######## design 1 ########
### Local utilization, design 1

The bar under the picture is 20 um long. The die is cut into 7 by 7 equal tiles; dark blue is low, red is high, 0 to 100% covered.
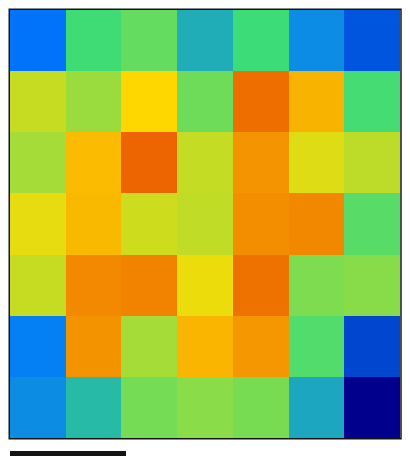
## src/rtl/pipeline_pkg.sv

```systemverilog
// Shared types and constants for the pipeline hazard controller.
//   hz_state_t   : controller state (RUN, MEM_WAIT, HALTED)
//   REG_ZERO     : index of the hard-wired zero register
//   stage_ctrl_t : bundle of per-stage enables and flushes
//   CTRL_*       : canned control patterns used by the controller FSM
package pipeline_pkg;

  typedef enum logic [1:0] {
    RUN      = 2'd0,
    MEM_WAIT = 2'd1,
    HALTED   = 2'd2
  } hz_state_t;

  localparam int unsigned REG_ZERO = 0;

  typedef struct packed {
    logic pc_en;
    logic if_id_en;
    logic id_ex_en;
    logic ex_mem_en;
    logic mem_wb_en;
    logic if_id_flush;
    logic id_ex_flush;
  } stage_ctrl_t;

  // Field order: pc, if_id, id_ex, ex_mem, mem_wb, if_id_flush, id_ex_flush
  localparam stage_ctrl_t CTRL_FREEZE = stage_ctrl_t'(7'b00000_00);
  localparam stage_ctrl_t CTRL_RUN    = stage_ctrl_t'(7'b11111_00);
  localparam stage_ctrl_t CTRL_FLUSH  = stage_ctrl_t'(7'b11111_11);
  // Hold PC and IF/ID, let the rest drain, and turn ID/EX into a bubble.
  localparam stage_ctrl_t CTRL_BUBBLE = stage_ctrl_t'(7'b00111_01);

endpackage

```

## src/rtl/sat_counter.sv

```systemverilog
// Saturating up-counter with synchronous clear.
//   clk   : clock
//   reset : synchronous, active-low reset (count -> 0)
//   inc   : increment request, ignored once count is all-ones
//   clr   : synchronous clear, wins over inc
//   count : current value
module sat_counter #(
  parameter int W = 16
) (
  input  logic         clk,
  input  logic         reset,
  input  logic         inc,
  input  logic         clr,
  output logic [W-1:0] count
);

  always_ff @(posedge clk) begin
    if (!reset) begin
      count <= '0;
    end else if (clr) begin
      count <= '0;
    end else if (inc && (count != '1)) begin
      count <= count + 1'b1;
    end
  end

endmodule

```

## src/rtl/pipeline_hazard_controller.sv

```systemverilog
// Pipeline hazard controller for a five-stage IF/ID/EX/MEM/WB pipeline.
// Generates stage enables/flushes to resolve load-use hazards, multi-cycle
// data-memory accesses, taken branches and external halts, and keeps
// saturating stall/flush performance counters.
//
// state    | meaning
// ---------+-----------------------------------------------------------
// RUN      | normal flow; hazards resolved combinationally (Mealy)
// MEM_WAIT | whole pipeline frozen for the rest of a memory access
// HALTED   | whole pipeline frozen until halt_req drops
//
// Ports:
//   clk, reset                 : clock, synchronous active-low reset
//   id_rs1/id_rs2, id_uses_rs* : source operands of the ID instruction
//   ex_rd, ex_mem_read,
//   ex_reg_write               : destination info of the EX instruction
//   mem_access_start           : MEM begins a load/store this cycle
//   branch_taken_ex            : taken branch/jump resolved in EX
//   halt_req                   : external halt request
//   perf_clear                 : clears both performance counters
//   pc_enable .. mem_wb_enable : register enables
//   if_id_flush, id_ex_flush   : register clears
//   halted                     : controller is in HALTED
//   stall_cycles, flush_count  : saturating performance counters
module pipeline_hazard_controller
  import pipeline_pkg::*;
#(
  parameter int REG_ADDR_W       = 4,
  parameter int MEM_STALL_CYCLES = 2,
  parameter int CNT_W            = 16
) (
  input  logic                  clk,
  input  logic                  reset,
  input  logic [REG_ADDR_W-1:0] id_rs1,
  input  logic [REG_ADDR_W-1:0] id_rs2,
  input  logic                  id_uses_rs1,
  input  logic                  id_uses_rs2,
  input  logic [REG_ADDR_W-1:0] ex_rd,
  input  logic                  ex_mem_read,
  input  logic                  ex_reg_write,
  input  logic                  mem_access_start,
  input  logic                  branch_taken_ex,
  input  logic                  halt_req,
  input  logic                  perf_clear,
  output logic                  pc_enable,
  output logic                  if_id_enable,
  output logic                  id_ex_enable,
  output logic                  ex_mem_enable,
  output logic                  mem_wb_enable,
  output logic                  if_id_flush,
  output logic                  id_ex_flush,
  output logic                  halted,
  output logic [CNT_W-1:0]      stall_cycles,
  output logic [CNT_W-1:0]      flush_count
);

  localparam bit       MEM_FREEZE_EN = (MEM_STALL_CYCLES > 0);
  localparam bit       MEM_MULTI     = (MEM_STALL_CYCLES > 1);
  // The access-start cycle is itself frozen, so MEM_WAIT covers N-1 cycles.
  localparam logic [3:0] WAIT_INIT   =
    (MEM_STALL_CYCLES > 0) ? 4'(MEM_STALL_CYCLES - 1) : 4'd0;

  hz_state_t   state, state_nxt;
  logic [3:0]  wait_cnt, wait_nxt;
  stage_ctrl_t ctrl;
  logic        halted_c;
  logic        stall_inc;
  logic        flush_inc;
  logic        luh;

  assign luh = ex_mem_read && ex_reg_write &&
               (ex_rd != REG_ADDR_W'(REG_ZERO)) &&
               ((id_uses_rs1 && (id_rs1 == ex_rd)) ||
                (id_uses_rs2 && (id_rs2 == ex_rd)));

  always_ff @(posedge clk) begin
    if (!reset) begin
      state    <= RUN;
      wait_cnt <= 4'd0;
    end else begin
      state    <= state_nxt;
      wait_cnt <= wait_nxt;
    end
  end

  always_comb begin
    state_nxt = state;
    wait_nxt  = wait_cnt;
    ctrl      = CTRL_FREEZE;
    halted_c  = 1'b0;
    stall_inc = 1'b0;
    flush_inc = 1'b0;
    unique case (state)
      RUN: begin
        if (halt_req) begin
          state_nxt = HALTED;
        end else if (mem_access_start && MEM_FREEZE_EN) begin
          stall_inc = 1'b1;
          wait_nxt  = WAIT_INIT;
          state_nxt = MEM_MULTI ? MEM_WAIT : RUN;
        end else if (branch_taken_ex) begin
          // Any load-use hazard is moot: the dependent instruction is flushed.
          ctrl      = CTRL_FLUSH;
          flush_inc = 1'b1;
        end else if (luh) begin
          ctrl      = CTRL_BUBBLE;
          stall_inc = 1'b1;
        end else begin
          ctrl = CTRL_RUN;
        end
      end
      MEM_WAIT: begin
        // halt_req is deliberately not sampled here; RUN picks it up later.
        stall_inc = 1'b1;
        if (wait_cnt <= 4'd1) begin
          state_nxt = RUN;
          wait_nxt  = 4'd0;
        end else begin
          wait_nxt = wait_cnt - 4'd1;
        end
      end
      HALTED: begin
        halted_c = 1'b1;
        if (!halt_req) state_nxt = RUN;
      end
      default: begin
        state_nxt = RUN;
        wait_nxt  = 4'd0;
      end
    endcase
  end

  assign pc_enable     = reset & ctrl.pc_en;
  assign if_id_enable  = reset & ctrl.if_id_en;
  assign id_ex_enable  = reset & ctrl.id_ex_en;
  assign ex_mem_enable = reset & ctrl.ex_mem_en;
  assign mem_wb_enable = reset & ctrl.mem_wb_en;
  assign if_id_flush   = reset & ctrl.if_id_flush;
  assign id_ex_flush   = reset & ctrl.id_ex_flush;
  assign halted        = reset & halted_c;

  sat_counter #(.W(CNT_W)) u_stall_cnt (
    .clk   (clk),
    .reset (reset),
    .inc   (stall_inc),
    .clr   (perf_clear),
    .count (stall_cycles)
  );

  sat_counter #(.W(CNT_W)) u_flush_cnt (
    .clk   (clk),
    .reset (reset),
    .inc   (flush_inc),
    .clr   (perf_clear),
    .count (flush_count)
  );

endmodule

```

## config.mk

```make
export PLATFORM = sky130hd
export DESIGN_NAME = pipeline_hazard_controller
export DESIGN_NICKNAME = d
export VERILOG_FILES = /design/src/rtl/pipeline_pkg.sv /design/src/rtl/sat_counter.sv /design/src/rtl/pipeline_hazard_controller.sv
export SDC_FILE = /design/constraint.sdc
export NUM_CORES = 1
export LEC_CHECK = 0
export ABC_AREA = 1
export CAP_MARGIN = 20
export CORE_ASPECT_RATIO = 1.1
export CORE_UTILIZATION = 50
export DETAILED_ROUTE_END_ITERATION = 16
export PLACE_DENSITY = 0.82
export SLEW_MARGIN = 20
export SYNTH_ARGS = -nofsm -noshare
export SYNTH_HDL_FRONTEND = slang
export SYNTH_SLANG_ARGS = --single-unit
```

## constraint.sdc

```tcl
create_clock -name clk -period 3.03 [get_ports clk]
set_clock_uncertainty 0.1 [all_clocks]
set_input_delay 0.303 -clock clk [delete_from_list [all_inputs] [get_ports clk]]
set_output_delay 0.303 -clock clk [all_outputs]
set_load 0.01 [all_outputs]
```

==> flow_metrics.rpt <==
FLOW METRICS REPORT
----------------------------------------------------
[Timing]
  Final hold viol count ........................ 0
  Summed negative setup slack over all endpoints ........................ 0 ps
  Setup repair after global routing missed its margin ........................ false
  Post-layout worst setup margin ........................ 465 ps

[Detailed routing]
  Vias post-DR ........................ 2446

[Pwr]
  Lkg Pwr ........................ 1.15 nW
  Combinational Power Share ........................ 0.131
  Seq group ........................ 0.515 mW
  Total combinational power ........................ 0.132 mW

[Synth]
  Syn avg cell area ........................ 6.72 um^2

[Critical path]
  Register-to-Register Path Depth ........................ 8
  Max Fanout on Critical Path ........................ 5
  Largest stage delay, worst path ........................ 570 ps

[Clock tree]
  Clock H-tree levels ........................ 2

[GRT]
  Routing usage on met1 ........................ 0.288
  Met3 Use GR ........................ 0.0404

[Run status]
  Outcome ........................ finished, final reports clean

[Finish]
  Synthesis-to-layout area growth ........................ 31.5%

[Placement]
  Instance area after placement ........................ 2980 um^2

----------------------------------------------------
About 'Local utilization' of design 1:
emptiest ninth of the die = lower right
fullest tile = 89%
nearly empty tiles = 2.0%
tiles over 75% full = 31%
mean over tiles = 61%
final core utilization: 0.701
starting utilization of the core area: 0.533
placeable core region: 4380 um^2

area by class of cell:
class | instances | area, um^2
Clock buffer | 7 | 86.3
Inverter | 39 | 146
Fill cell | 374 | 1310
Timing Repair Buffer | 64 | 633
Tap cell | 54 | 67.6
Clock inverter | 1 | 5.00
Sequential cell | 38 | 761
Multi-Input combinational cell | 261 | 1370
synth_stat cells (all sizes together) (2+ instances only):
cell type,instances,share of area
buf,7,0.021
and3,2,0.0054
a31oi,2,0.0054
nor2,39,0.067
o21ai,9,0.019
nor3b,2,0.0064
xor2,18,0.068
clkbuf,2,0.0032
nand3,33,0.071
nor4,6,0.016
ha,4,0.021
nand4,4,0.011
inv,39,0.063
dfxtp,38,0.33
xnor2,4,0.015
nor3,16,0.041
nand2,84,0.14
a21oi,33,0.077
per-stage QoR:
stage | utilization | power [mW] | hold WS, ps | instances
after detailed placement | 0.680 | 0.658 | 375 | 456
after global placement | 0.680 | 0.655 | 373 | 456
after floorplan | - | 0.603 | 324 | 347
after CTS | 0.701 | 1.02 | 386 | 464
final | 0.701 | 1.01 | 385 | 464
after global routing | 0.701 | 1.05 | 411 | 464

######## design 2 ########
### The metal 1 layer, design 2

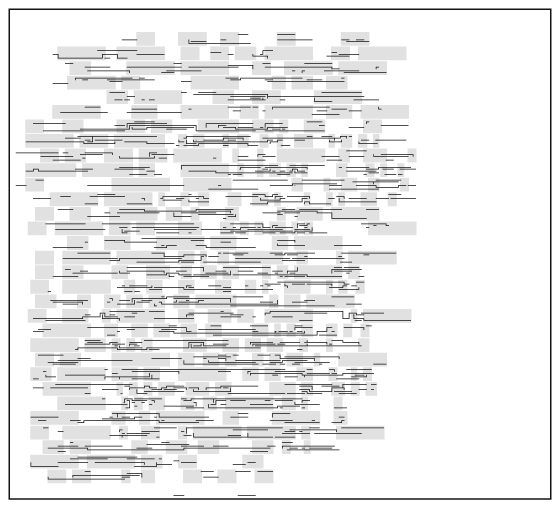
### Met2 routing, design 2

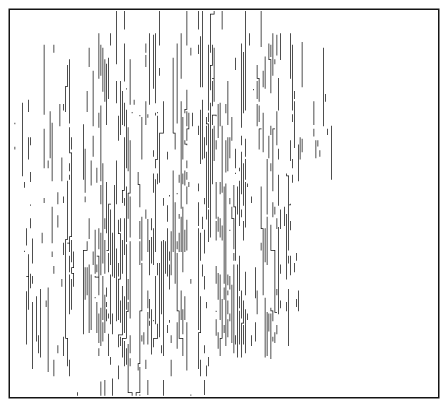
`config.mk`:
```
export PLATFORM = sky130hd
export DESIGN_NAME = uart_rx
export DESIGN_NICKNAME = d
export VERILOG_FILES = /design/src/rtl/uart_pkg.sv /design/src/rtl/uart_sync.sv /design/src/rtl/uart_rx.sv
export SDC_FILE = /design/constraint.sdc
export NUM_CORES = 1
export LEC_CHECK = 0
export CELL_PAD_IN_SITES_DETAIL_PLACEMENT = 1
export CELL_PAD_IN_SITES_GLOBAL_PLACEMENT = 1
export CORE_ASPECT_RATIO = 0.9
export CORE_MARGIN = 2
export CORE_UTILIZATION = 35
export DETAILED_ROUTE_END_ITERATION = 8
export PLACE_DENSITY = 0.75
export SYNTH_ARGS = -nofsm -noshare
export SYNTH_HDL_FRONTEND = slang
export SYNTH_SLANG_ARGS = --single-unit
```
`constraint.sdc`:
```
create_clock -name clk -period 5.4 [get_ports clk]
set_input_delay 1.08 -clock clk [delete_from_list [all_inputs] [get_ports clk]]
set_output_delay 1.08 -clock clk [all_outputs]
set_load 0.1 [all_outputs]
```
`src/rtl/uart_pkg.sv`:
```
// Shared UART types and constants.
// Used by both uart_tx and uart_rx.
package uart_pkg;

  localparam int UART_DIV_W = 16;

  typedef enum logic [1:0] {
    RX_IDLE,
    RX_START,
    RX_DATA,
    RX_STOP
  } t_rx_state;

endpackage

```
`src/rtl/uart_sync.sv`:
```
// Multi-flop synchroniser for an asynchronous input.
// Flops reset to 1 so an idle-high line shows no false edge.
module uart_sync #(
  parameter int STAGES = 2
) (
  input  logic clk,
  input  logic rst,
  input  logic d,
  output logic q
);

  logic [STAGES-1:0] ff;

  always_ff @(posedge clk or negedge rst) begin
    if (!rst) begin
      ff <= '1;
    end else begin
      ff <= {ff[STAGES-2:0], d};
    end
  end

  assign q = ff[STAGES-1];

endmodule

```
`src/rtl/uart_rx.sv`:
```
// 8N1 UART receiver, LSB first, mid-bit sampling.
// Bit period is clk_div+1 cycles, latched per frame.
module uart_rx
  import uart_pkg::*;
#(
  parameter int DATA_BITS   = 8,
  parameter int SYNC_STAGES = 2
) (
  input  logic                  clk,
  input  logic                  rst,
  input  logic                  rx,
  input  logic [UART_DIV_W-1:0] clk_div,
  output logic [DATA_BITS-1:0]  dout,
  output logic                  done,
  output logic                  frame_err,
  output logic                  busy
);

  localparam int BCW = $clog2(DATA_BITS + 1);
  localparam logic [BCW-1:0] LAST_BIT =
    BCW'(DATA_BITS - 1);

  t_rx_state             state;
  logic                  rx_s;
  logic                  rx_d;
  logic                  start_edge;
  logic [UART_DIV_W-1:0] cnt;
  logic [UART_DIV_W-1:0] div_q;
  logic [BCW-1:0]        bit_cnt;
  logic [DATA_BITS-1:0]  shift;
  logic [DATA_BITS-1:0]  dout_q;
  logic                  done_q;
  logic                  ferr_q;

  uart_sync #(
    .STAGES(SYNC_STAGES)
  ) u_sync (
    .clk(clk),
    .rst(rst),
    .d  (rx),
    .q  (rx_s)
  );

  assign start_edge = rx_d & ~rx_s;

  always_ff @(posedge clk or negedge rst) begin
    if (!rst) begin
      state   <= RX_IDLE;
      rx_d    <= 1'b1;
      cnt     <= '0;
      div_q   <= '0;
      bit_cnt <= '0;
      shift   <= '0;
      dout_q  <= '0;
      done_q  <= 1'b0;
      ferr_q  <= 1'b0;
    end else begin
      rx_d   <= rx_s;
      done_q <= 1'b0;
      ferr_q <= 1'b0;
      unique case (state)
        RX_IDLE: begin
          // a line stuck low shows no edge
          if (start_edge) begin
            state <= RX_START;
            cnt   <= '0;
            div_q <= clk_div;
          end
        end
        RX_START: begin
          if (cnt == (div_q >> 1)) begin
            cnt <= '0;
            if (!rx_s) begin
              state   <= RX_DATA;
              bit_cnt <= '0;
            end else begin
              state <= RX_IDLE;
            end
          end else begin
            cnt <= cnt + 1'b1;
          end
        end
        RX_DATA: begin
          if (cnt == div_q) begin
            cnt     <= '0;
            shift   <= {rx_s, shift[DATA_BITS-1:1]};
            bit_cnt <= bit_cnt + 1'b1;
            if (bit_cnt == LAST_BIT) begin
              state <= RX_STOP;
            end
          end else begin
            cnt <= cnt + 1'b1;
          end
        end
        RX_STOP: begin
          // leave at stop centre to catch a
          // start bit that follows directly
          if (cnt == div_q) begin
            cnt   <= '0;
            state <= RX_IDLE;
            if (rx_s) begin
              dout_q <= shift;
              done_q <= 1'b1;
            end else begin
              ferr_q <= 1'b1;
            end
          end else begin
            cnt <= cnt + 1'b1;
          end
        end
        default: begin
          state <= RX_IDLE;
        end
      endcase
    end
  end

  assign dout      = dout_q;
  assign done      = done_q;
  assign frame_err = ferr_q;
  assign busy      = (state != RX_IDLE);

endmodule

```
==> flow_metrics.rpt <==
FLOW METRICS REPORT
----------------------------------------------------
[Run status]
  Outcome ........................ finished, final reports clean

[Detailed routing]
  Number of DRC violations after detailed-routing iteration 0 ........................ 109
  Sum of met2 wire segment lengths after detailed routing ........................ 3220 um
  Amount of wire on met3 after detailed routing ........................ 204 um
  Highest layer used for signal routing ........................ met4

[Critical path]
  Startpoint type of the worst setup path ........................ register
  Register-to-Register Path Depth ........................ 6
  Startpoint of the most critical register-to-register path ........................ cnt[5]
  WS Path Type ........................ reg -> out

[Synth]
  Main area contributors ........................ dfrtp_1 48%, mux2_2 9.6%, xor2_1 9.2%
  Post-Synthesis Cells ........................ 254
  EDFF count, synth ........................ 0

[Die]
  Starting utilization of the core area ........................ 0.364

[Flow run]
  Count of tool warnings ........................ 26

[Timing]
  Time the worst path needs with I/O delays and setup ........................ 3380 ps
  Max Clk Rate ........................ 296 MHz

[Finish]
  Number of clock buffer instances in the layout ........................ 9
  Share of the final layout cell area in multi-input gates ........................ 0.383

[Clock tree]
  Worst-skew pair later-pin latency ........................ 350 ps
  Deepest clock path buffer count ........................ 2

[Worst hold path]
  Worst hold stages ........................ 0
  Min-Delay Path Class ........................ reg -> reg

----------------------------------------------------
## Picture notes: 'The metal 1 layer' of design 2
main direction = horizontal
nets with wire on the layer = 276
share of all routed wire = 47%
routing usage on met1: 0.218
Final Routed Wirelength: 6660 um
vias post-DR: 2033

## Picture notes: 'Met2 routing' of design 2
longest straight run = 38.1 um
nets with wire on the layer = 278
wire length on this layer = 3220 um
share of all routed wire = 48%
main direction = vertical
met2 global-route usage: 0.252

==> metrics by stage <==
step,util,cell area [um^2],hold WS [ps],std cells,setup WS (ps)
after global placement,0.408,3300,346,373,2450
after detailed placement,0.408,3300,347,373,2410
after CTS,0.435,3530,358,389,2020
after floorplan,-,2950,345,254,2960
final,0.435,3530,357,389,2020
after global routing,0.435,3530,366,389,1900
==> critical path: stages, from the launching register on <==
cell and delay, ps:
dfrtp_1 580, nor2_1 130, inv_1 100, clkdlybuf4s50_1 1140
==> power by group <==
group          switching [mW]  internal (mW)  leakage [nW]
Sequential              0.114          0.522         0.774
Combinational           0.244          0.186         0.728
Clock                   0.191          0.262         0.106
Total                   0.549          0.970          1.61
==> placed cells by master, fill, tap and decap left out, drive strengths merged, types with 3 or more instances in the layout <==
master          n
inv            14
nor4           10
clkbuf          9
clkdlybuf4s50  28
o21ai          15
nand4           3
mux2           32
dfrtp          56
nor3b           3
nor2            9
a21oi          10
or3             7
nand2          10
dfstp           3
nor3            3
nand3           9
xor2           31
buf             3
a21o            4
==> cells by family after synthesis <==
family	Yosys count
buffers and inverters	24
muxes	34
xor gates and xnor gates	33
DFF	59
AOI/OAI and AO/OA	38
and+or+nand+nor	64
adders and majority gates	2

######## design 3 ########
### Met2 routing, design 3

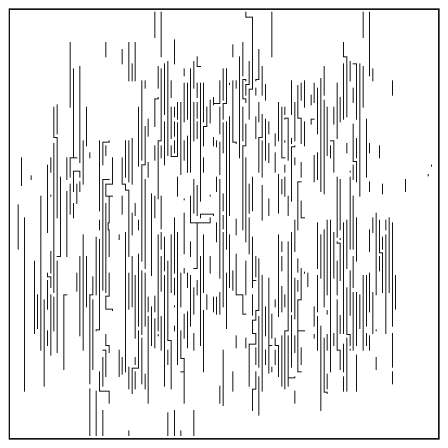
### Cell sizes after repair, design 3

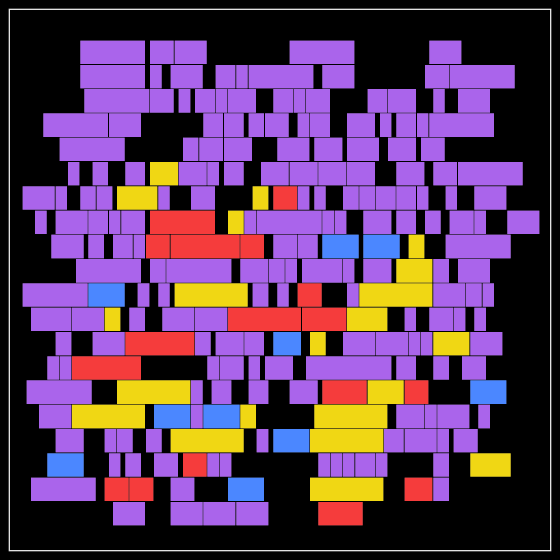
### Local utilization, design 3

The bar under the picture is 20 um long. The die is cut into 6 by 6 equal tiles; dark blue is low, red is high, 0 to 100% covered.
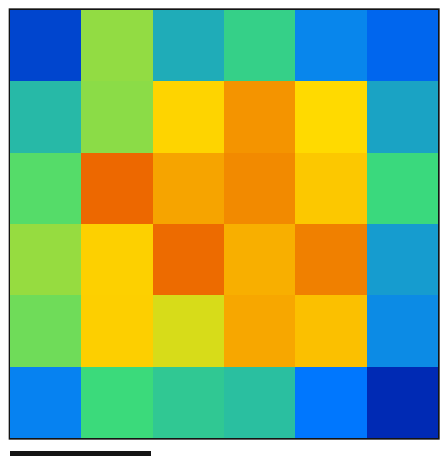
$ cat src/rtl/rr_arbiter_8.sv
// rr_arbiter_8 -- round-robin arbiter sharing one resource among 8 requesters.
//
// A requester keeps the grant for as long as it holds its request (no
// preemption). On release, priority rotates to the requester after the one
// just served. Every release costs exactly one idle cycle before the next
// grant is issued.
//
// Ports:
//   clk          rising-edge clock
//   rst          synchronous reset, active-high
//   en           arbitration enable; gates new grants only, never an existing one
//   req[7:0]     request vector; req[i] high = requester i wants/holds the resource
//   grant[7:0]   registered one-hot grant, zero when idle
//   grant_idx    binary index of the granted requester, zero when idle
//   grant_valid  high whenever grant is non-zero
//
// Parameters:
//   MAX_HOLD     maximum consecutive grant cycles (1..255), timeout build only
//   HOLD_W       width of the hold timer, must be able to hold MAX_HOLD-1
//
// Build option:
//   ARB_TIMEOUT_EN  when defined, a holder that still requests is forcibly
//                   released after MAX_HOLD grant cycles. When undefined, no
//                   hold timer is built and MAX_HOLD/HOLD_W are unused.
//
// state | meaning
// ------+------------------------------------------------------------
// IDLE  | no grant outstanding; next edge may issue one if en && req
// GRANT | grant_idx owns the resource until its request drops (or timeout)

module rr_arbiter_8 #(
  parameter int MAX_HOLD = 16,
  parameter int HOLD_W   = 8
) (
  input  logic       clk,
  input  logic       rst,
  input  logic       en,
  input  logic [7:0] req,
  output logic [7:0] grant,
  output logic [2:0] grant_idx,
  output logic       grant_valid
);

  typedef enum logic {IDLE, GRANT} state_t;

  state_t     state;
  logic [2:0] ptr;

  // Rotated view of req: req_rot[k] is req[(ptr + k) mod 8], so the lowest set
  // bit of req_rot is the winner and its offset is added back to ptr.
  logic [15:0] req_dbl;
  logic [7:0]  req_rot;
  logic [2:0]  pick_off;
  logic [2:0]  pick_idx;
  logic        pick_any;

  always_comb begin
    req_dbl  = {req, req};
    req_rot  = req_dbl[ptr +: 8];
    pick_off = 3'd0;
    for (int k = 7; k >= 0; k--) begin
      if (req_rot[k]) pick_off = 3'(k);
    end
    pick_idx = ptr + pick_off;
    pick_any = |req;
  end

  logic timeout;

`ifdef ARB_TIMEOUT_EN
  // Down-counter of grant cycles remaining after the current one; loaded with
  // MAX_HOLD-1 when a grant is issued, terminal count zero forces release.
  logic [HOLD_W-1:0] hold_cnt;

  assign timeout = (hold_cnt == '0);
`else
  logic unused_params;

  assign timeout       = 1'b0;
  assign unused_params = ^{32'(MAX_HOLD), 32'(HOLD_W)};
`endif

  always_ff @(posedge clk) begin
    if (rst) begin
      state       <= IDLE;
      grant       <= 8'h00;
      grant_idx   <= 3'd0;
      grant_valid <= 1'b0;
      ptr         <= 3'd0;
`ifdef ARB_TIMEOUT_EN
      hold_cnt    <= '0;
`endif
    end else begin
      case (state)
        IDLE: begin
          if (en && pick_any) begin
            state       <= GRANT;
            grant       <= 8'(1) << pick_idx;
            grant_idx   <= pick_idx;
            grant_valid <= 1'b1;
`ifdef ARB_TIMEOUT_EN
            hold_cnt    <= HOLD_W'(MAX_HOLD - 1);
`endif
          end
        end
        GRANT: begin
          // Voluntary and forced releases share one path so both advance the
          // pointer and both insert the single idle bubble.
          if (!req[grant_idx] || timeout) begin
            state       <= IDLE;
            grant       <= 8'h00;
            grant_idx   <= 3'd0;
            grant_valid <= 1'b0;
            ptr         <= grant_idx + 3'd1;
          end else begin
`ifdef ARB_TIMEOUT_EN
            hold_cnt    <= hold_cnt - HOLD_W'(1);
`endif
          end
        end
        default: begin
          state       <= IDLE;
          grant       <= 8'h00;
          grant_idx   <= 3'd0;
          grant_valid <= 1'b0;
        end
      endcase
    end
  end

endmodule

$ cat config.mk
export PLATFORM = sky130hd
export DESIGN_NAME = rr_arbiter_8
export DESIGN_NICKNAME = d
export VERILOG_FILES = /design/src/rtl/rr_arbiter_8.sv
export SDC_FILE = /design/constraint.sdc
export NUM_CORES = 1
export LEC_CHECK = 0
export CAP_MARGIN = 20
export CORE_UTILIZATION = 54
export CTS_BUF_LIST = sky130_fd_sc_hd__clkbuf_4
export CTS_CLUSTER_SIZE = 30
export DETAILED_ROUTE_END_ITERATION = 7
export GPL_TIMING_DRIVEN = 0
export PLACE_DENSITY = 0.79
export SETUP_SLACK_MARGIN = 0.5
export SLEW_MARGIN = 20
export SYNTH_ARGS = -nofsm -noshare
export SYNTH_HDL_FRONTEND = slang
export SYNTH_SLANG_ARGS = --single-unit
$ cat constraint.sdc
create_clock -name clk -period 11.6 [get_ports clk]
set_input_delay 2.32 -clock clk [delete_from_list [all_inputs] [get_ports clk]]
set_output_delay 2.32 -clock clk [all_outputs]
set_load 0.005 [all_outputs]
==> flow_metrics.rpt <==
FLOW METRICS REPORT
----------------------------------------------------
[Run status]
  Outcome ........................ finished, final reports clean

[Timing]
  Max Slew Vio Count ........................ 0
  Final hold viol count ........................ 0
  Slew at the pin closest to its max-slew limit ........................ 654 ps
  Setup repair after global routing missed its margin ........................ false

[GRT]
  Number of global-route vias before repair ........................ 1745
  Largest net degree at the start of global routing ........................ 11
  First-pass GRT wire length ........................ 7960 um

[Synth]
  Post-synth design cell area ........................ 1850 um^2
  Dominant Register Cell ........................ dfxtp_1
  Main area contributors ........................ dfxtp_1 17%, mux4_2 9.7%, buf_6 5.5%
  Post-Synthesis Cells ........................ 211

[Critical path]
  Register-to-Register Path Depth ........................ 14
  Startpoint of the most critical register-to-register path ........................ ptr[0]
  First element of the critical path ........................ req[5]
  Buf/Inv on CP ........................ 4
  Destination of the critical timing path ........................ grant[3]
  Largest delay share family, worst path ........................ AND-OR/OR-AND gates

[Pwr]
  Total power draw ........................ 0.173 mW
  Combinational Power Share ........................ 0.455

[Detailed routing]
  Routed len/inst ........................ 17.0 um
  Number of design rule violations left after detail routing ........................ 0

[Placement]
  Instance area after placement ........................ 2090 um^2

[Clock tree]
  CTS sink cnt ........................ 16
  # Post-CTS Setup Buffers ........................ 0

[Finish]
  Layout cell share with drive strength beyond 1 ........................ 0.205

----------------------------------------------------
Notes on 'Met2 routing' of design 3 above:
wire length on this layer = 2310 um
main direction = vertical
share of all routed wire = 49%
vias post-DR: 1814
Final Routed Wirelength: 4720 um

Notes on 'Cell sizes after repair' of design 3 above:
_6 and larger -> blue  # cells 10
_2 cells -> yellow  # cells 21
_3 and _4 cells -> red  # cells 17
_0 and _1 cells -> purple  # cells 186
synthesis-to-layout area growth: 14.7%
buffers outside the clock class: 43

Notes on 'Local utilization' of design 3 above:
tiles over 75% full = 39%
mean over tiles = 56%
emptiest ninth of the die = lower right
fullest tile = 88%
densest ninth of the die = center
placeable core region: 3150 um^2
final core utilization: 0.672
starting utilization of the core area: 0.586

==> kinds of logic after synthesis <==
kind of cell             Yosys count
XOR/XNOR                           1
buffers and inverters             32
AND/OR/NAND/NOR                   82
flip-flops                        16
multiplexers                      19
AND-OR/OR-AND                     58
adder cells (fa/ha/maj)            3
==> worst register-to-register path, cell delays in order (launching register included) <==
cell	delay [ps]
dfxtp_1	510
buf_2	310
clkbuf_1	430
nor3_1	150
a211oi_2	290
nand2_1	100
a32o_1	270
ha_1	170
inv_1	70
fa_1	420
clkbuf_1	230
nand4b_1	250
a2111oi_0	440
a31oi_1	70
nand2_1	70
==> per-layer routing <==
| layer | track usage | wire (um) |
|---|---|---|
| met1 | 0.374 | 2060 |
| met2 | 0.471 | 2310 |
| met3 | 0.0533 | 262 |
| met4 | 0.123 | 93 |
| met5 | 0 | 0 |
==> cells in the final DEF, fill, tap and decap left out, drive strengths merged, types with 9 or more instances in the layout <==
cell type,instances
a22oi,9
a31oi,10
buf,21
clkdlybuf4s50,19
dfxtp,16
mux4,9
nand2,18
nor2,24
==> sequential cells by signal, summed over array words and instances (netlist names) <==
signal	count
grant	8
grant_idx	3
grant_valid	1
ptr	3
state	1

######## design 4 ########
### The metal 1 layer, design 4

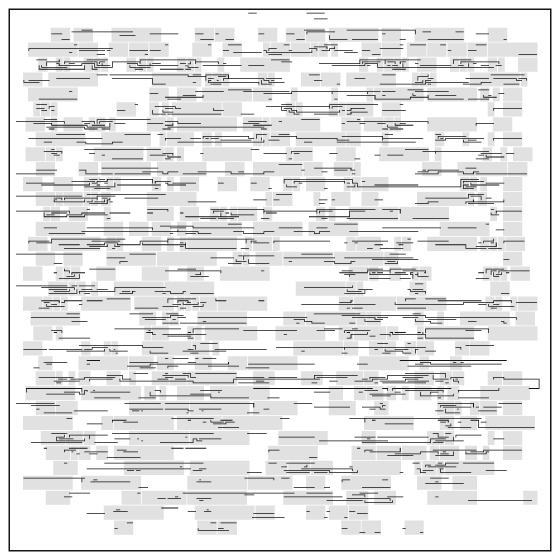
### config.mk
export PLATFORM = sky130hd
export DESIGN_NAME = factorial_requester_flat
export DESIGN_NICKNAME = d
export VERILOG_FILES = /design/src/rtl/factorial_pkg.sv /design/src/rtl/factorial_requester_if.sv /design/src/rtl/req_fifo.sv /design/src/rtl/factorial_requester.sv /design/src/flat_wrapper.sv
export SDC_FILE = /design/constraint.sdc
export NUM_CORES = 1
export LEC_CHECK = 0
export ABC_CLOCK_PERIOD_IN_PS = 7100
export CAP_MARGIN = 10
export CORE_MARGIN = 2
export CORE_UTILIZATION = 45
export CTS_BUF_LIST = sky130_fd_sc_hd__clkbuf_8
export DETAILED_ROUTE_END_ITERATION = 12
export PLACE_DENSITY_LB_ADDON = 0.05
export REMOVE_ABC_BUFFERS = 1
export SLEW_MARGIN = 20
export SYNTH_ARGS = -nofsm -noshare
export SYNTH_HDL_FRONTEND = slang
export SYNTH_HIERARCHICAL = 1
export SYNTH_SLANG_ARGS = --single-unit
### constraint.sdc
create_clock -name clk -period 7.1 [get_ports clk]
set_clock_uncertainty 0.1 [all_clocks]
set_input_delay 1.775 -clock clk [delete_from_list [all_inputs] [get_ports clk]]
set_output_delay 1.775 -clock clk [all_outputs]
set_load 0.1 [all_outputs]
### src/rtl/factorial_pkg.sv
// Shared types and default widths for the factorial requester.
//   req_state_e : requester FSM states
//   rsp_t       : response payload {operand, data, timeout} at default widths
package factorial_pkg;

   localparam int unsigned IN_DATA_WD  = 4;
   localparam int unsigned OUT_DATA_WD = 46;

   typedef enum logic [1:0] {
      IDLE  = 2'd0,
      ISSUE = 2'd1,
      WAIT  = 2'd2,
      RESP  = 2'd3
   } req_state_e;

   typedef struct packed {
      logic [IN_DATA_WD-1:0]  operand;
      logic [OUT_DATA_WD-1:0] data;
      logic                   timeout;
   } rsp_t;

endpackage

### src/rtl/factorial_requester_if.sv
// Bundle of host-side and engine-side signals of the factorial requester.
//   master : requester view (drives req_ready, fact_in_*, rsp_*, err_stray)
//   slave  : host/engine view (drives req_data/valid, fact_out_*, fact_busy, rsp_ready)
interface factorial_requester_if #(
   parameter int unsigned IN_DATA_WD  = factorial_pkg::IN_DATA_WD,
   parameter int unsigned OUT_DATA_WD = factorial_pkg::OUT_DATA_WD
);

   logic [IN_DATA_WD-1:0]  req_data;
   logic                   req_valid;
   logic                   req_ready;

   logic [IN_DATA_WD-1:0]  fact_in_data;
   logic                   fact_in_valid;
   logic [OUT_DATA_WD-1:0] fact_out_data;
   logic                   fact_out_valid;
   logic                   fact_busy;

   logic [OUT_DATA_WD-1:0] rsp_data;
   logic [IN_DATA_WD-1:0]  rsp_operand;
   logic                   rsp_timeout;
   logic                   rsp_valid;
   logic                   rsp_ready;

   logic                   err_stray;

   modport master (
      input  req_data, req_valid,
      output req_ready,
      output fact_in_data, fact_in_valid,
      input  fact_out_data, fact_out_valid, fact_busy,
      output rsp_data, rsp_operand, rsp_timeout, rsp_valid,
      input  rsp_ready,
      output err_stray
   );

   modport slave (
      output req_data, req_valid,
      input  req_ready,
      input  fact_in_data, fact_in_valid,
      output fact_out_data, fact_out_valid, fact_busy,
      input  rsp_data, rsp_operand, rsp_timeout, rsp_valid,
      output rsp_ready,
      input  err_stray
   );

endinterface

### src/rtl/req_fifo.sv
// Synchronous operand FIFO with registered occupancy and flags.
//   push/push_data : write, accepted when not full or when popping in the same cycle
//   pop/pop_data   : head is visible on pop_data; pop advances when not empty
//   full/empty     : registered flags derived from next occupancy
//   count          : registered occupancy 0..DEPTH
module req_fifo #(
   parameter  int unsigned DATA_WD = 4,
   parameter  int unsigned DEPTH   = 4,
   localparam int unsigned PTR_WD  = $clog2(DEPTH),
   localparam int unsigned CNT_WD  = $clog2(DEPTH) + 1
) (
   input  logic               clk,
   input  logic               resetn,
   input  logic               push,
   input  logic [DATA_WD-1:0] push_data,
   input  logic               pop,
   output logic [DATA_WD-1:0] pop_data,
   output logic               full,
   output logic               empty,
   output logic [CNT_WD-1:0]  count
);

   logic [DATA_WD-1:0] mem_q [DEPTH];
   logic [PTR_WD-1:0]  wr_ptr_q, wr_ptr_d;
   logic [PTR_WD-1:0]  rd_ptr_q, rd_ptr_d;
   logic [CNT_WD-1:0]  count_q, count_d;
   logic               full_q, full_d;
   logic               empty_q, empty_d;
   logic               push_ok_c;
   logic               pop_ok_c;

   // A push while full is legal only when the head leaves in the same cycle.
   assign push_ok_c = push && (!full_q || pop);
   assign pop_ok_c  = pop && !empty_q;

   // Pointer/occupancy next-state; pointers wrap naturally at power-of-two depth.
   always_comb begin
      wr_ptr_d = wr_ptr_q;
      rd_ptr_d = rd_ptr_q;
      count_d  = count_q;
      if (push_ok_c) wr_ptr_d = wr_ptr_q + PTR_WD'(1);
      if (pop_ok_c)  rd_ptr_d = rd_ptr_q + PTR_WD'(1);
      case ({push_ok_c, pop_ok_c})
         2'b10:   count_d = count_q + CNT_WD'(1);
         2'b01:   count_d = count_q - CNT_WD'(1);
         default: count_d = count_q;
      endcase
      full_d  = (count_d == CNT_WD'(DEPTH));
      empty_d = (count_d == '0);
   end

   // Control state register.
   always_ff @(posedge clk or negedge resetn) begin
      if (!resetn) begin
         wr_ptr_q <= '0;
         rd_ptr_q <= '0;
         count_q  <= '0;
         full_q   <= 1'b0;
         empty_q  <= 1'b1;
      end else begin
         wr_ptr_q <= wr_ptr_d;
         rd_ptr_q <= rd_ptr_d;
         count_q  <= count_d;
         full_q   <= full_d;
         empty_q  <= empty_d;
      end
   end

   // Storage needs no reset: occupancy alone decides what is valid.
   always_ff @(posedge clk) begin
      if (push_ok_c) mem_q[wr_ptr_q] <= push_data;
   end

   assign pop_data = mem_q[rd_ptr_q];
   assign full     = full_q;
   assign empty    = empty_q;
   assign count    = count_q;

endmodule

### src/rtl/factorial_requester.sv
// Initiator for the factorial engine: buffers host operands, issues them one at
// a time to the engine, waits for the result with a timeout and returns
// {operand, result, timeout} to the host.
//   clk, resetn          : clock, async active-low reset
//   bus.req_*            : host operand stream (valid/ready)
//   bus.fact_in_*        : one-cycle issue strobe and operand to the engine
//   bus.fact_out_*, busy : engine result strobe/data and busy
//   bus.rsp_*            : host response stream (valid/ready)
//   bus.err_stray        : sticky flag, engine result seen outside WAIT
module factorial_requester
   import factorial_pkg::*;
#(
   parameter int unsigned IN_DATA_WD     = factorial_pkg::IN_DATA_WD,
   parameter int unsigned OUT_DATA_WD    = factorial_pkg::OUT_DATA_WD,
   parameter int unsigned FIFO_DEPTH     = 4,
   parameter int unsigned TIMEOUT_CYCLES = 64
) (
   input  logic                  clk,
   input  logic                  resetn,
   factorial_requester_if.master bus
);

   localparam int unsigned TMR_WD = $clog2(TIMEOUT_CYCLES) + 1;
   localparam int unsigned CNT_WD = $clog2(FIFO_DEPTH) + 1;

   req_state_e             state_q, state_d;
   logic [TMR_WD-1:0]      timer_q, timer_d;
   logic [IN_DATA_WD-1:0]  op_q, op_d;
   logic                   fact_in_valid_q, fact_in_valid_d;
   logic                   rsp_valid_q, rsp_valid_d;
   logic [OUT_DATA_WD-1:0] rsp_data_q, rsp_data_d;
   logic [IN_DATA_WD-1:0]  rsp_operand_q, rsp_operand_d;
   logic                   rsp_timeout_q, rsp_timeout_d;
   logic                   err_stray_q, err_stray_d;

   logic                   fifo_push_c;
   logic                   fifo_pop_c;
   logic [IN_DATA_WD-1:0]  fifo_head;
   logic                   fifo_full;
   logic                   fifo_empty;
   logic [CNT_WD-1:0]      fifo_count_unused;

   assign fifo_push_c = bus.req_valid && !fifo_full;

   req_fifo #(
      .DATA_WD (IN_DATA_WD),
      .DEPTH   (FIFO_DEPTH)
   ) u_fifo (
      .clk       (clk),
      .resetn    (resetn),
      .push      (fifo_push_c),
      .push_data (bus.req_data),
      .pop       (fifo_pop_c),
      .pop_data  (fifo_head),
      .full      (fifo_full),
      .empty     (fifo_empty),
      .count     (fifo_count_unused)
   );

   // Next-state, timer, issue strobe and response capture.
   always_comb begin
      state_d         = state_q;
      timer_d         = timer_q;
      op_d            = op_q;
      fact_in_valid_d = 1'b0;
      rsp_valid_d     = rsp_valid_q;
      rsp_data_d      = rsp_data_q;
      rsp_operand_d   = rsp_operand_q;
      rsp_timeout_d   = rsp_timeout_q;
      fifo_pop_c      = 1'b0;
      // Results are only expected while waiting; anything else latches the error.
      err_stray_d     = err_stray_q || (bus.fact_out_valid && (state_q != WAIT));

      case (state_q)
         IDLE: begin
            if (!fifo_empty && !bus.fact_busy) begin
               fifo_pop_c      = 1'b1;
               op_d            = fifo_head;
               fact_in_valid_d = 1'b1;
               state_d         = ISSUE;
            end
         end
         ISSUE: begin
            timer_d = '0;
            state_d = WAIT;
         end
         WAIT: begin
            timer_d = timer_q + TMR_WD'(1);
            // A result arriving on the last timeout cycle still wins.
            if (bus.fact_out_valid) begin
               rsp_data_d    = bus.fact_out_data;
               rsp_timeout_d = 1'b0;
               rsp_operand_d = op_q;
               rsp_valid_d   = 1'b1;
               state_d       = RESP;
            end else if (timer_q == TMR_WD'(TIMEOUT_CYCLES - 1)) begin
               rsp_data_d    = '0;
               rsp_timeout_d = 1'b1;
               rsp_operand_d = op_q;
               rsp_valid_d   = 1'b1;
               state_d       = RESP;
            end
         end
         RESP: begin
            if (bus.rsp_ready) begin
               rsp_valid_d = 1'b0;
               state_d     = IDLE;
            end
         end
         default: state_d = IDLE;
      endcase
   end

   // State and output registers.
   always_ff @(posedge clk or negedge resetn) begin
      if (!resetn) begin
         state_q         <= IDLE;
         timer_q         <= '0;
         op_q            <= '0;
         fact_in_valid_q <= 1'b0;
         rsp_valid_q     <= 1'b0;
         rsp_data_q      <= '0;
         rsp_operand_q   <= '0;
         rsp_timeout_q   <= 1'b0;
         err_stray_q     <= 1'b0;
      end else begin
         state_q         <= state_d;
         timer_q         <= timer_d;
         op_q            <= op_d;
         fact_in_valid_q <= fact_in_valid_d;
         rsp_valid_q     <= rsp_valid_d;
         rsp_data_q      <= rsp_data_d;
         rsp_operand_q   <= rsp_operand_d;
         rsp_timeout_q   <= rsp_timeout_d;
         err_stray_q     <= err_stray_d;
      end
   end

   assign bus.req_ready     = !fifo_full;
   assign bus.fact_in_data  = op_q;
   assign bus.fact_in_valid = fact_in_valid_q;
   assign bus.rsp_data      = rsp_data_q;
   assign bus.rsp_operand   = rsp_operand_q;
   assign bus.rsp_timeout   = rsp_timeout_q;
   assign bus.rsp_valid     = rsp_valid_q;
   assign bus.err_stray     = err_stray_q;

endmodule

### src/flat_wrapper.sv
// flat-port wrapper written by rule: the top's interface ports become plain ports
module factorial_requester_flat import factorial_pkg::*;
#(
   parameter int unsigned IN_DATA_WD     = factorial_pkg::IN_DATA_WD,
   parameter int unsigned OUT_DATA_WD    = factorial_pkg::OUT_DATA_WD,
   parameter int unsigned FIFO_DEPTH     = 4,
   parameter int unsigned TIMEOUT_CYCLES = 64
)
  (clk, resetn, bus_req_data, bus_req_valid, bus_req_ready, bus_fact_in_data, bus_fact_in_valid, bus_fact_out_data, bus_fact_out_valid, bus_fact_busy, bus_rsp_data, bus_rsp_operand, bus_rsp_timeout, bus_rsp_valid, bus_rsp_ready, bus_err_stray);
  factorial_requester_if #(.IN_DATA_WD(IN_DATA_WD), .OUT_DATA_WD(OUT_DATA_WD)) bus_i ();
  input  logic clk;
  input  logic resetn;
  input wire logic [$bits(bus_i.req_data)-1:0] bus_req_data;
  input wire logic [$bits(bus_i.req_valid)-1:0] bus_req_valid;
  output wire logic [$bits(bus_i.req_ready)-1:0] bus_req_ready;
  output wire logic [$bits(bus_i.fact_in_data)-1:0] bus_fact_in_data;
  output wire logic [$bits(bus_i.fact_in_valid)-1:0] bus_fact_in_valid;
  input wire logic [$bits(bus_i.fact_out_data)-1:0] bus_fact_out_data;
  input wire logic [$bits(bus_i.fact_out_valid)-1:0] bus_fact_out_valid;
  input wire logic [$bits(bus_i.fact_busy)-1:0] bus_fact_busy;
  output wire logic [$bits(bus_i.rsp_data)-1:0] bus_rsp_data;
  output wire logic [$bits(bus_i.rsp_operand)-1:0] bus_rsp_operand;
  output wire logic [$bits(bus_i.rsp_timeout)-1:0] bus_rsp_timeout;
  output wire logic [$bits(bus_i.rsp_valid)-1:0] bus_rsp_valid;
  input wire logic [$bits(bus_i.rsp_ready)-1:0] bus_rsp_ready;
  output wire logic [$bits(bus_i.err_stray)-1:0] bus_err_stray;
  assign bus_i.req_data = bus_req_data;
  assign bus_i.req_valid = bus_req_valid;
  assign bus_req_ready = bus_i.req_ready;
  assign bus_fact_in_data = bus_i.fact_in_data;
  assign bus_fact_in_valid = bus_i.fact_in_valid;
  assign bus_i.fact_out_data = bus_fact_out_data;
  assign bus_i.fact_out_valid = bus_fact_out_valid;
  assign bus_i.fact_busy = bus_fact_busy;
  assign bus_rsp_data = bus_i.rsp_data;
  assign bus_rsp_operand = bus_i.rsp_operand;
  assign bus_rsp_timeout = bus_i.rsp_timeout;
  assign bus_rsp_valid = bus_i.rsp_valid;
  assign bus_i.rsp_ready = bus_rsp_ready;
  assign bus_err_stray = bus_i.err_stray;
  factorial_requester #(.IN_DATA_WD(IN_DATA_WD), .OUT_DATA_WD(OUT_DATA_WD), .FIFO_DEPTH(FIFO_DEPTH), .TIMEOUT_CYCLES(TIMEOUT_CYCLES)) u_core (.clk(clk), .resetn(resetn), .bus(bus_i));
endmodule
==> flow_metrics.rpt <==
FLOW METRICS REPORT
----------------------------------------------------
[Finish]
  Synthesis-to-layout area growth ........................ 34.8%
  Layout non-clock buf frac ........................ 0.212
  Sequential cell area ........................ 2380 um^2
  Seq/total area ........................ 0.441
  Combinational gates ........................ 239
  Number of clock buffer instances in the layout ........................ 9
  Layout sequential cell count ........................ 92
  Final core utilization ........................ 0.622

[GRT]
  Met2 global-route usage ........................ 0.292

[Synth]
  Post-Synth Simple-Gate Area ........................ 0.150
  Area share of the largest cell type after synthesis ........................ 0.469
  Main area contributors ........................ dfrtp_1 47%, edfxtp_1 12%, nand2_1 9.3%
  Tally of yosys warning messages ........................ 6
  Share of flip-flops with an asynchronous set or reset ........................ 0.826

[Critical path]
  Critical Path, Cell by Cell ........................ clkdlybuf4s50_1, nor3b_2, o21a_1, inv_1, ha_1, inv_1, fa_1, and3b_1, a32oi_1, o2bb2ai_1
  Max Fanout on Critical Path ........................ 7
  Worst-path cell with the longest stage delay ........................ nor3b_2

[Clock tree]
  Count of instances resized after the clock tree is built ........................ 0

[Die]
  Die y size ........................ 98.3 um
  DIE WIDTH ........................ 98.3 um
  Row cnt ........................ 34

[Timing]
  Summed negative setup slack over all endpoints ........................ 0 ps

[Placement]
  Final HPWL DP ........................ 5780 um

[Run status]
  Outcome ........................ finished, final reports clean

----------------------------------------------------
Notes on 'The metal 1 layer' of design 4 above:
share of all routed wire = 44%
nets with wire on the layer = 455
wire length on this layer = 3830 um
main direction = horizontal
longest straight run = 27.1 um
vias post-DR: 2963
routing usage on met1: 0.247
Final Routed Wirelength: 8680 um

## final timing paths
kind | slack [ps] | endpoint | start | depth (start not counted)
max in group asynchronous | 4810 | u_core/u_fifo/wr_ptr_q[0] | resetn | 1
hold / removal | 360 | u_core/u_fifo/empty | u_core/u_fifo/count[2] | 1
min in group asynchronous | 1460 | u_core/state_q[0] | resetn | 1
setup / recovery | 2850 | u_core/u_fifo/full | bus_fact_busy | 10
setup reg to reg | 4040 | u_core/u_fifo/full | u_core/state_q[0] | 11
hold reg to reg | 360 | u_core/u_fifo/empty | u_core/u_fifo/count[2] | 1
## state kept, by name, summed over array words and instances (netlist names)
name,count
u_core/bus.err_stray,1
u_core/bus.fact_in_data,4
u_core/bus.fact_in_valid,1
u_core/bus.rsp_data,46
u_core/bus.rsp_operand,4
u_core/bus.rsp_timeout,1
u_core/bus.rsp_valid,1
u_core/state_q,2
u_core/timer_q,7
u_core/u_fifo/count,3
u_core/u_fifo/empty,1
u_core/u_fifo/full,1
u_core/u_fifo/mem_q,16
u_core/u_fifo/rd_ptr_q,2
u_core/u_fifo/wr_ptr_q,2

######## design 5 ########
<file path="src/rtl/main.sv">
// -----------------------------------------------------------------------------
// main -- 8-bit operand-register ALU with a 2-bit control FSM.
//
// Two operand registers (A, B) are cleared, loaded from num1/num2, or held
// according to in_sel. A one-hot out_sel picks one of seven operations. The
// result is registered on out while the FSM is in EXEC. The FSM state and its
// combinational next state are exported for monitoring.
//
// Ports
//   clk        in   1  rising-edge clock
//   rst        in   1  asynchronous, active-high reset
//   on         in   1  enable; 0 forces OFF and holds all data registers
//   in_sel     in   3  operand mux control {persist, load, clear}
//   num1       in   8  operand source for A
//   num2       in   8  operand source for B
//   out_sel    in   7  one-hot operation select
//   out        out  8  registered ALU result
//   currState  out  2  current FSM state
//   nextState  out  2  combinational next FSM state
//
// Handshake: none. Inputs are sampled on every rising edge while on=1; there
// is no valid/ready flow control and no back-pressure.
// -----------------------------------------------------------------------------
module main (
  input  logic       clk,
  input  logic       rst,
  input  logic       on,
  input  logic [2:0] in_sel,
  input  logic [7:0] num1,
  input  logic [7:0] num2,
  input  logic [6:0] out_sel,
  output logic [7:0] out,
  output logic [1:0] currState,
  output logic [1:0] nextState
);

  typedef enum logic [1:0] {
    OFF  = 2'b00,
    IDLE = 2'b01,
    LOAD = 2'b10,
    EXEC = 2'b11
  } state_t;

  state_t     r_state;
  state_t     w_next;
  logic [7:0] r_a;
  logic [7:0] r_b;
  logic [7:0] r_out;
  logic [7:0] w_alu;

  assign currState = r_state;
  assign nextState = w_next;
  assign out       = r_out;

  // State register
  always_ff @(posedge clk or posedge rst) begin
    if (rst) begin
      r_state <= OFF;
    end else begin
      r_state <= w_next;
    end
  end

  // Next-state logic; on=0 overrides every transition.
  always_comb begin
    w_next = r_state;
    if (!on) begin
      w_next = OFF;
    end else begin
      case (r_state)
        OFF:  w_next = IDLE;
        IDLE: w_next = in_sel[1] ? LOAD : IDLE;
        LOAD: w_next = EXEC;
        EXEC: begin
          if (in_sel[0])      w_next = IDLE;
          else if (in_sel[1]) w_next = LOAD;
          else                w_next = EXEC;
        end
        default: w_next = OFF;
      endcase
    end
  end

  // Operand registers. Updates do not depend on the FSM state, so a load on
  // the OFF->IDLE edge still captures. The persist bit is a don't-care: any
  // code without clear or load holds.
  always_ff @(posedge clk or posedge rst) begin
    if (rst) begin
      r_a <= 8'h00;
      r_b <= 8'h00;
    end else if (on) begin
      casez (in_sel)
        3'b??1: begin
          r_a <= 8'h00;
          r_b <= 8'h00;
        end
        3'b?10: begin
          r_a <= num1;
          r_b <= num2;
        end
        default: begin
          r_a <= r_a;
          r_b <= r_b;
        end
      endcase
    end
  end

  // ALU; anything other than exactly one select bit yields zero.
  always_comb begin
    w_alu = 8'h00;
    case (out_sel)
      7'b000_0001: w_alu = r_a + r_b;
      7'b000_0010: w_alu = r_a - r_b;
      7'b000_0100: w_alu = r_a & r_b;
      7'b000_1000: w_alu = r_a | r_b;
      7'b001_0000: w_alu = r_a ^ r_b;
      7'b010_0000: w_alu = ~r_a;
      7'b100_0000: w_alu = {r_a[6:0], 1'b0};
      default:     w_alu = 8'h00;
    endcase
  end

  // Output register: clear wins over EXEC; other states hold.
  always_ff @(posedge clk or posedge rst) begin
    if (rst) begin
      r_out <= 8'h00;
    end else if (on) begin
      if (in_sel[0]) begin
        r_out <= 8'h00;
      end else if (r_state == EXEC) begin
        r_out <= w_alu;
      end
    end
  end

endmodule

</file>
<file path="config.mk">
export PLATFORM = sky130hd
export DESIGN_NAME = main
export DESIGN_NICKNAME = d
export VERILOG_FILES = /design/src/rtl/main.sv
export SDC_FILE = /design/constraint.sdc
export NUM_CORES = 1
export LEC_CHECK = 0
export ABC_AREA = 1
export CORE_MARGIN = 2
export CORE_UTILIZATION = 27
export DETAILED_ROUTE_END_ITERATION = 10
export PLACE_DENSITY_LB_ADDON = 0.2
export SYNTH_ARGS = -nofsm -noshare
export SYNTH_HDL_FRONTEND = slang
export SYNTH_SLANG_ARGS = --single-unit
</file>
<file path="constraint.sdc">
create_clock -name clk -period 3.1 [get_ports clk]
set_input_delay 0.465 -clock clk [delete_from_list [all_inputs] [get_ports clk]]
set_output_delay 0.465 -clock clk [all_outputs]
set_load 0.02 [all_outputs]
</file>
==> flow_metrics.rpt <==
FLOW METRICS REPORT
----------------------------------------------------
[Critical path]
  Startpoint of the most critical register-to-register path ........................ r_b[0]
  Largest delay share family, worst path ........................ simple AND/OR/NAND/NOR gates
  Critical Path, Cell by Cell ........................ clkdlybuf4s50_1, inv_2, nand2_2, nor2_4, nand2_2, o21ai_0, nand2_1, xor2_1, ha_1, nand2_1, or2_2, nand3_1, nand2_1, nand3_1, nand2_1, nand2_1, nand2_1
  Critical path capture point type ........................ register

[Timing]
  Slew headroom ........................ 0.351
  Time the worst path needs with I/O delays and setup ........................ 2670 ps
  Summed negative setup slack over all endpoints ........................ 0 ps

[Synth]
  Share of flip-flops with an asynchronous set or reset ........................ 1.00
  Post-synth design cell area ........................ 2200 um^2
  Syn avg cell area ........................ 7.12 um^2

[Pwr]
  Largest voltage drop on the vdd net ........................ 0.163 mV

[GRT]
  Total routing resource utilization after global routing ........................ 0.143
  Number of global-route vias before repair ........................ 2106

[Run status]
  Outcome ........................ finished, final reports clean

[Placement]
  Final HPWL DP ........................ 4730 um

----------------------------------------------------
power by group through the flow:
stage / logic, mW / clock network (mW) / registers, mW
floorplan: 0.233 / 0 / 0.382
global placement: 0.347 / 0 / 0.385
detailed placement: 0.348 / 0 / 0.386
CTS: 0.350 / 0.292 / 0.379
global route: 0.403 / 0.302 / 0.382
finish: 0.346 / 0.286 / 0.379
final cells by class:
class | count | area, um^2
Clock inverter | 1 | 30.0
Clock buffer | 3 | 41.3
Inverter | 47 | 176
Tap cell | 102 | 128
Fill cell | 826 | 4980
Sequential cell | 26 | 651
Multi-Input combinational cell | 232 | 1350
Timing Repair Buffer | 47 | 450
path summary, 6_finish.rpt:
path	to	slack, ps	depth (start not counted)
min in group asynchronous	currState[1]	700	2
setup / recovery	out[6]	430	17
hold reg to reg	out[3]	490	2
max in group asynchronous	r_a[3]	1790	2
hold / removal	out[3]	490	2
setup reg to reg	out[7]	610	18
per-stage QoR:
stage	hold WS [ps]	power [mW]	instances
3_3_place_gp	468	0.732	454
6_report	490	1.01	458
4_1_cts	495	1.02	458
2_1_floorplan	505	0.615	309
5_1_grt	527	1.09	458
3_5_place_dp	469	0.734	454
### Track usage over the die, design 5

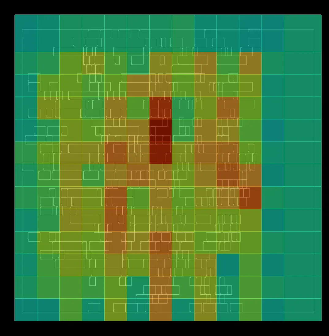
routed len/inst: 12.6 um
final core utilization: 0.362
most crowded layer after global routing: met2
met2 global-route usage: 0.242

### Cell sizes after repair, design 5

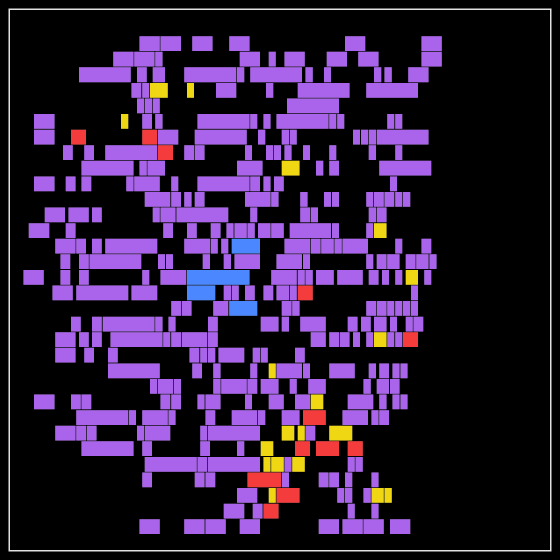
_3 and _4 cells -> red  # cells 12
_0 and _1 cells -> purple  # cells 321
_6 and larger -> blue  # cells 4
_2 cells -> yellow  # cells 19
synthesis-to-layout area growth: 28.6%
post-layout worst setup margin: 428 ps

### The metal 1 layer, design 5

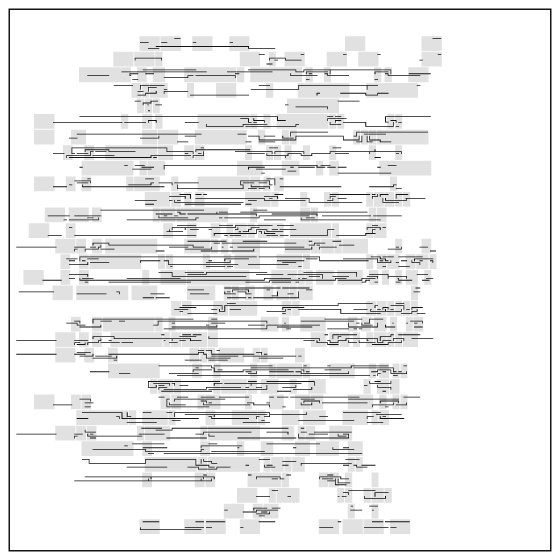
nets with wire on the layer = 363
share of all routed wire = 50%
longest straight run = 34.5 um
main direction = horizontal
vias post-DR: 2064
routing usage on met1: 0.197


######## design 6 ########
<file path="config.mk">
export PLATFORM = sky130hd
export DESIGN_NAME = a2d_sequencer
export DESIGN_NICKNAME = d
export VERILOG_FILES = /design/src/rtl/segway_pkg.sv /design/src/rtl/spi_mnrch.sv /design/src/rtl/a2d_sequencer.sv
export SDC_FILE = /design/constraint.sdc
export NUM_CORES = 1
export LEC_CHECK = 0
export CAP_MARGIN = 40
export CORE_ASPECT_RATIO = 0.6
export CORE_UTILIZATION = 38
export DETAILED_ROUTE_END_ITERATION = 12
export MAX_ROUTING_LAYER = met4
export PLACE_DENSITY = 0.6
export SLEW_MARGIN = 30
export SYNTH_ARGS = -nofsm -noshare
export SYNTH_HDL_FRONTEND = slang
export SYNTH_HIERARCHICAL = 1
export SYNTH_SLANG_ARGS = --single-unit
export TNS_END_PERCENT = 5
</file>
<file path="constraint.sdc">
create_clock -name clk -period 3.8 [get_ports clk]
set_input_delay 0.95 -clock clk [delete_from_list [all_inputs] [get_ports clk]]
set_output_delay 0.95 -clock clk [all_outputs]
set_load 0.02 [all_outputs]
</file>
<file path="src/rtl/segway_pkg.sv">
// rtl/segway_pkg.sv - shared types and constants for the A2D conversion sequencer
package segway_pkg;

    typedef enum logic [1:0] {
        IDLE = 2'd0,
        CMD  = 2'd1,
        GAP  = 2'd2,
        READ = 2'd3
    } a2d_state_t;

    localparam logic [2:0] LFT_CH_DEF  = 3'd0;
    localparam logic [2:0] RGHT_CH_DEF = 3'd4;
    localparam logic [2:0] BATT_CH_DEF = 3'd5;

    // Conversion command word: channel select in bits [13:11], everything else zero.
    function automatic logic [15:0] a2d_cmd(input logic [2:0] ch);
        return {2'b00, ch, 11'h000};
    endfunction

endpackage

</file>
<file path="src/rtl/spi_mnrch.sv">
// rtl/spi_mnrch.sv - 16-bit SPI master, SCLK idles high, MOSI on fall, MISO on rise
module spi_mnrch #(
    parameter int SCLK_DIV = 32
) (
    input  logic        clk,
    input  logic        rst_n,
    input  logic        wrt,
    input  logic [15:0] cmd,
    input  logic        MISO,
    output logic        done,
    output logic [15:0] rd_data,
    output logic        SS_n,
    output logic        SCLK,
    output logic        MOSI
);

    localparam int CW   = $clog2(SCLK_DIV);
    localparam int HALF = SCLK_DIV / 2;

    logic          active;
    logic          done_pend;
    logic [CW-1:0] cnt;
    logic [3:0]    bit_cnt;
    logic [14:0]   tx;

    always_ff @(posedge clk or negedge rst_n) begin
        if (!rst_n) begin
            active    <= 1'b0;
            done_pend <= 1'b0;
            done      <= 1'b0;
            cnt       <= '0;
            bit_cnt   <= 4'd0;
            tx        <= 15'd0;
            rd_data   <= 16'd0;
            SS_n      <= 1'b1;
            SCLK      <= 1'b1;
            MOSI      <= 1'b0;
        end else begin
            done      <= done_pend;
            done_pend <= 1'b0;
            if (!active) begin
                // done_pend keeps SS_n high for at least one clk between frames
                if (wrt && !done_pend) begin
                    active  <= 1'b1;
                    SS_n    <= 1'b0;
                    cnt     <= '0;
                    bit_cnt <= 4'd0;
                    tx      <= cmd[14:0];
                    MOSI    <= cmd[15];
                end
            end else begin
                cnt <= (cnt == CW'(SCLK_DIV - 1)) ? '0 : cnt + 1'b1;
                if (cnt == '0) begin
                    SCLK <= 1'b0;
                    if (bit_cnt != 4'd0) begin
                        MOSI <= tx[14];
                        tx   <= {tx[13:0], 1'b0};
                    end
                end
                if (cnt == CW'(HALF)) begin
                    SCLK    <= 1'b1;
                    rd_data <= {rd_data[14:0], MISO};
                end
                if (cnt == CW'(SCLK_DIV - 1)) begin
                    if (bit_cnt == 4'd15) begin
                        active    <= 1'b0;
                        SS_n      <= 1'b1;
                        MOSI      <= 1'b0;
                        done_pend <= 1'b1;
                    end else begin
                        bit_cnt <= bit_cnt + 4'd1;
                    end
                end
            end
        end
    end

endmodule

</file>
<file path="src/rtl/a2d_sequencer.sv">
// rtl/a2d_sequencer.sv - round-robin A2D conversion of left, right and battery channels
module a2d_sequencer
    import segway_pkg::*;
#(
    parameter int         SCLK_DIV = 32,
    parameter logic [2:0] LFT_CH   = LFT_CH_DEF,
    parameter logic [2:0] RGHT_CH  = RGHT_CH_DEF,
    parameter logic [2:0] BATT_CH  = BATT_CH_DEF
) (
    input  logic        clk,
    input  logic        rst_n,
    input  logic        nxt,
    output logic [11:0] lft_ld,
    output logic [11:0] rght_ld,
    output logic [11:0] batt,
    output logic        cnv_cmplt,
    output logic        SS_n,
    output logic        SCLK,
    output logic        MOSI,
    input  logic        MISO
);

    a2d_state_t  state;
    logic [1:0]  ptr;
    logic [2:0]  cur_ch;
    logic        wrt;
    logic [15:0] cmd;
    logic        done;
    logic [15:0] rd_data;
    logic [3:0]  rd_hi_unused;

    assign rd_hi_unused = rd_data[15:12];

    always_comb begin
        cur_ch = BATT_CH;
        case (ptr)
            2'd0:    cur_ch = LFT_CH;
            2'd1:    cur_ch = RGHT_CH;
            default: cur_ch = BATT_CH;
        endcase
    end

    spi_mnrch #(.SCLK_DIV(SCLK_DIV)) u_spi (
        .clk     (clk),
        .rst_n   (rst_n),
        .wrt     (wrt),
        .cmd     (cmd),
        .MISO    (MISO),
        .done    (done),
        .rd_data (rd_data),
        .SS_n    (SS_n),
        .SCLK    (SCLK),
        .MOSI    (MOSI)
    );

    always_ff @(posedge clk or negedge rst_n) begin
        if (!rst_n) begin
            state     <= IDLE;
            ptr       <= 2'd0;
            wrt       <= 1'b0;
            cmd       <= 16'h0000;
            cnv_cmplt <= 1'b0;
            lft_ld    <= 12'h000;
            rght_ld   <= 12'h000;
            batt      <= 12'h000;
        end else begin
            wrt       <= 1'b0;
            cnv_cmplt <= 1'b0;
            case (state)
                IDLE: begin
                    // a request landing on the completion pulse is dropped, not deferred
                    if (nxt && !cnv_cmplt) begin
                        wrt   <= 1'b1;
                        cmd   <= a2d_cmd(cur_ch);
                        state <= CMD;
                    end
                end
                CMD: begin
                    if (done) state <= GAP;
                end
                GAP: begin
                    wrt   <= 1'b1;
                    state <= READ;
                end
                READ: begin
                    if (done) begin
                        case (ptr)
                            2'd0:    lft_ld  <= rd_data[11:0];
                            2'd1:    rght_ld <= rd_data[11:0];
                            default: batt    <= rd_data[11:0];
                        endcase
                        ptr       <= (ptr == 2'd2) ? 2'd0 : ptr + 2'd1;
                        cnv_cmplt <= 1'b1;
                        state     <= IDLE;
                    end
                end
                default: state <= IDLE;
            endcase
        end
    end

endmodule

</file>
==> flow_metrics.rpt <==
FLOW METRICS REPORT
----------------------------------------------------
[Finish]
  Layout cell share with drive strength beyond 1 ........................ 0.274
  Multi-input gate area in the final layout ........................ 1480 um^2
  Commonest non-fill, non-tap cells in the layout ........................ 84 x dfrtp_1, 50 x mux2_2, 42 x clkdlybuf4s50_1
  Highest-count logic cell in the final layout ........................ dfrtp_1
  Number of non-filler instances in the completed layout ........................ 462

[Clock tree]
  Count of instances resized after the clock tree is built ........................ 0
  # Post-CTS Setup Buffers ........................ 0
  CTS sink cnt ........................ 86
  Post-cts hold buffer count ........................ 0

[Pwr]
  Seq group ........................ 0.917 mW
  Sw Ratio ........................ 0.192
  Lkg Pwr ........................ 2.19 nW
  Largest voltage drop on the vdd net ........................ 0.217 mV
  Combinational Power Share ........................ 0.014

[Critical path]
  Worst-path cell with the longest stage delay ........................ clkdlybuf4s50_1
  Critical Path, Cell by Cell ........................ clkdlybuf4s50_1
  Arr. time, crit path ........................ 1480 ps

[Timing]
  Summed negative setup slack over all endpoints ........................ 0 ps
  Worst-case hold slack ........................ 395 ps

[Die]
  DIE WIDTH ........................ 129 um
  Die y size ........................ 78.5 um

[Worst hold path]
  Min-Delay Path Class ........................ reg -> reg

[Detailed routing]
  Number of DRC violations after detailed-routing iteration 0 ........................ 112
  Final Routed Wirelength ........................ 6990 um

[Run status]
  Outcome ........................ finished, final reports clean

[Placement]
  Final RePlAce weighted congestion ........................ 0.751

[Synth]
  Syn avg cell area ........................ 13.8 um^2

[GRT]
  Total routing resource utilization after global routing ........................ 0.161

----------------------------------------------------
==> per-layer routing <==
layer  share of wire  up-vias  track usage
li1                -     1073            -
met1            0.55     1143        0.246
met2            0.40       31        0.189
met3           0.029       11       0.0470
met4           0.016        0       0.0698
met5               0        -            -
==> per-stage QoR <==
stage | area, um^2 | util | setup WS (ps)
CTS | 4590 | 0.492 | 1350
global placement | 4260 | 0.457 | 1480
global route | 4620 | 0.495 | 1340
detailed placement | 4270 | 0.458 | 1570
floorplan | 3750 | - | 2060
finish | 4620 | 0.495 | 1370
==> area by class of cell <==
| type | count | share of cell area |
|---|---|---|
| Sequential cell | 86 | 0.467 |
| Clock inverter | 4 | 0.0152 |
| Clock buffer | 12 | 0.0534 |
| Timing Repair Buffer | 45 | 0.102 |
| Multi-Input combinational cell | 176 | 0.320 |
| Inverter | 9 | 0.00732 |
| Tap cell | 130 | 0.0352 |
==> registers in the layout (all words and copies together), names as in the netlist, 4 cells and up <==
register and count:
u_spi/rd_data 12, lft_ld 12, u_spi/bit_cnt 4, u_spi/tx 15
batt 12, u_spi/cnt 5, rght_ld 12
### Cell sizes after repair, design 6

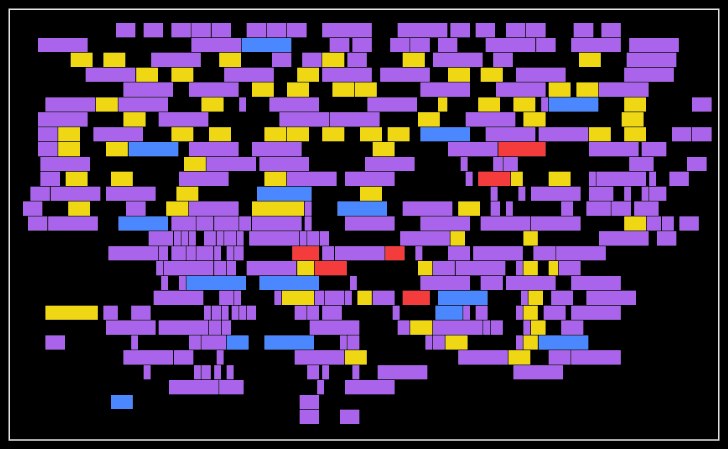
_0 and _1 cells -> purple  # cells 241
_2 cells -> yellow  # cells 70
_3 and _4 cells -> red  # cells 6
_6 and larger -> blue  # cells 15
buffers outside the clock class: 45
Final Cell Area: 4620 um^2
synthesis-to-layout area growth: 24.6%


######## design 7 ########
### The metal 4 layer, design 7

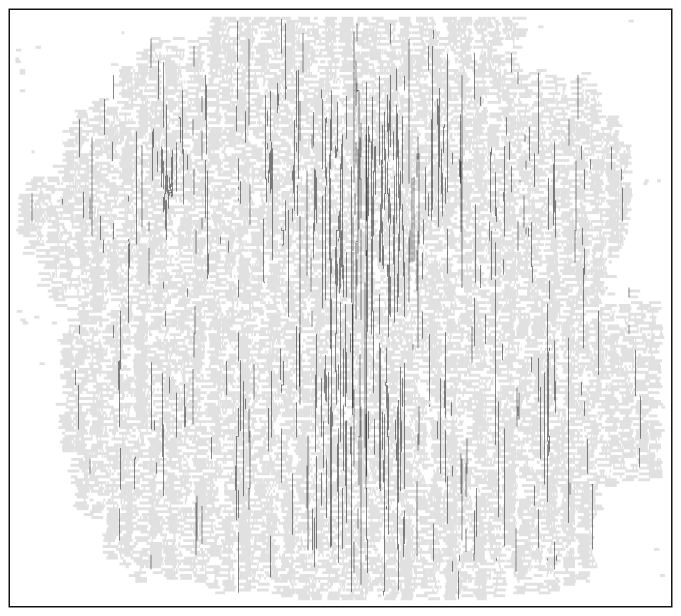
### Track usage over the die, design 7

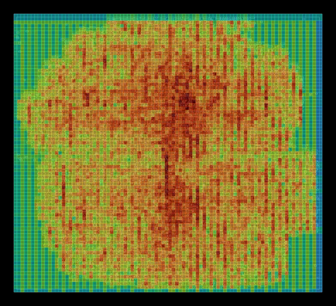
<file path="config.mk">
export PLATFORM = sky130hd
export DESIGN_NAME = wb_slv_regbank
export DESIGN_NICKNAME = d
export VERILOG_FILES = /design/src/rtl/wb_slv_regbank.sv
export SDC_FILE = /design/constraint.sdc
export NUM_CORES = 2
export LEC_CHECK = 0
export CORE_ASPECT_RATIO = 0.9
export CORE_MARGIN = 5
export CORE_UTILIZATION = 50
export DETAILED_ROUTE_END_ITERATION = 8
export PLACE_DENSITY = 0.63
export SYNTH_ARGS = -nofsm -noshare
export SYNTH_HDL_FRONTEND = slang
export SYNTH_SLANG_ARGS = --single-unit
</file>
<file path="constraint.sdc">
create_clock -name wb_clk -period 5 [get_ports wb_clk]
set_input_delay 0.5 -clock wb_clk [delete_from_list [all_inputs] [get_ports wb_clk]]
set_output_delay 0.5 -clock wb_clk [all_outputs]
set_load 0.02 [all_outputs]
</file>
<file path="src/rtl/wb_slv_regbank.sv">
// 16-bit Wishbone slave RAM bank with classic/incrementing-burst support and range-error termination.
// Latency: first ack/err 1+WAIT_STATES cycles after cyc&stb is sampled; burst beats then ack every cycle.
// Backpressure: master throttles a burst by lowering wb_stb_i; dropping wb_cyc_i aborts with no ack or write.
module wb_slv_regbank #(
    parameter int ADDR_WIDTH  = 8,
    parameter int WAIT_STATES = 0
) (
    input  logic        wb_clk,
    input  logic        rstn,
    input  logic [31:0] wb_adr_i,
    input  logic [15:0] wb_dat_i,
    input  logic [2:0]  wb_cti_i,
    input  logic        wb_we_i,
    input  logic [1:0]  wb_sel_i,
    input  logic        wb_stb_i,
    input  logic        wb_cyc_i,
    output logic [15:0] wb_dat_o,
    output logic        wb_ack_o,
    output logic        wb_err_o,
    output logic [15:0] acc_cnt
);

    localparam int         DEPTH   = 1 << ADDR_WIDTH;
    localparam logic [3:0] WS      = 4'(WAIT_STATES);
    localparam bit         NO_WAIT = (WAIT_STATES == 0);
    localparam logic [2:0] CTI_INC = 3'b010;

    typedef enum logic [1:0] {
        S_IDLE,
        S_WAIT,
        S_CLASSIC_ACK,
        S_BURST
    } state_t;

    state_t                  state_q, state_d;
    logic [ADDR_WIDTH-1:0]   addr_cnt;      // word address of the next beat
    logic                    upper_nz;      // captured address lies outside the bank
    logic                    is_burst;      // captured cycle type was an incrementing burst
    logic [3:0]              wait_cnt;
    logic [15:0]             ram [DEPTH];

    logic                    start;
    logic [ADDR_WIDTH-1:0]   adr_word;
    logic                    adr_oor;
    logic [ADDR_WIDTH-1:0]   cur_addr;
    logic                    cur_oor;
    logic                    beat;          // a termination (ack or err) is issued at this edge
    logic                    ack_d;
    logic                    err_d;
    logic                    wr_en;
    logic                    unused_adr0;

    assign start       = wb_cyc_i & wb_stb_i;
    assign adr_word    = wb_adr_i[ADDR_WIDTH:1];
    assign adr_oor     = |wb_adr_i[31:ADDR_WIDTH+1];
    // Byte-offset bit is meaningless for a 16-bit bank.
    assign unused_adr0 = wb_adr_i[0];

    // Next-state and termination decode; in IDLE the live bus address is used so a
    // zero-wait access can complete on the very edge that samples it.
    always_comb begin
        state_d  = state_q;
        beat     = 1'b0;
        cur_addr = addr_cnt;
        cur_oor  = upper_nz;
        case (state_q)
            S_IDLE: begin
                cur_addr = adr_word;
                cur_oor  = adr_oor;
                if (start) begin
                    if (NO_WAIT) begin
                        beat = 1'b1;
                        if (wb_cti_i != CTI_INC)
                            state_d = S_CLASSIC_ACK;
                        else
                            state_d = adr_oor ? S_IDLE : S_BURST;
                    end else begin
                        state_d = S_WAIT;
                    end
                end
            end
            S_WAIT: begin
                // The first termination goes out on the edge where the counter runs out.
                if (!wb_cyc_i) begin
                    state_d = S_IDLE;
                end else if (wait_cnt <= 4'd1 && wb_stb_i) begin
                    beat = 1'b1;
                    if (!is_burst)
                        state_d = S_CLASSIC_ACK;
                    else
                        state_d = upper_nz ? S_IDLE : S_BURST;
                end
            end
            S_CLASSIC_ACK: begin
                // Ack cycle: strobe is ignored so ack can never be asserted twice in a row.
                state_d = S_IDLE;
            end
            S_BURST: begin
                // Staying here means the previous beat was tagged incrementing.
                if (!wb_cyc_i) begin
                    state_d = S_IDLE;
                end else if (wb_stb_i) begin
                    beat = 1'b1;
                    if (upper_nz || wb_cti_i != CTI_INC)
                        state_d = S_IDLE;
                end
            end
            default: state_d = S_IDLE;
        endcase
        ack_d = beat & ~cur_oor;
        err_d = beat & cur_oor;
        wr_en = ack_d & wb_we_i;
    end

    // Control state, registered terminations, read data and beat counter.
    always_ff @(posedge wb_clk or negedge rstn) begin
        if (!rstn) begin
            state_q  <= S_IDLE;
            addr_cnt <= '0;
            upper_nz <= 1'b0;
            is_burst <= 1'b0;
            wait_cnt <= 4'd0;
            wb_ack_o <= 1'b0;
            wb_err_o <= 1'b0;
            wb_dat_o <= 16'd0;
            acc_cnt  <= 16'd0;
        end else begin
            state_q  <= state_d;
            wb_ack_o <= ack_d;
            wb_err_o <= err_d;
            // Data bus is only driven for read acks; writes and errors return zero.
            wb_dat_o <= (ack_d && !wb_we_i) ? ram[cur_addr] : 16'd0;
            if (ack_d)
                acc_cnt <= acc_cnt + 16'd1;
            if (beat)
                addr_cnt <= cur_addr + 1'b1;
            else if (state_q == S_IDLE && start)
                addr_cnt <= adr_word;
            if (state_q == S_IDLE && start) begin
                upper_nz <= adr_oor;
                is_burst <= (wb_cti_i == CTI_INC);
                wait_cnt <= WS;
            end else if (state_q == S_WAIT && wait_cnt > 4'd1) begin
                wait_cnt <= wait_cnt - 4'd1;
            end
        end
    end

    // Storage: contents survive reset, but no write may land while reset is held.
    always_ff @(posedge wb_clk or negedge rstn) begin
        if (!rstn) begin
            // contents intentionally retained
        end else if (wr_en) begin
            if (wb_sel_i[1])
                ram[cur_addr][15:8] <= wb_dat_i[15:8];
            if (wb_sel_i[0])
                ram[cur_addr][7:0] <= wb_dat_i[7:0];
        end
    end

endmodule

</file>
==> flow_metrics.rpt <==
FLOW METRICS REPORT
----------------------------------------------------
[Critical path]
  Buf/Inv on CP ........................ 4
  Max Fanout on Critical Path ........................ 63
  Arr. time, crit path ........................ 5650 ps

[Synth]
  Number of cells in the yosys synthesis report ........................ 12648
  Tally of yosys warning messages ........................ 0
  Post-synth design cell area ........................ 167000 um^2
  Synthesized-area fraction occupied by ao, oa, aoi and oai cells ........................ 0.0340
  Share of flip-flops with an asynchronous set or reset ........................ 0.0121
  Biggest area consumer among synthesized cells ........................ edfxtp_1

[Detailed routing]
  Number of DRC violations after detailed-routing iteration 0 ........................ 17074

[Run status]
  Outcome ........................ finished, violations left
  Failing checks ........................ max-capacitance violations, max-slew violations

[Pwr]
  Combinational Power Share ........................ 0.336
  Power per cell area ........................ 542 nW/um^2

[Clock tree]
  # Post-CTS Setup Buffers ........................ 0

[GRT]
  Total routing resource utilization after global routing ........................ 0.288

[Timing]
  Final setup violation count ........................ 0
  Final hold viol count ........................ 0
  Max Slew Vio Count ........................ 5

[Die]
  Die y size ........................ 558 um

[Worst hold path]
  Min-Delay Path Class ........................ in -> reg

[Flow run]
  # Max-Cap Violations ........................ 1

[Finish]
  Commonest non-fill, non-tap cells in the layout ........................ 4096 x edfxtp_1, 3574 x nand2_1, 1870 x nand3_1

----------------------------------------------------
## Picture notes: 'The metal 4 layer' of design 7
share of all routed wire = 4.3%
wire length on this layer = 22.0 mm
nets with wire on the layer = 267
Final Routed Wirelength: 509000 um
vias post-DR: 110583

## Picture notes: 'Track usage over the die' of design 7
final core utilization: 0.576
met2 global-route usage: 0.417
met3 Use GR: 0.0808
routing usage on met1: 0.416
routed len/inst: 28.2 um

area by class of cell:
class                           count  area share
Antenna cell                       12    0.000157
Clock buffer                      508      0.0568
Clock inverter                    265      0.0125
Inverter                            9    0.000300
Multi-Input combinational cell   7612       0.202
Sequential cell                  4146       0.648
Tap cell                         4466      0.0291
Timing Repair Buffer             1054      0.0512
routing by layer:
layer,vias up,track usage,wire (um)
li1,47695,-,-
met1,55049,0.416,200000
met2,6722,0.417,221000
met3,1089,0.0808,65700
met4,28,0.110,22000
met5,-,0,162
worst max path at each step:
| stage | startpoint | endpoint | slack [ps] |
|---|---|---|---|
| 6_report | state_q[0] | wb_dat_o[14] | 190 |
| 5_1_grt | state_q[1] | wb_dat_o[14] | 50 |
| 4_1_cts | state_q[1] | wb_dat_o[14] | 170 |
| 3_5_place_dp | wb_adr_i[1] | wb_dat_o[14] | -360 |
| 3_3_place_gp | wb_adr_i[1] | wb_dat_o[14] | -410 |
| 2_1_floorplan | state_q[0] | ram[192][0] | 1160 |

######## design 8 ########
### The metal 1 layer, design 8

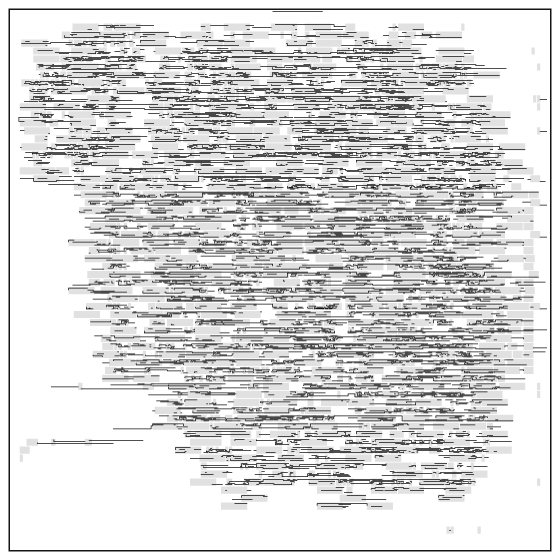
### Met2 routing, design 8

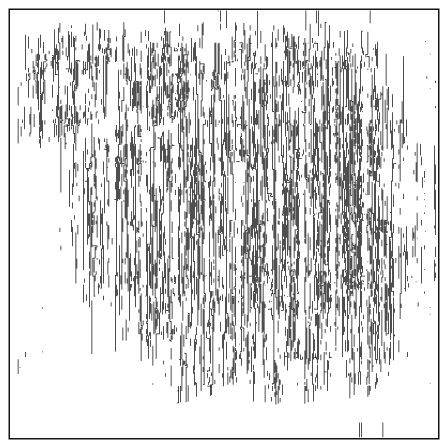
`src/rtl/wb_ppm_rx_pkg.sv`:
```
// Shared register map, status/control bit positions and FSM encoding for the PPM receiver.
package wb_ppm_rx_pkg;

    localparam logic [3:0] REG_STATUS = 4'h0;
    localparam logic [3:0] REG_CTRL   = 4'h1;
    localparam logic [3:0] REG_FRAMES = 4'h2;
    localparam logic [3:0] REG_CH0    = 4'h4;

    localparam int ST_VALID   = 0;
    localparam int ST_LOST    = 1;
    localparam int ST_IRQ     = 2;
    localparam int ST_BAD     = 3;
    localparam int ST_OVF     = 4;
    localparam int ST_CNT_LSB = 8;

    localparam int CTRL_EN     = 0;
    localparam int CTRL_IRQ_EN = 1;

    typedef enum logic {
        HUNT = 1'b0,
        RUN  = 1'b1
    } ppm_state_t;

    function automatic logic [3:0] sat_min(input logic [3:0] a, input logic [3:0] b);
        return (a < b) ? a : b;
    endfunction

endpackage

```
`src/rtl/ppm_edge_timer.sv`:
```
// PPM front end: 2-FF synchronizer, rise pulse, 1 us prescaler and a saturating
// interval counter that restarts on every rising edge.
module ppm_edge_timer #(
    parameter int CLK_DIV    = 50,
    parameter int TIMEOUT_US = 25000
) (
    input  logic        clk,
    input  logic        rst,
    input  logic        en,
    input  logic        ppm_in,
    output logic        rise,
    output logic [15:0] interval,
    output logic        timeout
);

    localparam logic [31:0] PRE_MAX = (CLK_DIV > 1) ? 32'(CLK_DIV - 1) : 32'd0;

    logic [2:0]  sync_q;
    logic        rise_q;
    logic [31:0] pre_cnt;
    logic        us_tick;
    logic [15:0] us_cnt;

    assign us_tick = (pre_cnt == PRE_MAX);

    always_ff @(posedge clk or posedge rst) begin
        if (rst) begin
            sync_q  <= '0;
            rise_q  <= 1'b0;
            pre_cnt <= '0;
            us_cnt  <= '0;
        end else begin
            // [0],[1] are the synchronizer; [2] is the delayed copy for edge detect
            sync_q  <= {sync_q[1:0], ppm_in};
            rise_q  <= sync_q[1] & ~sync_q[2];
            pre_cnt <= us_tick ? 32'd0 : pre_cnt + 32'd1;
            if (!en || rise_q)
                us_cnt <= '0;
            else if (us_tick && us_cnt != 16'hFFFF)
                us_cnt <= us_cnt + 16'd1;
        end
    end

    assign rise     = rise_q;
    assign interval = us_cnt;
    assign timeout  = en && ({16'd0, us_cnt} >= 32'(TIMEOUT_US));

endmodule

```
`src/rtl/wb_ppm_rx.sv`:
```
// Wishbone PPM receiver: frame FSM, live/shadow channel banks and register file.
// The shadow bank is only ever replaced whole, so CPU reads see one coherent frame.
module wb_ppm_rx
    import wb_ppm_rx_pkg::*;
#(
    parameter int clk_freq   = 50000000,
    parameter int NUM_CH     = 8,
    parameter int SYNC_US    = 3000,
    parameter int MIN_US     = 500,
    parameter int TIMEOUT_US = 25000
) (
    input  logic        clk,
    input  logic        rst,
    input  logic [31:0] wb_adr_i,
    input  logic [31:0] wb_dat_i,
    output logic [31:0] wb_dat_o,
    input  logic [3:0]  wb_sel_i,
    input  logic        wb_stb_i,
    input  logic        wb_cyc_i,
    input  logic        wb_we_i,
    output logic        wb_ack_o,
    input  logic        ppm_in,
    output logic        intr
);

    localparam logic [15:0] SYNC_W  = 16'(SYNC_US);
    localparam logic [15:0] MIN_W   = 16'(MIN_US);
    localparam logic [3:0]  NUM_CH4 = 4'(NUM_CH);

    ppm_state_t state_q, state_d;

    logic                   rise, timeout;
    logic [15:0]            interval;
    logic                   ctrl_en, ctrl_irq_en;
    logic                   valid, lost, irq_pend, bad_frame, overflow;
    logic [3:0]             ch_count, ch_idx;
    logic [15:0]            frames;
    logic [NUM_CH-1:0][15:0] live, shadow;

    logic ev_commit, ev_store, ev_ovf, ev_bad, ev_lost, idx_clr, idx_inc;
    logic wb_acc, wr_en, rd_en, wr_status, wr_ctrl;
    logic [3:0]  reg_idx;
    logic [2:0]  w1c;
    logic [31:0] rd_data;
    logic        unused_bits;

    ppm_edge_timer #(
        .CLK_DIV    (clk_freq / 1000000),
        .TIMEOUT_US (TIMEOUT_US)
    ) u_timer (
        .clk      (clk),
        .rst      (rst),
        .en       (ctrl_en),
        .ppm_in   (ppm_in),
        .rise     (rise),
        .interval (interval),
        .timeout  (timeout)
    );

    always_comb begin
        state_d   = state_q;
        ev_commit = 1'b0;
        ev_store  = 1'b0;
        ev_ovf    = 1'b0;
        ev_bad    = 1'b0;
        idx_clr   = 1'b0;
        idx_inc   = 1'b0;
        if (!ctrl_en) begin
            state_d = HUNT;
        end else if (rise) begin
            // A rise ends the silence, so it takes precedence over a coincident timeout
            case (state_q)
                HUNT: if (interval >= SYNC_W) begin
                    state_d = RUN;
                    idx_clr = 1'b1;
                end
                RUN: if (interval < MIN_W) begin
                    ev_bad  = 1'b1;
                    state_d = HUNT;
                end else if (interval >= SYNC_W) begin
                    idx_clr   = 1'b1;
                    ev_commit = (ch_idx != 4'd0);
                end else begin
                    idx_inc  = 1'b1;
                    ev_store = (ch_idx < NUM_CH4);
                    ev_ovf   = ~(ch_idx < NUM_CH4);
                end
                default: state_d = HUNT;
            endcase
        end else if (timeout) begin
            state_d = HUNT;
        end
    end

    assign ev_lost = timeout;

    always_ff @(posedge clk or posedge rst) begin
        if (rst) state_q <= HUNT;
        else     state_q <= state_d;
    end

    always_ff @(posedge clk or posedge rst) begin
        if (rst) begin
            ch_idx    <= '0;
            ch_count  <= '0;
            frames    <= '0;
            valid     <= 1'b0;
            lost      <= 1'b0;
            irq_pend  <= 1'b0;
            bad_frame <= 1'b0;
            overflow  <= 1'b0;
            live      <= '0;
            shadow    <= '0;
        end else begin
            if (idx_clr)
                ch_idx <= '0;
            else if (idx_inc && ch_idx != 4'hF)
                ch_idx <= ch_idx + 4'd1;
            for (int n = 0; n < NUM_CH; n++)
                if (ev_store && ch_idx == 4'(n))
                    live[n] <= interval;
            if (ev_commit) begin
                shadow   <= live;
                ch_count <= sat_min(ch_idx, NUM_CH4);
                frames   <= frames + 16'd1;
            end
            if (!ctrl_en || ev_lost) valid <= 1'b0;
            else if (ev_commit)      valid <= 1'b1;
            if (ev_lost)             lost  <= 1'b1;
            else if (ev_commit)      lost  <= 1'b0;
            // Hardware set beats a same-cycle W1C clear
            irq_pend  <= (irq_pend  & ~w1c[0]) | ev_commit;
            bad_frame <= (bad_frame & ~w1c[1]) | ev_bad;
            overflow  <= (overflow  & ~w1c[2]) | ev_ovf;
        end
    end

    assign wb_acc    = wb_stb_i & wb_cyc_i & ~wb_ack_o;
    assign wr_en     = wb_acc & wb_we_i;
    assign rd_en     = wb_acc & ~wb_we_i;
    assign reg_idx   = wb_adr_i[5:2];
    assign wr_status = wr_en && (reg_idx == REG_STATUS);
    assign wr_ctrl   = wr_en && (reg_idx == REG_CTRL);
    assign w1c       = wr_status ? wb_dat_i[ST_OVF:ST_IRQ] : 3'b000;

    always_ff @(posedge clk or posedge rst) begin
        if (rst) begin
            ctrl_en     <= 1'b0;
            ctrl_irq_en <= 1'b0;
        end else if (wr_ctrl) begin
            ctrl_en     <= wb_dat_i[CTRL_EN];
            ctrl_irq_en <= wb_dat_i[CTRL_IRQ_EN];
        end
    end

    // Only [5:2] is decoded, so channel words beyond index 11 are not addressable
    always_comb begin
        rd_data = '0;
        case (reg_idx)
            REG_STATUS: rd_data = {20'd0, ch_count, 3'd0, overflow, bad_frame, irq_pend, lost, valid};
            REG_CTRL:   rd_data = {30'd0, ctrl_irq_en, ctrl_en};
            REG_FRAMES: rd_data = {16'd0, frames};
            default: begin
                for (int n = 0; n < NUM_CH; n++)
                    if (int'(reg_idx) == int'(REG_CH0) + n)
                        rd_data = {16'd0, shadow[n]};
            end
        endcase
    end

    always_ff @(posedge clk or posedge rst) begin
        if (rst) begin
            wb_ack_o <= 1'b0;
            wb_dat_o <= '0;
        end else begin
            wb_ack_o <= wb_acc;
            wb_dat_o <= rd_en ? rd_data : 32'd0;
        end
    end

    assign intr        = irq_pend & ctrl_irq_en;
    assign unused_bits = ^{wb_sel_i, wb_adr_i[31:6], wb_adr_i[1:0], wb_dat_i[31:5]};

endmodule

```
`config.mk`:
```
export PLATFORM = sky130hd
export DESIGN_NAME = wb_ppm_rx
export DESIGN_NICKNAME = d
export VERILOG_FILES = /design/src/rtl/wb_ppm_rx_pkg.sv /design/src/rtl/ppm_edge_timer.sv /design/src/rtl/wb_ppm_rx.sv
export SDC_FILE = /design/constraint.sdc
export NUM_CORES = 1
export LEC_CHECK = 0
export CORE_MARGIN = 3
export CORE_UTILIZATION = 50
export DETAILED_ROUTE_END_ITERATION = 12
export PLACE_DENSITY = 0.73
export SKIP_CTS_REPAIR_TIMING = 1
export SYNTH_ARGS = -nofsm -noshare
export SYNTH_HDL_FRONTEND = slang
export SYNTH_SLANG_ARGS = --single-unit
```
`constraint.sdc`:
```
create_clock -name clk -period 14.4 [get_ports clk]
set_input_delay 2.88 -clock clk [delete_from_list [all_inputs] [get_ports clk]]
set_output_delay 2.88 -clock clk [all_outputs]
set_load 0.01 [all_outputs]
```
==> flow_metrics.rpt <==
FLOW METRICS REPORT
----------------------------------------------------
[Pwr]
  Total power draw ........................ 2.05 mW
  Power per cell area ........................ 117 nW/um^2
  Lkg Pwr ........................ 8.80 nW

[Synth]
  Synthesized chip area reported by yosys ........................ 15800 um^2
  Share of flip-flops with an asynchronous set or reset ........................ 1.00
  Post-synthesis sequential element count ........................ 357
  Register share after synthesis ........................ 0.564

[Placement]
  Final HPWL DP ........................ 21900 um
  Number of cells after detailed placement ........................ 1848
  Final RePlAce weighted congestion ........................ 0.821

[Finish]
  Layout cell share with drive strength beyond 1 ........................ 0.144
  Fin nets ........................ 1575
  Layout non-clock buf frac ........................ 0.0235
  Inverter tally of the final layout excluding the clock network ........................ 30
  Number of non-filler instances in the completed layout ........................ 1914

[Flow run]
  Count of tool warnings ........................ 95

[Critical path]
  Critical path capture point type ........................ register
  Worst-path cell with the longest stage delay ........................ nor3_1

[GRT]
  Largest net degree at the start of global routing ........................ 170

[Run status]
  Outcome ........................ finished, final reports clean

[Timing]
  Time the worst path needs with I/O delays and setup ........................ 5120 ps

[Clock tree]
  CTS tree ........................ done
  Worst-skew pair later-pin latency ........................ 530 ps

[Die]
  DIE WIDTH ........................ 184 um
  Starting utilization of the core area ........................ 0.512
  Placeable core region ........................ 30900 um^2
  Number of ports placed on the die boundary ........................ 108

----------------------------------------------------
## Picture notes: 'The metal 1 layer' of design 8
longest straight run = 56.1 um
share of all routed wire = 45%
wire length on this layer = 16300 um
nets with wire on the layer = 1395
vias post-DR: 10873
routing usage on met1: 0.307

## Picture notes: 'Met2 routing' of design 8
main direction = vertical
share of all routed wire = 47%
wire length on this layer = 16800 um
longest straight run = 89.2 um
met2 global-route usage: 0.348
Final Routed Wirelength: 36100 um

## final timing paths
check	startpoint	to	slack, ps	depth (start not counted)
hold reg to reg	u_timer.sync_q[0]	u_timer.sync_q[1]	350	0
setup reg to reg	u_timer.interval[7]	frames[8]	10220	7
hold / removal	u_timer.sync_q[0]	u_timer.sync_q[1]	350	0
setup / recovery	wb_adr_i[2]	wb_dat_o[0]	9280	6
min in group asynchronous	rst	live[10]	2910	2
max in group asynchronous	rst	live[102]	9310	4
## per-stage QoR
step            util  hold slack [ps]
2_1_floorplan      -              331
3_3_place_gp   0.528              332
3_5_place_dp   0.528              337
4_1_cts        0.569              350
5_1_grt        0.569              356
6_report       0.569              347
## metal layers
metal	part of all wire	track usage	vias to the layer above
met5	0.00036	0	-
met4	0.027	0.0699	2
met3	0.055	0.0336	70
met2	0.47	0.348	345
met1	0.45	0.307	5454
li1	-	-	5002
## kinds of logic after synthesis
family          count (synthesis)
mux                           118
compound gates                163
buf+inv                       133
other cells                     1
simple gates                  665
flops                         357
fa+ha+maj                       9
xor+xnor                       50
## report_power, final
group          switching, mW  internal [mW]
clock network          0.393          0.589
logic                 0.0468         0.0147
registers            0.00147           1.01

######## design 9 ########
--- src/rtl/mem_clr_ram_pkg.sv ---
// Shared definitions for the clearable RAM: default geometry and sequencer state encoding.
package mem_pkg;

  localparam int MEM_WIDTH = 8;
  localparam int MEM_DEPTH = 256;

  typedef logic [0:0] state_t;

  localparam state_t ST_IDLE  = 1'b0;
  localparam state_t ST_CLEAR = 1'b1;

endpackage : mem_pkg

--- src/rtl/mem_clr_ram_if.sv ---
// User-side bus of the clearable RAM: address/write/clear request in, read data and status out.
interface mem_clr_ram_if
  import mem_pkg::*;
#(
  parameter int WIDTH     = MEM_WIDTH,
  parameter int ADDR_SIZE = $clog2(MEM_DEPTH)
);

  logic [ADDR_SIZE-1:0] addr;
  logic                 wen;
  logic [WIDTH-1:0]     din;
  logic                 clr_req;
  logic [WIDTH-1:0]     dout;
  logic                 busy;
  logic                 clr_done;

  modport master (
    output addr, wen, din, clr_req,
    input  dout, busy, clr_done
  );

  modport slave (
    input  addr, wen, din, clr_req,
    output dout, busy, clr_done
  );

endinterface : mem_clr_ram_if

--- src/rtl/mem_clr_ram_clr_seq.sv ---
// Clear sequencer: walks clr_addr over every word after reset or on request,
// driving the sweep write strobe, busy and the final-write clr_done pulse.
module mem_clr_seq
  import mem_pkg::*;
#(
  parameter int DEPTH     = MEM_DEPTH,
  parameter int ADDR_SIZE = $clog2(DEPTH)
) (
  input  logic                 clk,
  input  logic                 reset,
  input  logic                 clr_req_i,
  output logic                 busy_o,
  output logic                 clr_done_o,
  output logic                 swp_we_o,
  output logic [ADDR_SIZE-1:0] swp_addr_o
);

  localparam logic [ADDR_SIZE-1:0] LAST_ADDR = ADDR_SIZE'(DEPTH - 1);

  state_t               state_q,    state_d;
  logic [ADDR_SIZE-1:0] clr_addr_q, clr_addr_d;
  logic                 busy_q,     busy_d;
  logic                 clr_done_q, clr_done_d;

  // Next-state logic; clr_done is precomputed so it is high in the cycle that writes the last word.
  always_comb begin
    state_d    = state_q;
    clr_addr_d = clr_addr_q;
    case (state_q)
      ST_CLEAR: begin
        if (clr_addr_q == LAST_ADDR) begin
          state_d    = ST_IDLE;
          clr_addr_d = {ADDR_SIZE{1'b0}};
        end else begin
          clr_addr_d = clr_addr_q + {{(ADDR_SIZE-1){1'b0}}, 1'b1};
        end
      end
      ST_IDLE: begin
        if (clr_req_i) begin
          state_d    = ST_CLEAR;
          clr_addr_d = {ADDR_SIZE{1'b0}};
        end else begin
          state_d    = ST_IDLE;
        end
      end
      default: begin
        state_d    = ST_CLEAR;
        clr_addr_d = {ADDR_SIZE{1'b0}};
      end
    endcase
    busy_d     = (state_d == ST_CLEAR);
    clr_done_d = (state_d == ST_CLEAR) && (clr_addr_d == LAST_ADDR);
  end

  // State registers; reset (re)starts the sweep from word 0.
  always_ff @(posedge clk) begin
    if (reset) begin
      state_q    <= ST_CLEAR;
      clr_addr_q <= {ADDR_SIZE{1'b0}};
      busy_q     <= 1'b1;
      clr_done_q <= 1'b0;
    end else begin
      state_q    <= state_d;
      clr_addr_q <= clr_addr_d;
      busy_q     <= busy_d;
      clr_done_q <= clr_done_d;
    end
  end

  assign busy_o     = busy_q;
  assign clr_done_o = clr_done_q;
  assign swp_we_o   = (state_q == ST_CLEAR) && !reset;
  assign swp_addr_o = clr_addr_q;

endmodule : mem_clr_seq

--- src/rtl/mem_clr_ram.sv ---
// Single-port RAM with a hardware clear sweep; the sweep owns the write port while busy.
// Define MEM_CLR_RAM_RDREG_EN for a registered, write-first read port (latency 1).
module mem_clr_ram
  import mem_pkg::*;
#(
  parameter int               WIDTH     = MEM_WIDTH,
  parameter int               DEPTH     = MEM_DEPTH,
  parameter int               ADDR_SIZE = $clog2(DEPTH),
  parameter logic [WIDTH-1:0] CLR_VALUE = {WIDTH{1'b0}}
) (
  input logic          clk,
  input logic          reset,
  mem_clr_ram_if.slave bus_if
);

  localparam logic [ADDR_SIZE:0] DEPTH_W = (ADDR_SIZE+1)'(DEPTH);

  logic [WIDTH-1:0]     mem_q [DEPTH];
  logic                 swp_we_s;
  logic [ADDR_SIZE-1:0] swp_addr_s;
  logic                 busy_s;
  logic                 clr_done_s;
  logic                 addr_ok_s;
  logic                 usr_we_s;
  logic                 mem_we_s;
  logic [ADDR_SIZE-1:0] wr_addr_s;
  logic [WIDTH-1:0]     wr_data_s;
  logic [WIDTH-1:0]     rd_data_s;

  mem_clr_seq #(
    .DEPTH     (DEPTH),
    .ADDR_SIZE (ADDR_SIZE)
  ) u_clr_seq (
    .clk        (clk),
    .reset      (reset),
    .clr_req_i  (bus_if.clr_req),
    .busy_o     (busy_s),
    .clr_done_o (clr_done_s),
    .swp_we_o   (swp_we_s),
    .swp_addr_o (swp_addr_s)
  );

  // A clear request in the same cycle drops the user write.
  assign addr_ok_s = ({1'b0, bus_if.addr} < DEPTH_W);
  assign usr_we_s  = !busy_s && bus_if.wen && !bus_if.clr_req && addr_ok_s && !reset;

  // Write-port mux; the sweep has priority over the user.
  always_comb begin
    mem_we_s  = 1'b0;
    wr_addr_s = bus_if.addr;
    wr_data_s = bus_if.din;
    if (swp_we_s) begin
      mem_we_s  = 1'b1;
      wr_addr_s = swp_addr_s;
      wr_data_s = CLR_VALUE;
    end else begin
      mem_we_s  = usr_we_s;
    end
  end

  // Storage array; contents are defined only by writes and the sweep.
  always_ff @(posedge clk) begin
    if (mem_we_s) begin
      mem_q[wr_addr_s] <= wr_data_s;
    end
  end

  // Out-of-range addresses read as zero.
  always_comb begin
    rd_data_s = {WIDTH{1'b0}};
    if (addr_ok_s) begin
      rd_data_s = mem_q[bus_if.addr];
    end else begin
      rd_data_s = {WIDTH{1'b0}};
    end
  end

`ifdef MEM_CLR_RAM_RDREG_EN
  logic [WIDTH-1:0] dout_q;

  // Registered read port, forwarding same-address write data.
  always_ff @(posedge clk) begin
    if (reset) begin
      dout_q <= {WIDTH{1'b0}};
    end else if (!addr_ok_s) begin
      dout_q <= {WIDTH{1'b0}};
    end else if (mem_we_s && (wr_addr_s == bus_if.addr)) begin
      dout_q <= wr_data_s;
    end else begin
      dout_q <= rd_data_s;
    end
  end

  assign bus_if.dout = dout_q;
`else
  assign bus_if.dout = rd_data_s;
`endif

  assign bus_if.busy     = busy_s;
  assign bus_if.clr_done = clr_done_s;

endmodule : mem_clr_ram
--- src/flat_wrapper.sv ---
// flat-port wrapper written by rule: the top's interface ports become plain ports
module mem_clr_ram_flat import mem_pkg::*;
#(
  parameter int               WIDTH     = MEM_WIDTH,
  parameter int               DEPTH     = MEM_DEPTH,
  parameter int               ADDR_SIZE = $clog2(DEPTH),
  parameter logic [WIDTH-1:0] CLR_VALUE = {WIDTH{1'b0}}
)
  (clk, reset, bus_if_addr, bus_if_wen, bus_if_din, bus_if_clr_req, bus_if_dout, bus_if_busy, bus_if_clr_done);
  mem_clr_ram_if #(.WIDTH(WIDTH), .ADDR_SIZE(ADDR_SIZE)) bus_if_i ();
  input logic clk;
  input logic reset;
  input wire logic [$bits(bus_if_i.addr)-1:0] bus_if_addr;
  input wire logic [$bits(bus_if_i.wen)-1:0] bus_if_wen;
  input wire logic [$bits(bus_if_i.din)-1:0] bus_if_din;
  input wire logic [$bits(bus_if_i.clr_req)-1:0] bus_if_clr_req;
  output wire logic [$bits(bus_if_i.dout)-1:0] bus_if_dout;
  output wire logic [$bits(bus_if_i.busy)-1:0] bus_if_busy;
  output wire logic [$bits(bus_if_i.clr_done)-1:0] bus_if_clr_done;
  assign bus_if_i.addr = bus_if_addr;
  assign bus_if_i.wen = bus_if_wen;
  assign bus_if_i.din = bus_if_din;
  assign bus_if_i.clr_req = bus_if_clr_req;
  assign bus_if_dout = bus_if_i.dout;
  assign bus_if_busy = bus_if_i.busy;
  assign bus_if_clr_done = bus_if_i.clr_done;
  mem_clr_ram #(.WIDTH(WIDTH), .DEPTH(DEPTH), .ADDR_SIZE(ADDR_SIZE), .CLR_VALUE(CLR_VALUE)) u_core (.clk(clk), .reset(reset), .bus_if(bus_if_i));
endmodule
--- config.mk ---
export PLATFORM = sky130hd
export DESIGN_NAME = mem_clr_ram_flat
export DESIGN_NICKNAME = d
export VERILOG_FILES = /design/src/rtl/mem_clr_ram_pkg.sv /design/src/rtl/mem_clr_ram_if.sv /design/src/rtl/mem_clr_ram_clr_seq.sv /design/src/rtl/mem_clr_ram.sv /design/src/flat_wrapper.sv
export SDC_FILE = /design/constraint.sdc
export NUM_CORES = 2
export LEC_CHECK = 0
export CORE_ASPECT_RATIO = 0.5
export CORE_MARGIN = 4
export CORE_UTILIZATION = 25
export DETAILED_ROUTE_END_ITERATION = 16
export PLACE_DENSITY_LB_ADDON = 0.05
export SLEW_MARGIN = 20
export SYNTH_ARGS = -nofsm -noshare
export SYNTH_HDL_FRONTEND = slang
export SYNTH_SLANG_ARGS = --single-unit
--- constraint.sdc ---
create_clock -name clk -period 5.3 [get_ports clk]
set_input_delay 0.53 -clock clk [delete_from_list [all_inputs] [get_ports clk]]
set_output_delay 0.53 -clock clk [all_outputs]
set_load 0.02 [all_outputs]
==> flow_metrics.rpt <==
FLOW METRICS REPORT
----------------------------------------------------
[Synth]
  Parity-gate share of the synthesized area counting xor and xnor cells ........................ 0.000327
  Arithmetic-cell share of the synthesized area counting full adders, half adders and majority gates ........................ 0.000156

[Finish]
  Seq/total area ........................ 0.650
  Highest-count logic cell in the final layout ........................ edfxtp_1

[Detailed routing]
  Amount of wire on met3 after detailed routing ........................ 11500 um
  Number of nets with antenna violations after detailed routing ........................ 0
  Number of design rule violations left after detail routing ........................ 0

[Die]
  DIE WIDTH ........................ 809 um

[GRT]
  Total routing resource utilization after global routing ........................ 0.156
  Met3 Use GR ........................ 0.0234
  Aggregate global routing overflow ........................ 0

[Placement]
  Final HPWL DP ........................ 172000 um

[Clock tree]
  Inserted Clock Buffers ........................ 213
  Worst-skew pair later-pin latency ........................ 880 ps

[Critical path]
  Buf/Inv on CP ........................ 6

[Timing]
  Largest clock skew in the final design ........................ 52.5 ps
  Time the worst path needs with I/O delays and setup ........................ 5020 ps
  Max Clk Rate ........................ 199 MHz

[Pwr]
  Power consumed by the clock network ........................ 15.0 mW

[Flow run]
  # Max-Cap Violations ........................ 0

[Run status]
  Outcome ........................ finished, final reports clean

----------------------------------------------------
==> cell usage after synthesis, types with 4 or more instances <==
cell type	count	area (um^2)
a2111oi_0	5	43.8
a211o_1	7	61.3
a211oi_1	9	67.6
a21boi_0	13	97.6
a21oi_1	108	541
a221o_1	15	150
a221oi_1	10	87.6
a22o_1	4	35.0
a22oi_1	143	1070
a31o_1	5	43.8
and2_1	12	75.1
buf_1	9	33.8
buf_12	8	160
buf_2	60	300
buf_4	35	263
buf_6	26	293
buf_8	8	120
clkbuf_1	90	338
dfxtp_1	10	200
edfxtp_1	2048	61500
mux2_2	5	56.3
mux2i_1	148	1480
mux4_1	39	1020
mux4_2	399	8990
nand2_1	76	285
nand2b_1	15	93.8
nand3_1	27	135
nand3b_1	9	67.6
nor2_1	314	1180
nor2b_1	7	43.8
nor3_1	17	85.1
nor4_1	33	206
o21ai_0	40	200
o21ai_1	12	60.1
o221ai_1	47	412
o22ai_1	19	119
o31ai_1	8	60.1
o32ai_1	6	52.6
or3_1	4	25.0
==> sequential cells by signal, indices dropped and copies added, names as in the netlist <==
name / cells
u_core.mem_q: 2048
u_core.u_clr_seq.clr_done_o: 1
u_core.u_clr_seq.busy_o: 1
u_core.u_clr_seq.swp_addr_o: 8
### The metal 4 layer, design 9

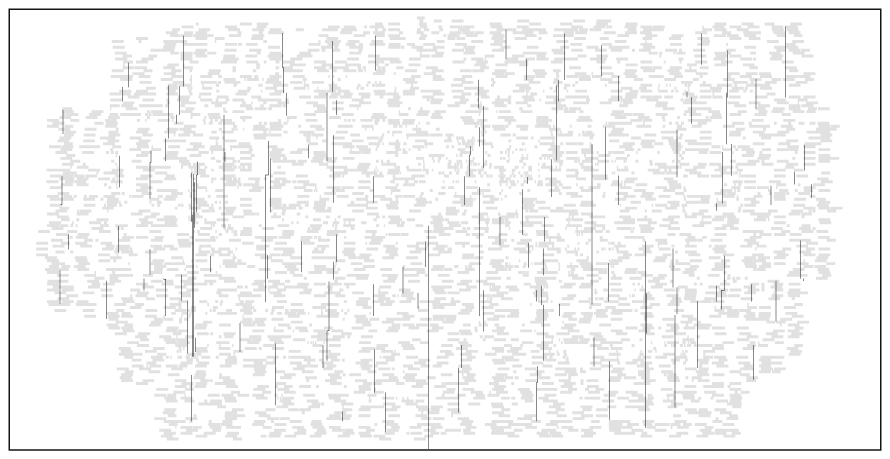
nets with wire on the layer = 38
wire length on this layer = 4680 um
longest straight run = 207 um
share of all routed wire = 1.8%
main direction = vertical
vias post-DR: 40405
Final Routed Wirelength: 264000 um

### Local utilization, design 9

The bar under the picture is 200 um long. The die is cut into 20 by 10 equal tiles; dark blue is low, red is high, 0 to 100% covered.
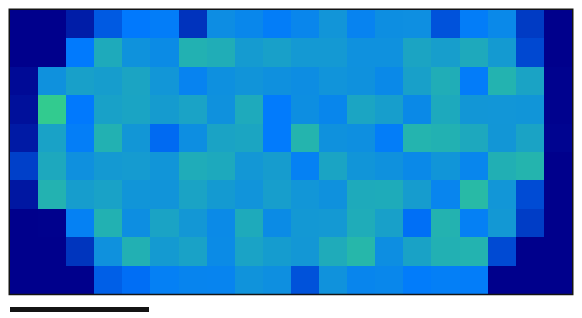
fullest tile = 46%
mean over tiles = 27%
nearly empty tiles = 12%
placeable core region: 318000 um^2
final core utilization: 0.298
starting utilization of the core area: 0.252


######## design 10 ########
### config.mk
export PLATFORM = sky130hd
export DESIGN_NAME = generation_scheduler_flat
export DESIGN_NICKNAME = d
export VERILOG_FILES = /design/src/rtl/generation_scheduler_pkg.sv /design/src/rtl/generation_scheduler_if.sv /design/src/rtl/generation_scheduler_frame_divider.sv /design/src/rtl/generation_scheduler.sv /design/src/flat_wrapper.sv
export SDC_FILE = /design/constraint.sdc
export NUM_CORES = 1
export LEC_CHECK = 0
export CORE_ASPECT_RATIO = 1.25
export CORE_MARGIN = 2
export CORE_UTILIZATION = 50
export DETAILED_ROUTE_END_ITERATION = 8
export GPL_TIMING_DRIVEN = 0
export PLACE_DENSITY = 0.79
export SLEW_MARGIN = 20
export SYNTH_ARGS = -nofsm -noshare
export SYNTH_HDL_FRONTEND = slang
export SYNTH_SLANG_ARGS = --single-unit
### constraint.sdc
create_clock -name clk_in -period 2.19 [get_ports clk_in]
set_input_delay 0.219 -clock clk_in [delete_from_list [all_inputs] [get_ports clk_in]]
set_output_delay 0.219 -clock clk_in [all_outputs]
set_load 0.02 [all_outputs]
### src/rtl/generation_scheduler_pkg.sv
// Shared types, default widths and helpers for the Game of Life generation scheduler.
package generation_scheduler_pkg;

  localparam int unsigned GEN_W_DEF   = 16;
  localparam int unsigned SPEED_W_DEF = 3;

  typedef enum logic {
    ST_IDLE = 1'b0,
    ST_BUSY = 1'b1
  } sched_state_e;

  // Frame count at which a tick fires for a given speed select: 2^speed - 1.
  function automatic int unsigned speed_to_limit(input int unsigned speed);
    return (32'd1 << speed) - 32'd1;
  endfunction

endpackage

### src/rtl/generation_scheduler_if.sv
// Control/status bundle between the scheduler and its frame, button and engine environment.
interface generation_scheduler_if #(
  parameter int unsigned GEN_W   = generation_scheduler_pkg::GEN_W_DEF,
  parameter int unsigned SPEED_W = generation_scheduler_pkg::SPEED_W_DEF
) ();

  logic               frame_start_in;
  logic               run_toggle_in;
  logic               step_in;
  logic [SPEED_W-1:0] speed_in;
  logic               logic_done_in;
  logic               gen_start_out;
  logic               running_out;
  logic               busy_out;
  logic [GEN_W-1:0]   gen_count_out;
  logic               overrun_out;

  modport master (
    input  frame_start_in, run_toggle_in, step_in, speed_in, logic_done_in,
    output gen_start_out, running_out, busy_out, gen_count_out, overrun_out
  );

  modport slave (
    output frame_start_in, run_toggle_in, step_in, speed_in, logic_done_in,
    input  gen_start_out, running_out, busy_out, gen_count_out, overrun_out
  );

endinterface

### src/rtl/generation_scheduler_frame_divider.sv
// Divides video frames down to generation ticks; tick_c fires on the frame that reaches the limit.
module generation_scheduler_frame_divider
  import generation_scheduler_pkg::*;
#(
  parameter int unsigned SPEED_W = SPEED_W_DEF
) (
  input  logic               clk_in,
  input  logic               rst_in,
  input  logic               clear,
  input  logic               enable,
  input  logic               frame_start,
  input  logic [SPEED_W-1:0] speed,
  output logic               tick_c
);

  localparam int unsigned FDIV_W = (32'd1 << SPEED_W) - 32'd1;

  logic [FDIV_W-1:0] frame_cnt;
  logic [FDIV_W-1:0] limit;

  // Greater-or-equal compare so lowering the speed mid-count ticks on the next frame.
  always_comb begin
    limit  = FDIV_W'(speed_to_limit(32'(speed)));
    tick_c = enable & frame_start & (frame_cnt >= limit);
  end

  always_ff @(posedge clk_in) begin
    if (!rst_in) begin
      frame_cnt <= '0;
    end else if (clear) begin
      frame_cnt <= '0;
    end else if (enable && frame_start) begin
      frame_cnt <= tick_c ? '0 : frame_cnt + FDIV_W'(1);
    end
  end

endmodule

### src/rtl/generation_scheduler.sv
// Schedules Game of Life generations: frame-locked free-run, pause, single-step,
// plus a completed-generation counter and a sticky overrun flag.
module generation_scheduler
  import generation_scheduler_pkg::*;
#(
  parameter int unsigned GEN_W   = GEN_W_DEF,
  parameter int unsigned SPEED_W = SPEED_W_DEF
) (
  input  logic                  clk_in,
  input  logic                  rst_in,
  generation_scheduler_if.master bus
);

  localparam logic [0:0] IDLE = ST_IDLE;
  localparam logic [0:0] BUSY = ST_BUSY;

  logic [0:0]       state,     state_nxt;
  logic             running,   running_nxt;
  logic [GEN_W-1:0] gen_count, gen_count_nxt;
  logic             overrun,   overrun_nxt;
  logic             gen_start, gen_start_nxt;

  logic tick_c;
  logic enter_run_c;
  logic engine_free_c;
  logic step_ok_c;
  logic trigger_c;

  assign enter_run_c = bus.run_toggle_in & ~running;

  generation_scheduler_frame_divider #(
    .SPEED_W (SPEED_W)
  ) u_frame_divider (
    .clk_in      (clk_in),
    .rst_in      (rst_in),
    .clear       (enter_run_c),
    .enable      (running),
    .frame_start (bus.frame_start_in),
    .speed       (bus.speed_in),
    .tick_c      (tick_c)
  );

  // A done arriving this cycle frees the engine for this cycle's tick/step decision.
  always_comb begin
    engine_free_c = (state == IDLE) | bus.logic_done_in;
    step_ok_c     = bus.step_in & ~running & ~bus.run_toggle_in;
    trigger_c     = engine_free_c & (tick_c | step_ok_c);
  end

  always_comb begin
    state_nxt     = state;
    running_nxt   = running;
    gen_count_nxt = gen_count;
    overrun_nxt   = overrun;
    gen_start_nxt = 1'b0;

    case (state)
      IDLE: begin
        if (trigger_c) state_nxt = BUSY;
      end
      BUSY: begin
        if (bus.logic_done_in) begin
          gen_count_nxt = gen_count + GEN_W'(1);
          state_nxt     = trigger_c ? BUSY : IDLE;
        end
      end
      default: state_nxt = IDLE;
    endcase

    gen_start_nxt = trigger_c;

    if (bus.run_toggle_in) running_nxt = ~running;

    // Ticks are dropped, never queued, when the engine is still working.
    if (enter_run_c) begin
      overrun_nxt = 1'b0;
    end else if (tick_c && (state == BUSY) && !bus.logic_done_in) begin
      overrun_nxt = 1'b1;
    end
  end

  always_ff @(posedge clk_in) begin
    if (!rst_in) begin
      state     <= IDLE;
      running   <= 1'b0;
      gen_count <= '0;
      overrun   <= 1'b0;
      gen_start <= 1'b0;
    end else begin
      state     <= state_nxt;
      running   <= running_nxt;
      gen_count <= gen_count_nxt;
      overrun   <= overrun_nxt;
      gen_start <= gen_start_nxt;
    end
  end

  assign bus.gen_start_out = gen_start;
  assign bus.running_out   = running;
  assign bus.busy_out      = (state == BUSY);
  assign bus.gen_count_out = gen_count;
  assign bus.overrun_out   = overrun;

endmodule

### src/flat_wrapper.sv
// flat-port wrapper written by rule: the top's interface ports become plain ports
module generation_scheduler_flat import generation_scheduler_pkg::*;
#(
  parameter int unsigned GEN_W   = GEN_W_DEF,
  parameter int unsigned SPEED_W = SPEED_W_DEF
)
  (clk_in, rst_in, bus_frame_start_in, bus_run_toggle_in, bus_step_in, bus_speed_in, bus_logic_done_in, bus_gen_start_out, bus_running_out, bus_busy_out, bus_gen_count_out, bus_overrun_out);
  generation_scheduler_if #(.GEN_W(GEN_W), .SPEED_W(SPEED_W)) bus_i ();
  input  logic clk_in;
  input  logic rst_in;
  input wire logic [$bits(bus_i.frame_start_in)-1:0] bus_frame_start_in;
  input wire logic [$bits(bus_i.run_toggle_in)-1:0] bus_run_toggle_in;
  input wire logic [$bits(bus_i.step_in)-1:0] bus_step_in;
  input wire logic [$bits(bus_i.speed_in)-1:0] bus_speed_in;
  input wire logic [$bits(bus_i.logic_done_in)-1:0] bus_logic_done_in;
  output wire logic [$bits(bus_i.gen_start_out)-1:0] bus_gen_start_out;
  output wire logic [$bits(bus_i.running_out)-1:0] bus_running_out;
  output wire logic [$bits(bus_i.busy_out)-1:0] bus_busy_out;
  output wire logic [$bits(bus_i.gen_count_out)-1:0] bus_gen_count_out;
  output wire logic [$bits(bus_i.overrun_out)-1:0] bus_overrun_out;
  assign bus_i.frame_start_in = bus_frame_start_in;
  assign bus_i.run_toggle_in = bus_run_toggle_in;
  assign bus_i.step_in = bus_step_in;
  assign bus_i.speed_in = bus_speed_in;
  assign bus_i.logic_done_in = bus_logic_done_in;
  assign bus_gen_start_out = bus_i.gen_start_out;
  assign bus_running_out = bus_i.running_out;
  assign bus_busy_out = bus_i.busy_out;
  assign bus_gen_count_out = bus_i.gen_count_out;
  assign bus_overrun_out = bus_i.overrun_out;
  generation_scheduler #(.GEN_W(GEN_W), .SPEED_W(SPEED_W)) u_core (.clk_in(clk_in), .rst_in(rst_in), .bus(bus_i));
endmodule
### Met2 routing, design 10

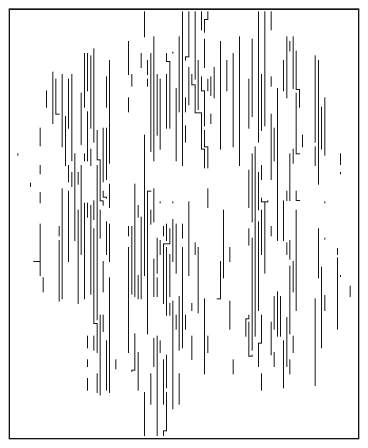
main direction = vertical
wire length on this layer = 1470 um
longest straight run = 27.5 um
share of all routed wire = 55%
met2 global-route usage: 0.377
Final Routed Wirelength: 2650 um
vias post-DR: 1091

### Track usage over the die, design 10

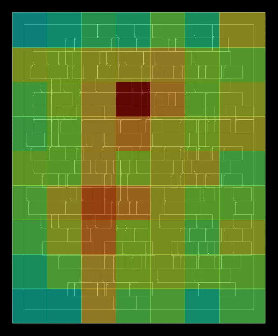
routing usage on met1: 0.224
most crowded layer after global routing: met2

### Cell sizes after repair, design 10

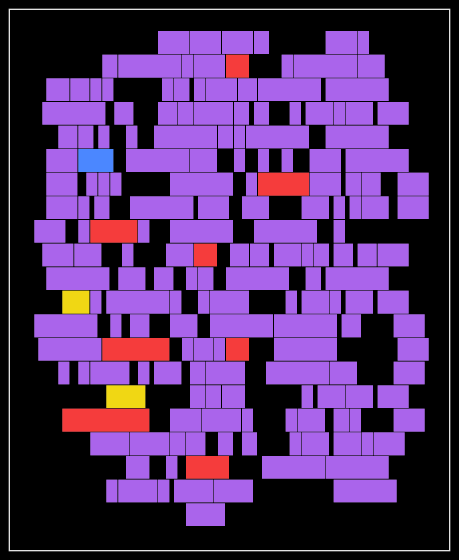
_6 and larger -> blue  # cells 1
_0 and _1 cells -> purple  # cells 171
_3 and _4 cells -> red  # cells 8
_2 cells -> yellow  # cells 2
buffers outside the clock class: 30
post-layout worst setup margin: 167 ps
synthesis-to-layout area growth: 26.1%
Final Cell Area: 1710 um^2

==> flow_metrics.rpt <==
FLOW METRICS REPORT
----------------------------------------------------
[Finish]
  Area-dominant class ........................ multi-input combinational cells
  Fin nets ........................ 201
  Layout non-clock buf frac ........................ 0.176

[Critical path]
  Required time of the worst setup path ........................ 2440 ps

[Run status]
  Outcome ........................ finished, final reports clean

[Clock tree]
  Library cell used as clock root buffer ........................ clkbuf_4
  Clock H-tree levels ........................ 1
  Clock slew seen by the registers of the worst setup and hold paths ........................ 130 ps

[Synth]
  Number of nets at floorplan ........................ 168
  Post-synthesis sequential element count ........................ 27
  Post-synth design cell area ........................ 1360 um^2
  Parity-gate share of the synthesized area counting xor and xnor cells ........................ 0.123
  Mux contribution to synthesized area ........................ 0
  Register share after synthesis ........................ 0.399

[Timing]
  Share of the cycle needed by the critical path after routing ........................ 0.924
  Largest clock skew in the final design ........................ 7.18 ps

[Pwr]
  Seq group ........................ 0.501 mW
  Clock network fraction of total power ........................ 0.261

[GRT]
  First-pass GRT wire length ........................ 4950 um

[Die]
  DIE WIDTH ........................ 50.6 um

----------------------------------------------------
[through the flow]
stage                     setup TNS [ps]  area (um^2)
final                                  0         1710
after global routing                   0         1710
after CTS                              0         1710
after detailed placement           -2310         1680
after global placement             -1790         1680
after floorplan                        0         1360
[synth_stat cells]
cell       number
and2_1          3
nand2b_1        2
nand4_1         3
a21oi_2         1
or2b_1          1
or3_1           3
a2111oi_4       1
o21ai_0         3
ha_1            9
nor2_1         24
buf_6           1
xnor2_1         5
nand3_1         9
a31oi_1         1
dfxtp_1        27
o21a_1          1
o31ai_2         1
inv_1           3
or2_1           1
and4_1          2
nand4_4         1
a21o_1          1
a21o_4          1
clkbuf_1        1
xor2_1         14
nand2_1        19
a21oi_1         8
nand2b_4        1
nor3_4          1
and3_1          2
[what timing repair did]
item                                    CTS  global route
buffers inserted                          0             0
endpoints found under the setup margin    0             7
resized                                   0             2
[routing by layer]
| metal | part of all wire | track usage | up-vias |
|---|---|---|---|
| met4 | 0.015 | 0.0811 | 0 |
| met3 | 0.028 | 0.0216 | 4 |
| met1 | 0.40 | 0.224 | 496 |
| met5 | 0 | 0 | - |
| li1 | - | - | 571 |
| met2 | 0.55 | 0.377 | 20 |


==> layout pictures side by side <==
The metal 1 layer.
Plate I
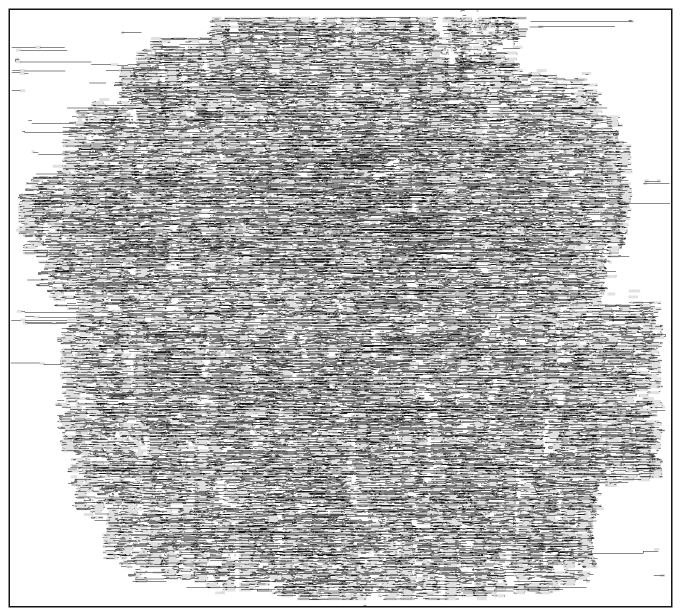
Plate II
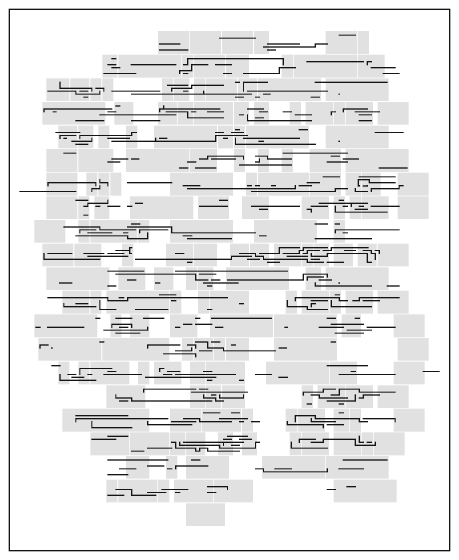
Plate III
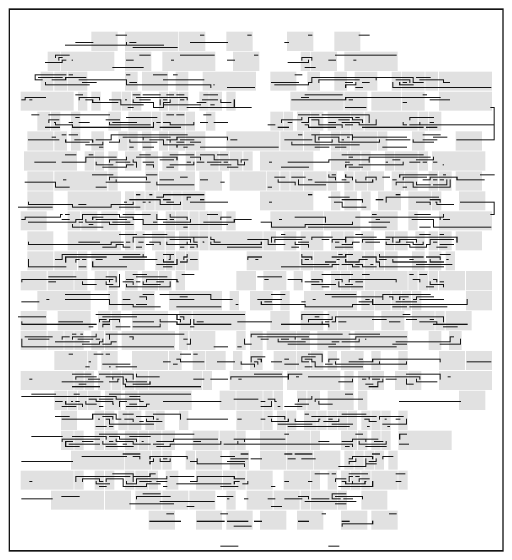
Plate IV
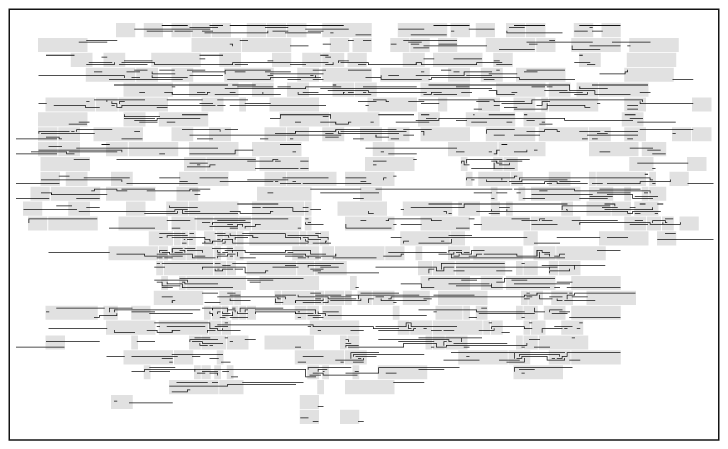
Plate V
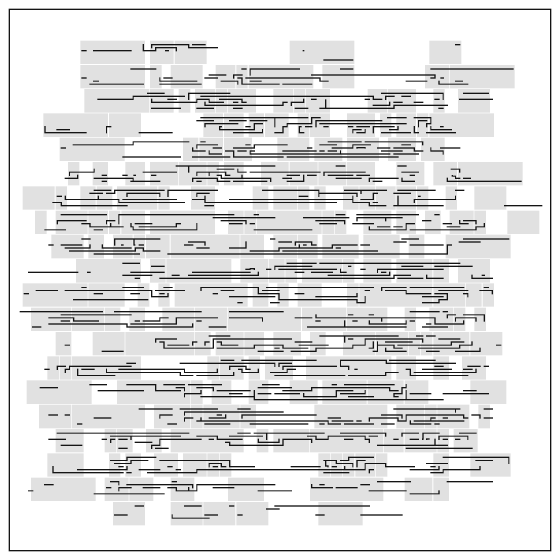
Plate VI
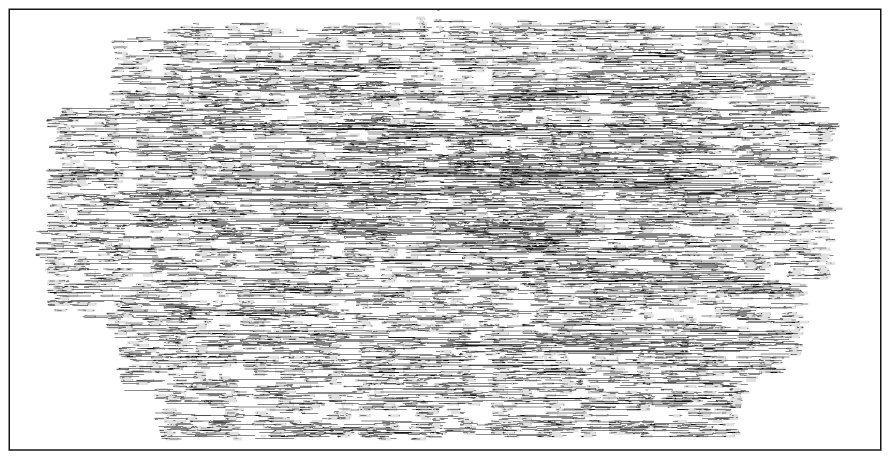
Plate VI: design 9
Plate II: design 10
Plate V: design 3
Plate IV: design 6
Plate I: design 7
Plate III: design 1

Key to Plate II:
longest straight run = 13.8 um
share of all routed wire = 40%
main direction = horizontal
wire length on this layer = 1070 um


==> notes/layouts.md <==
Pictures saved along the way, in no particular order.

The metal 4 layer.
(a)
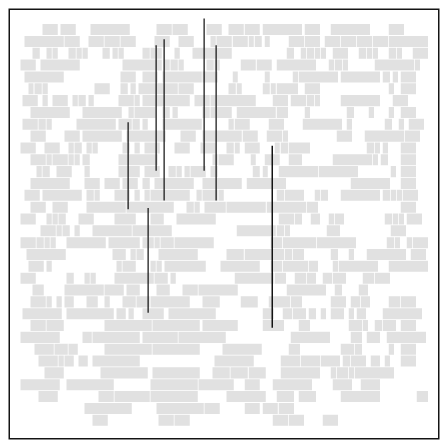
(b)
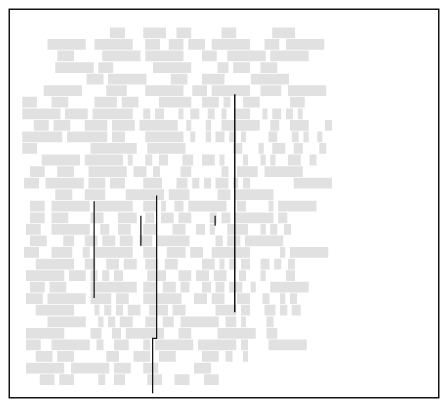
(c)
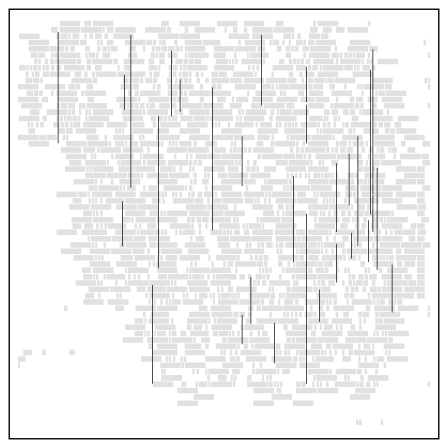
(a) comes from design 4.
(c) comes from design 8.
(b) comes from design 2.

Power and IR drop assume default switching activity.
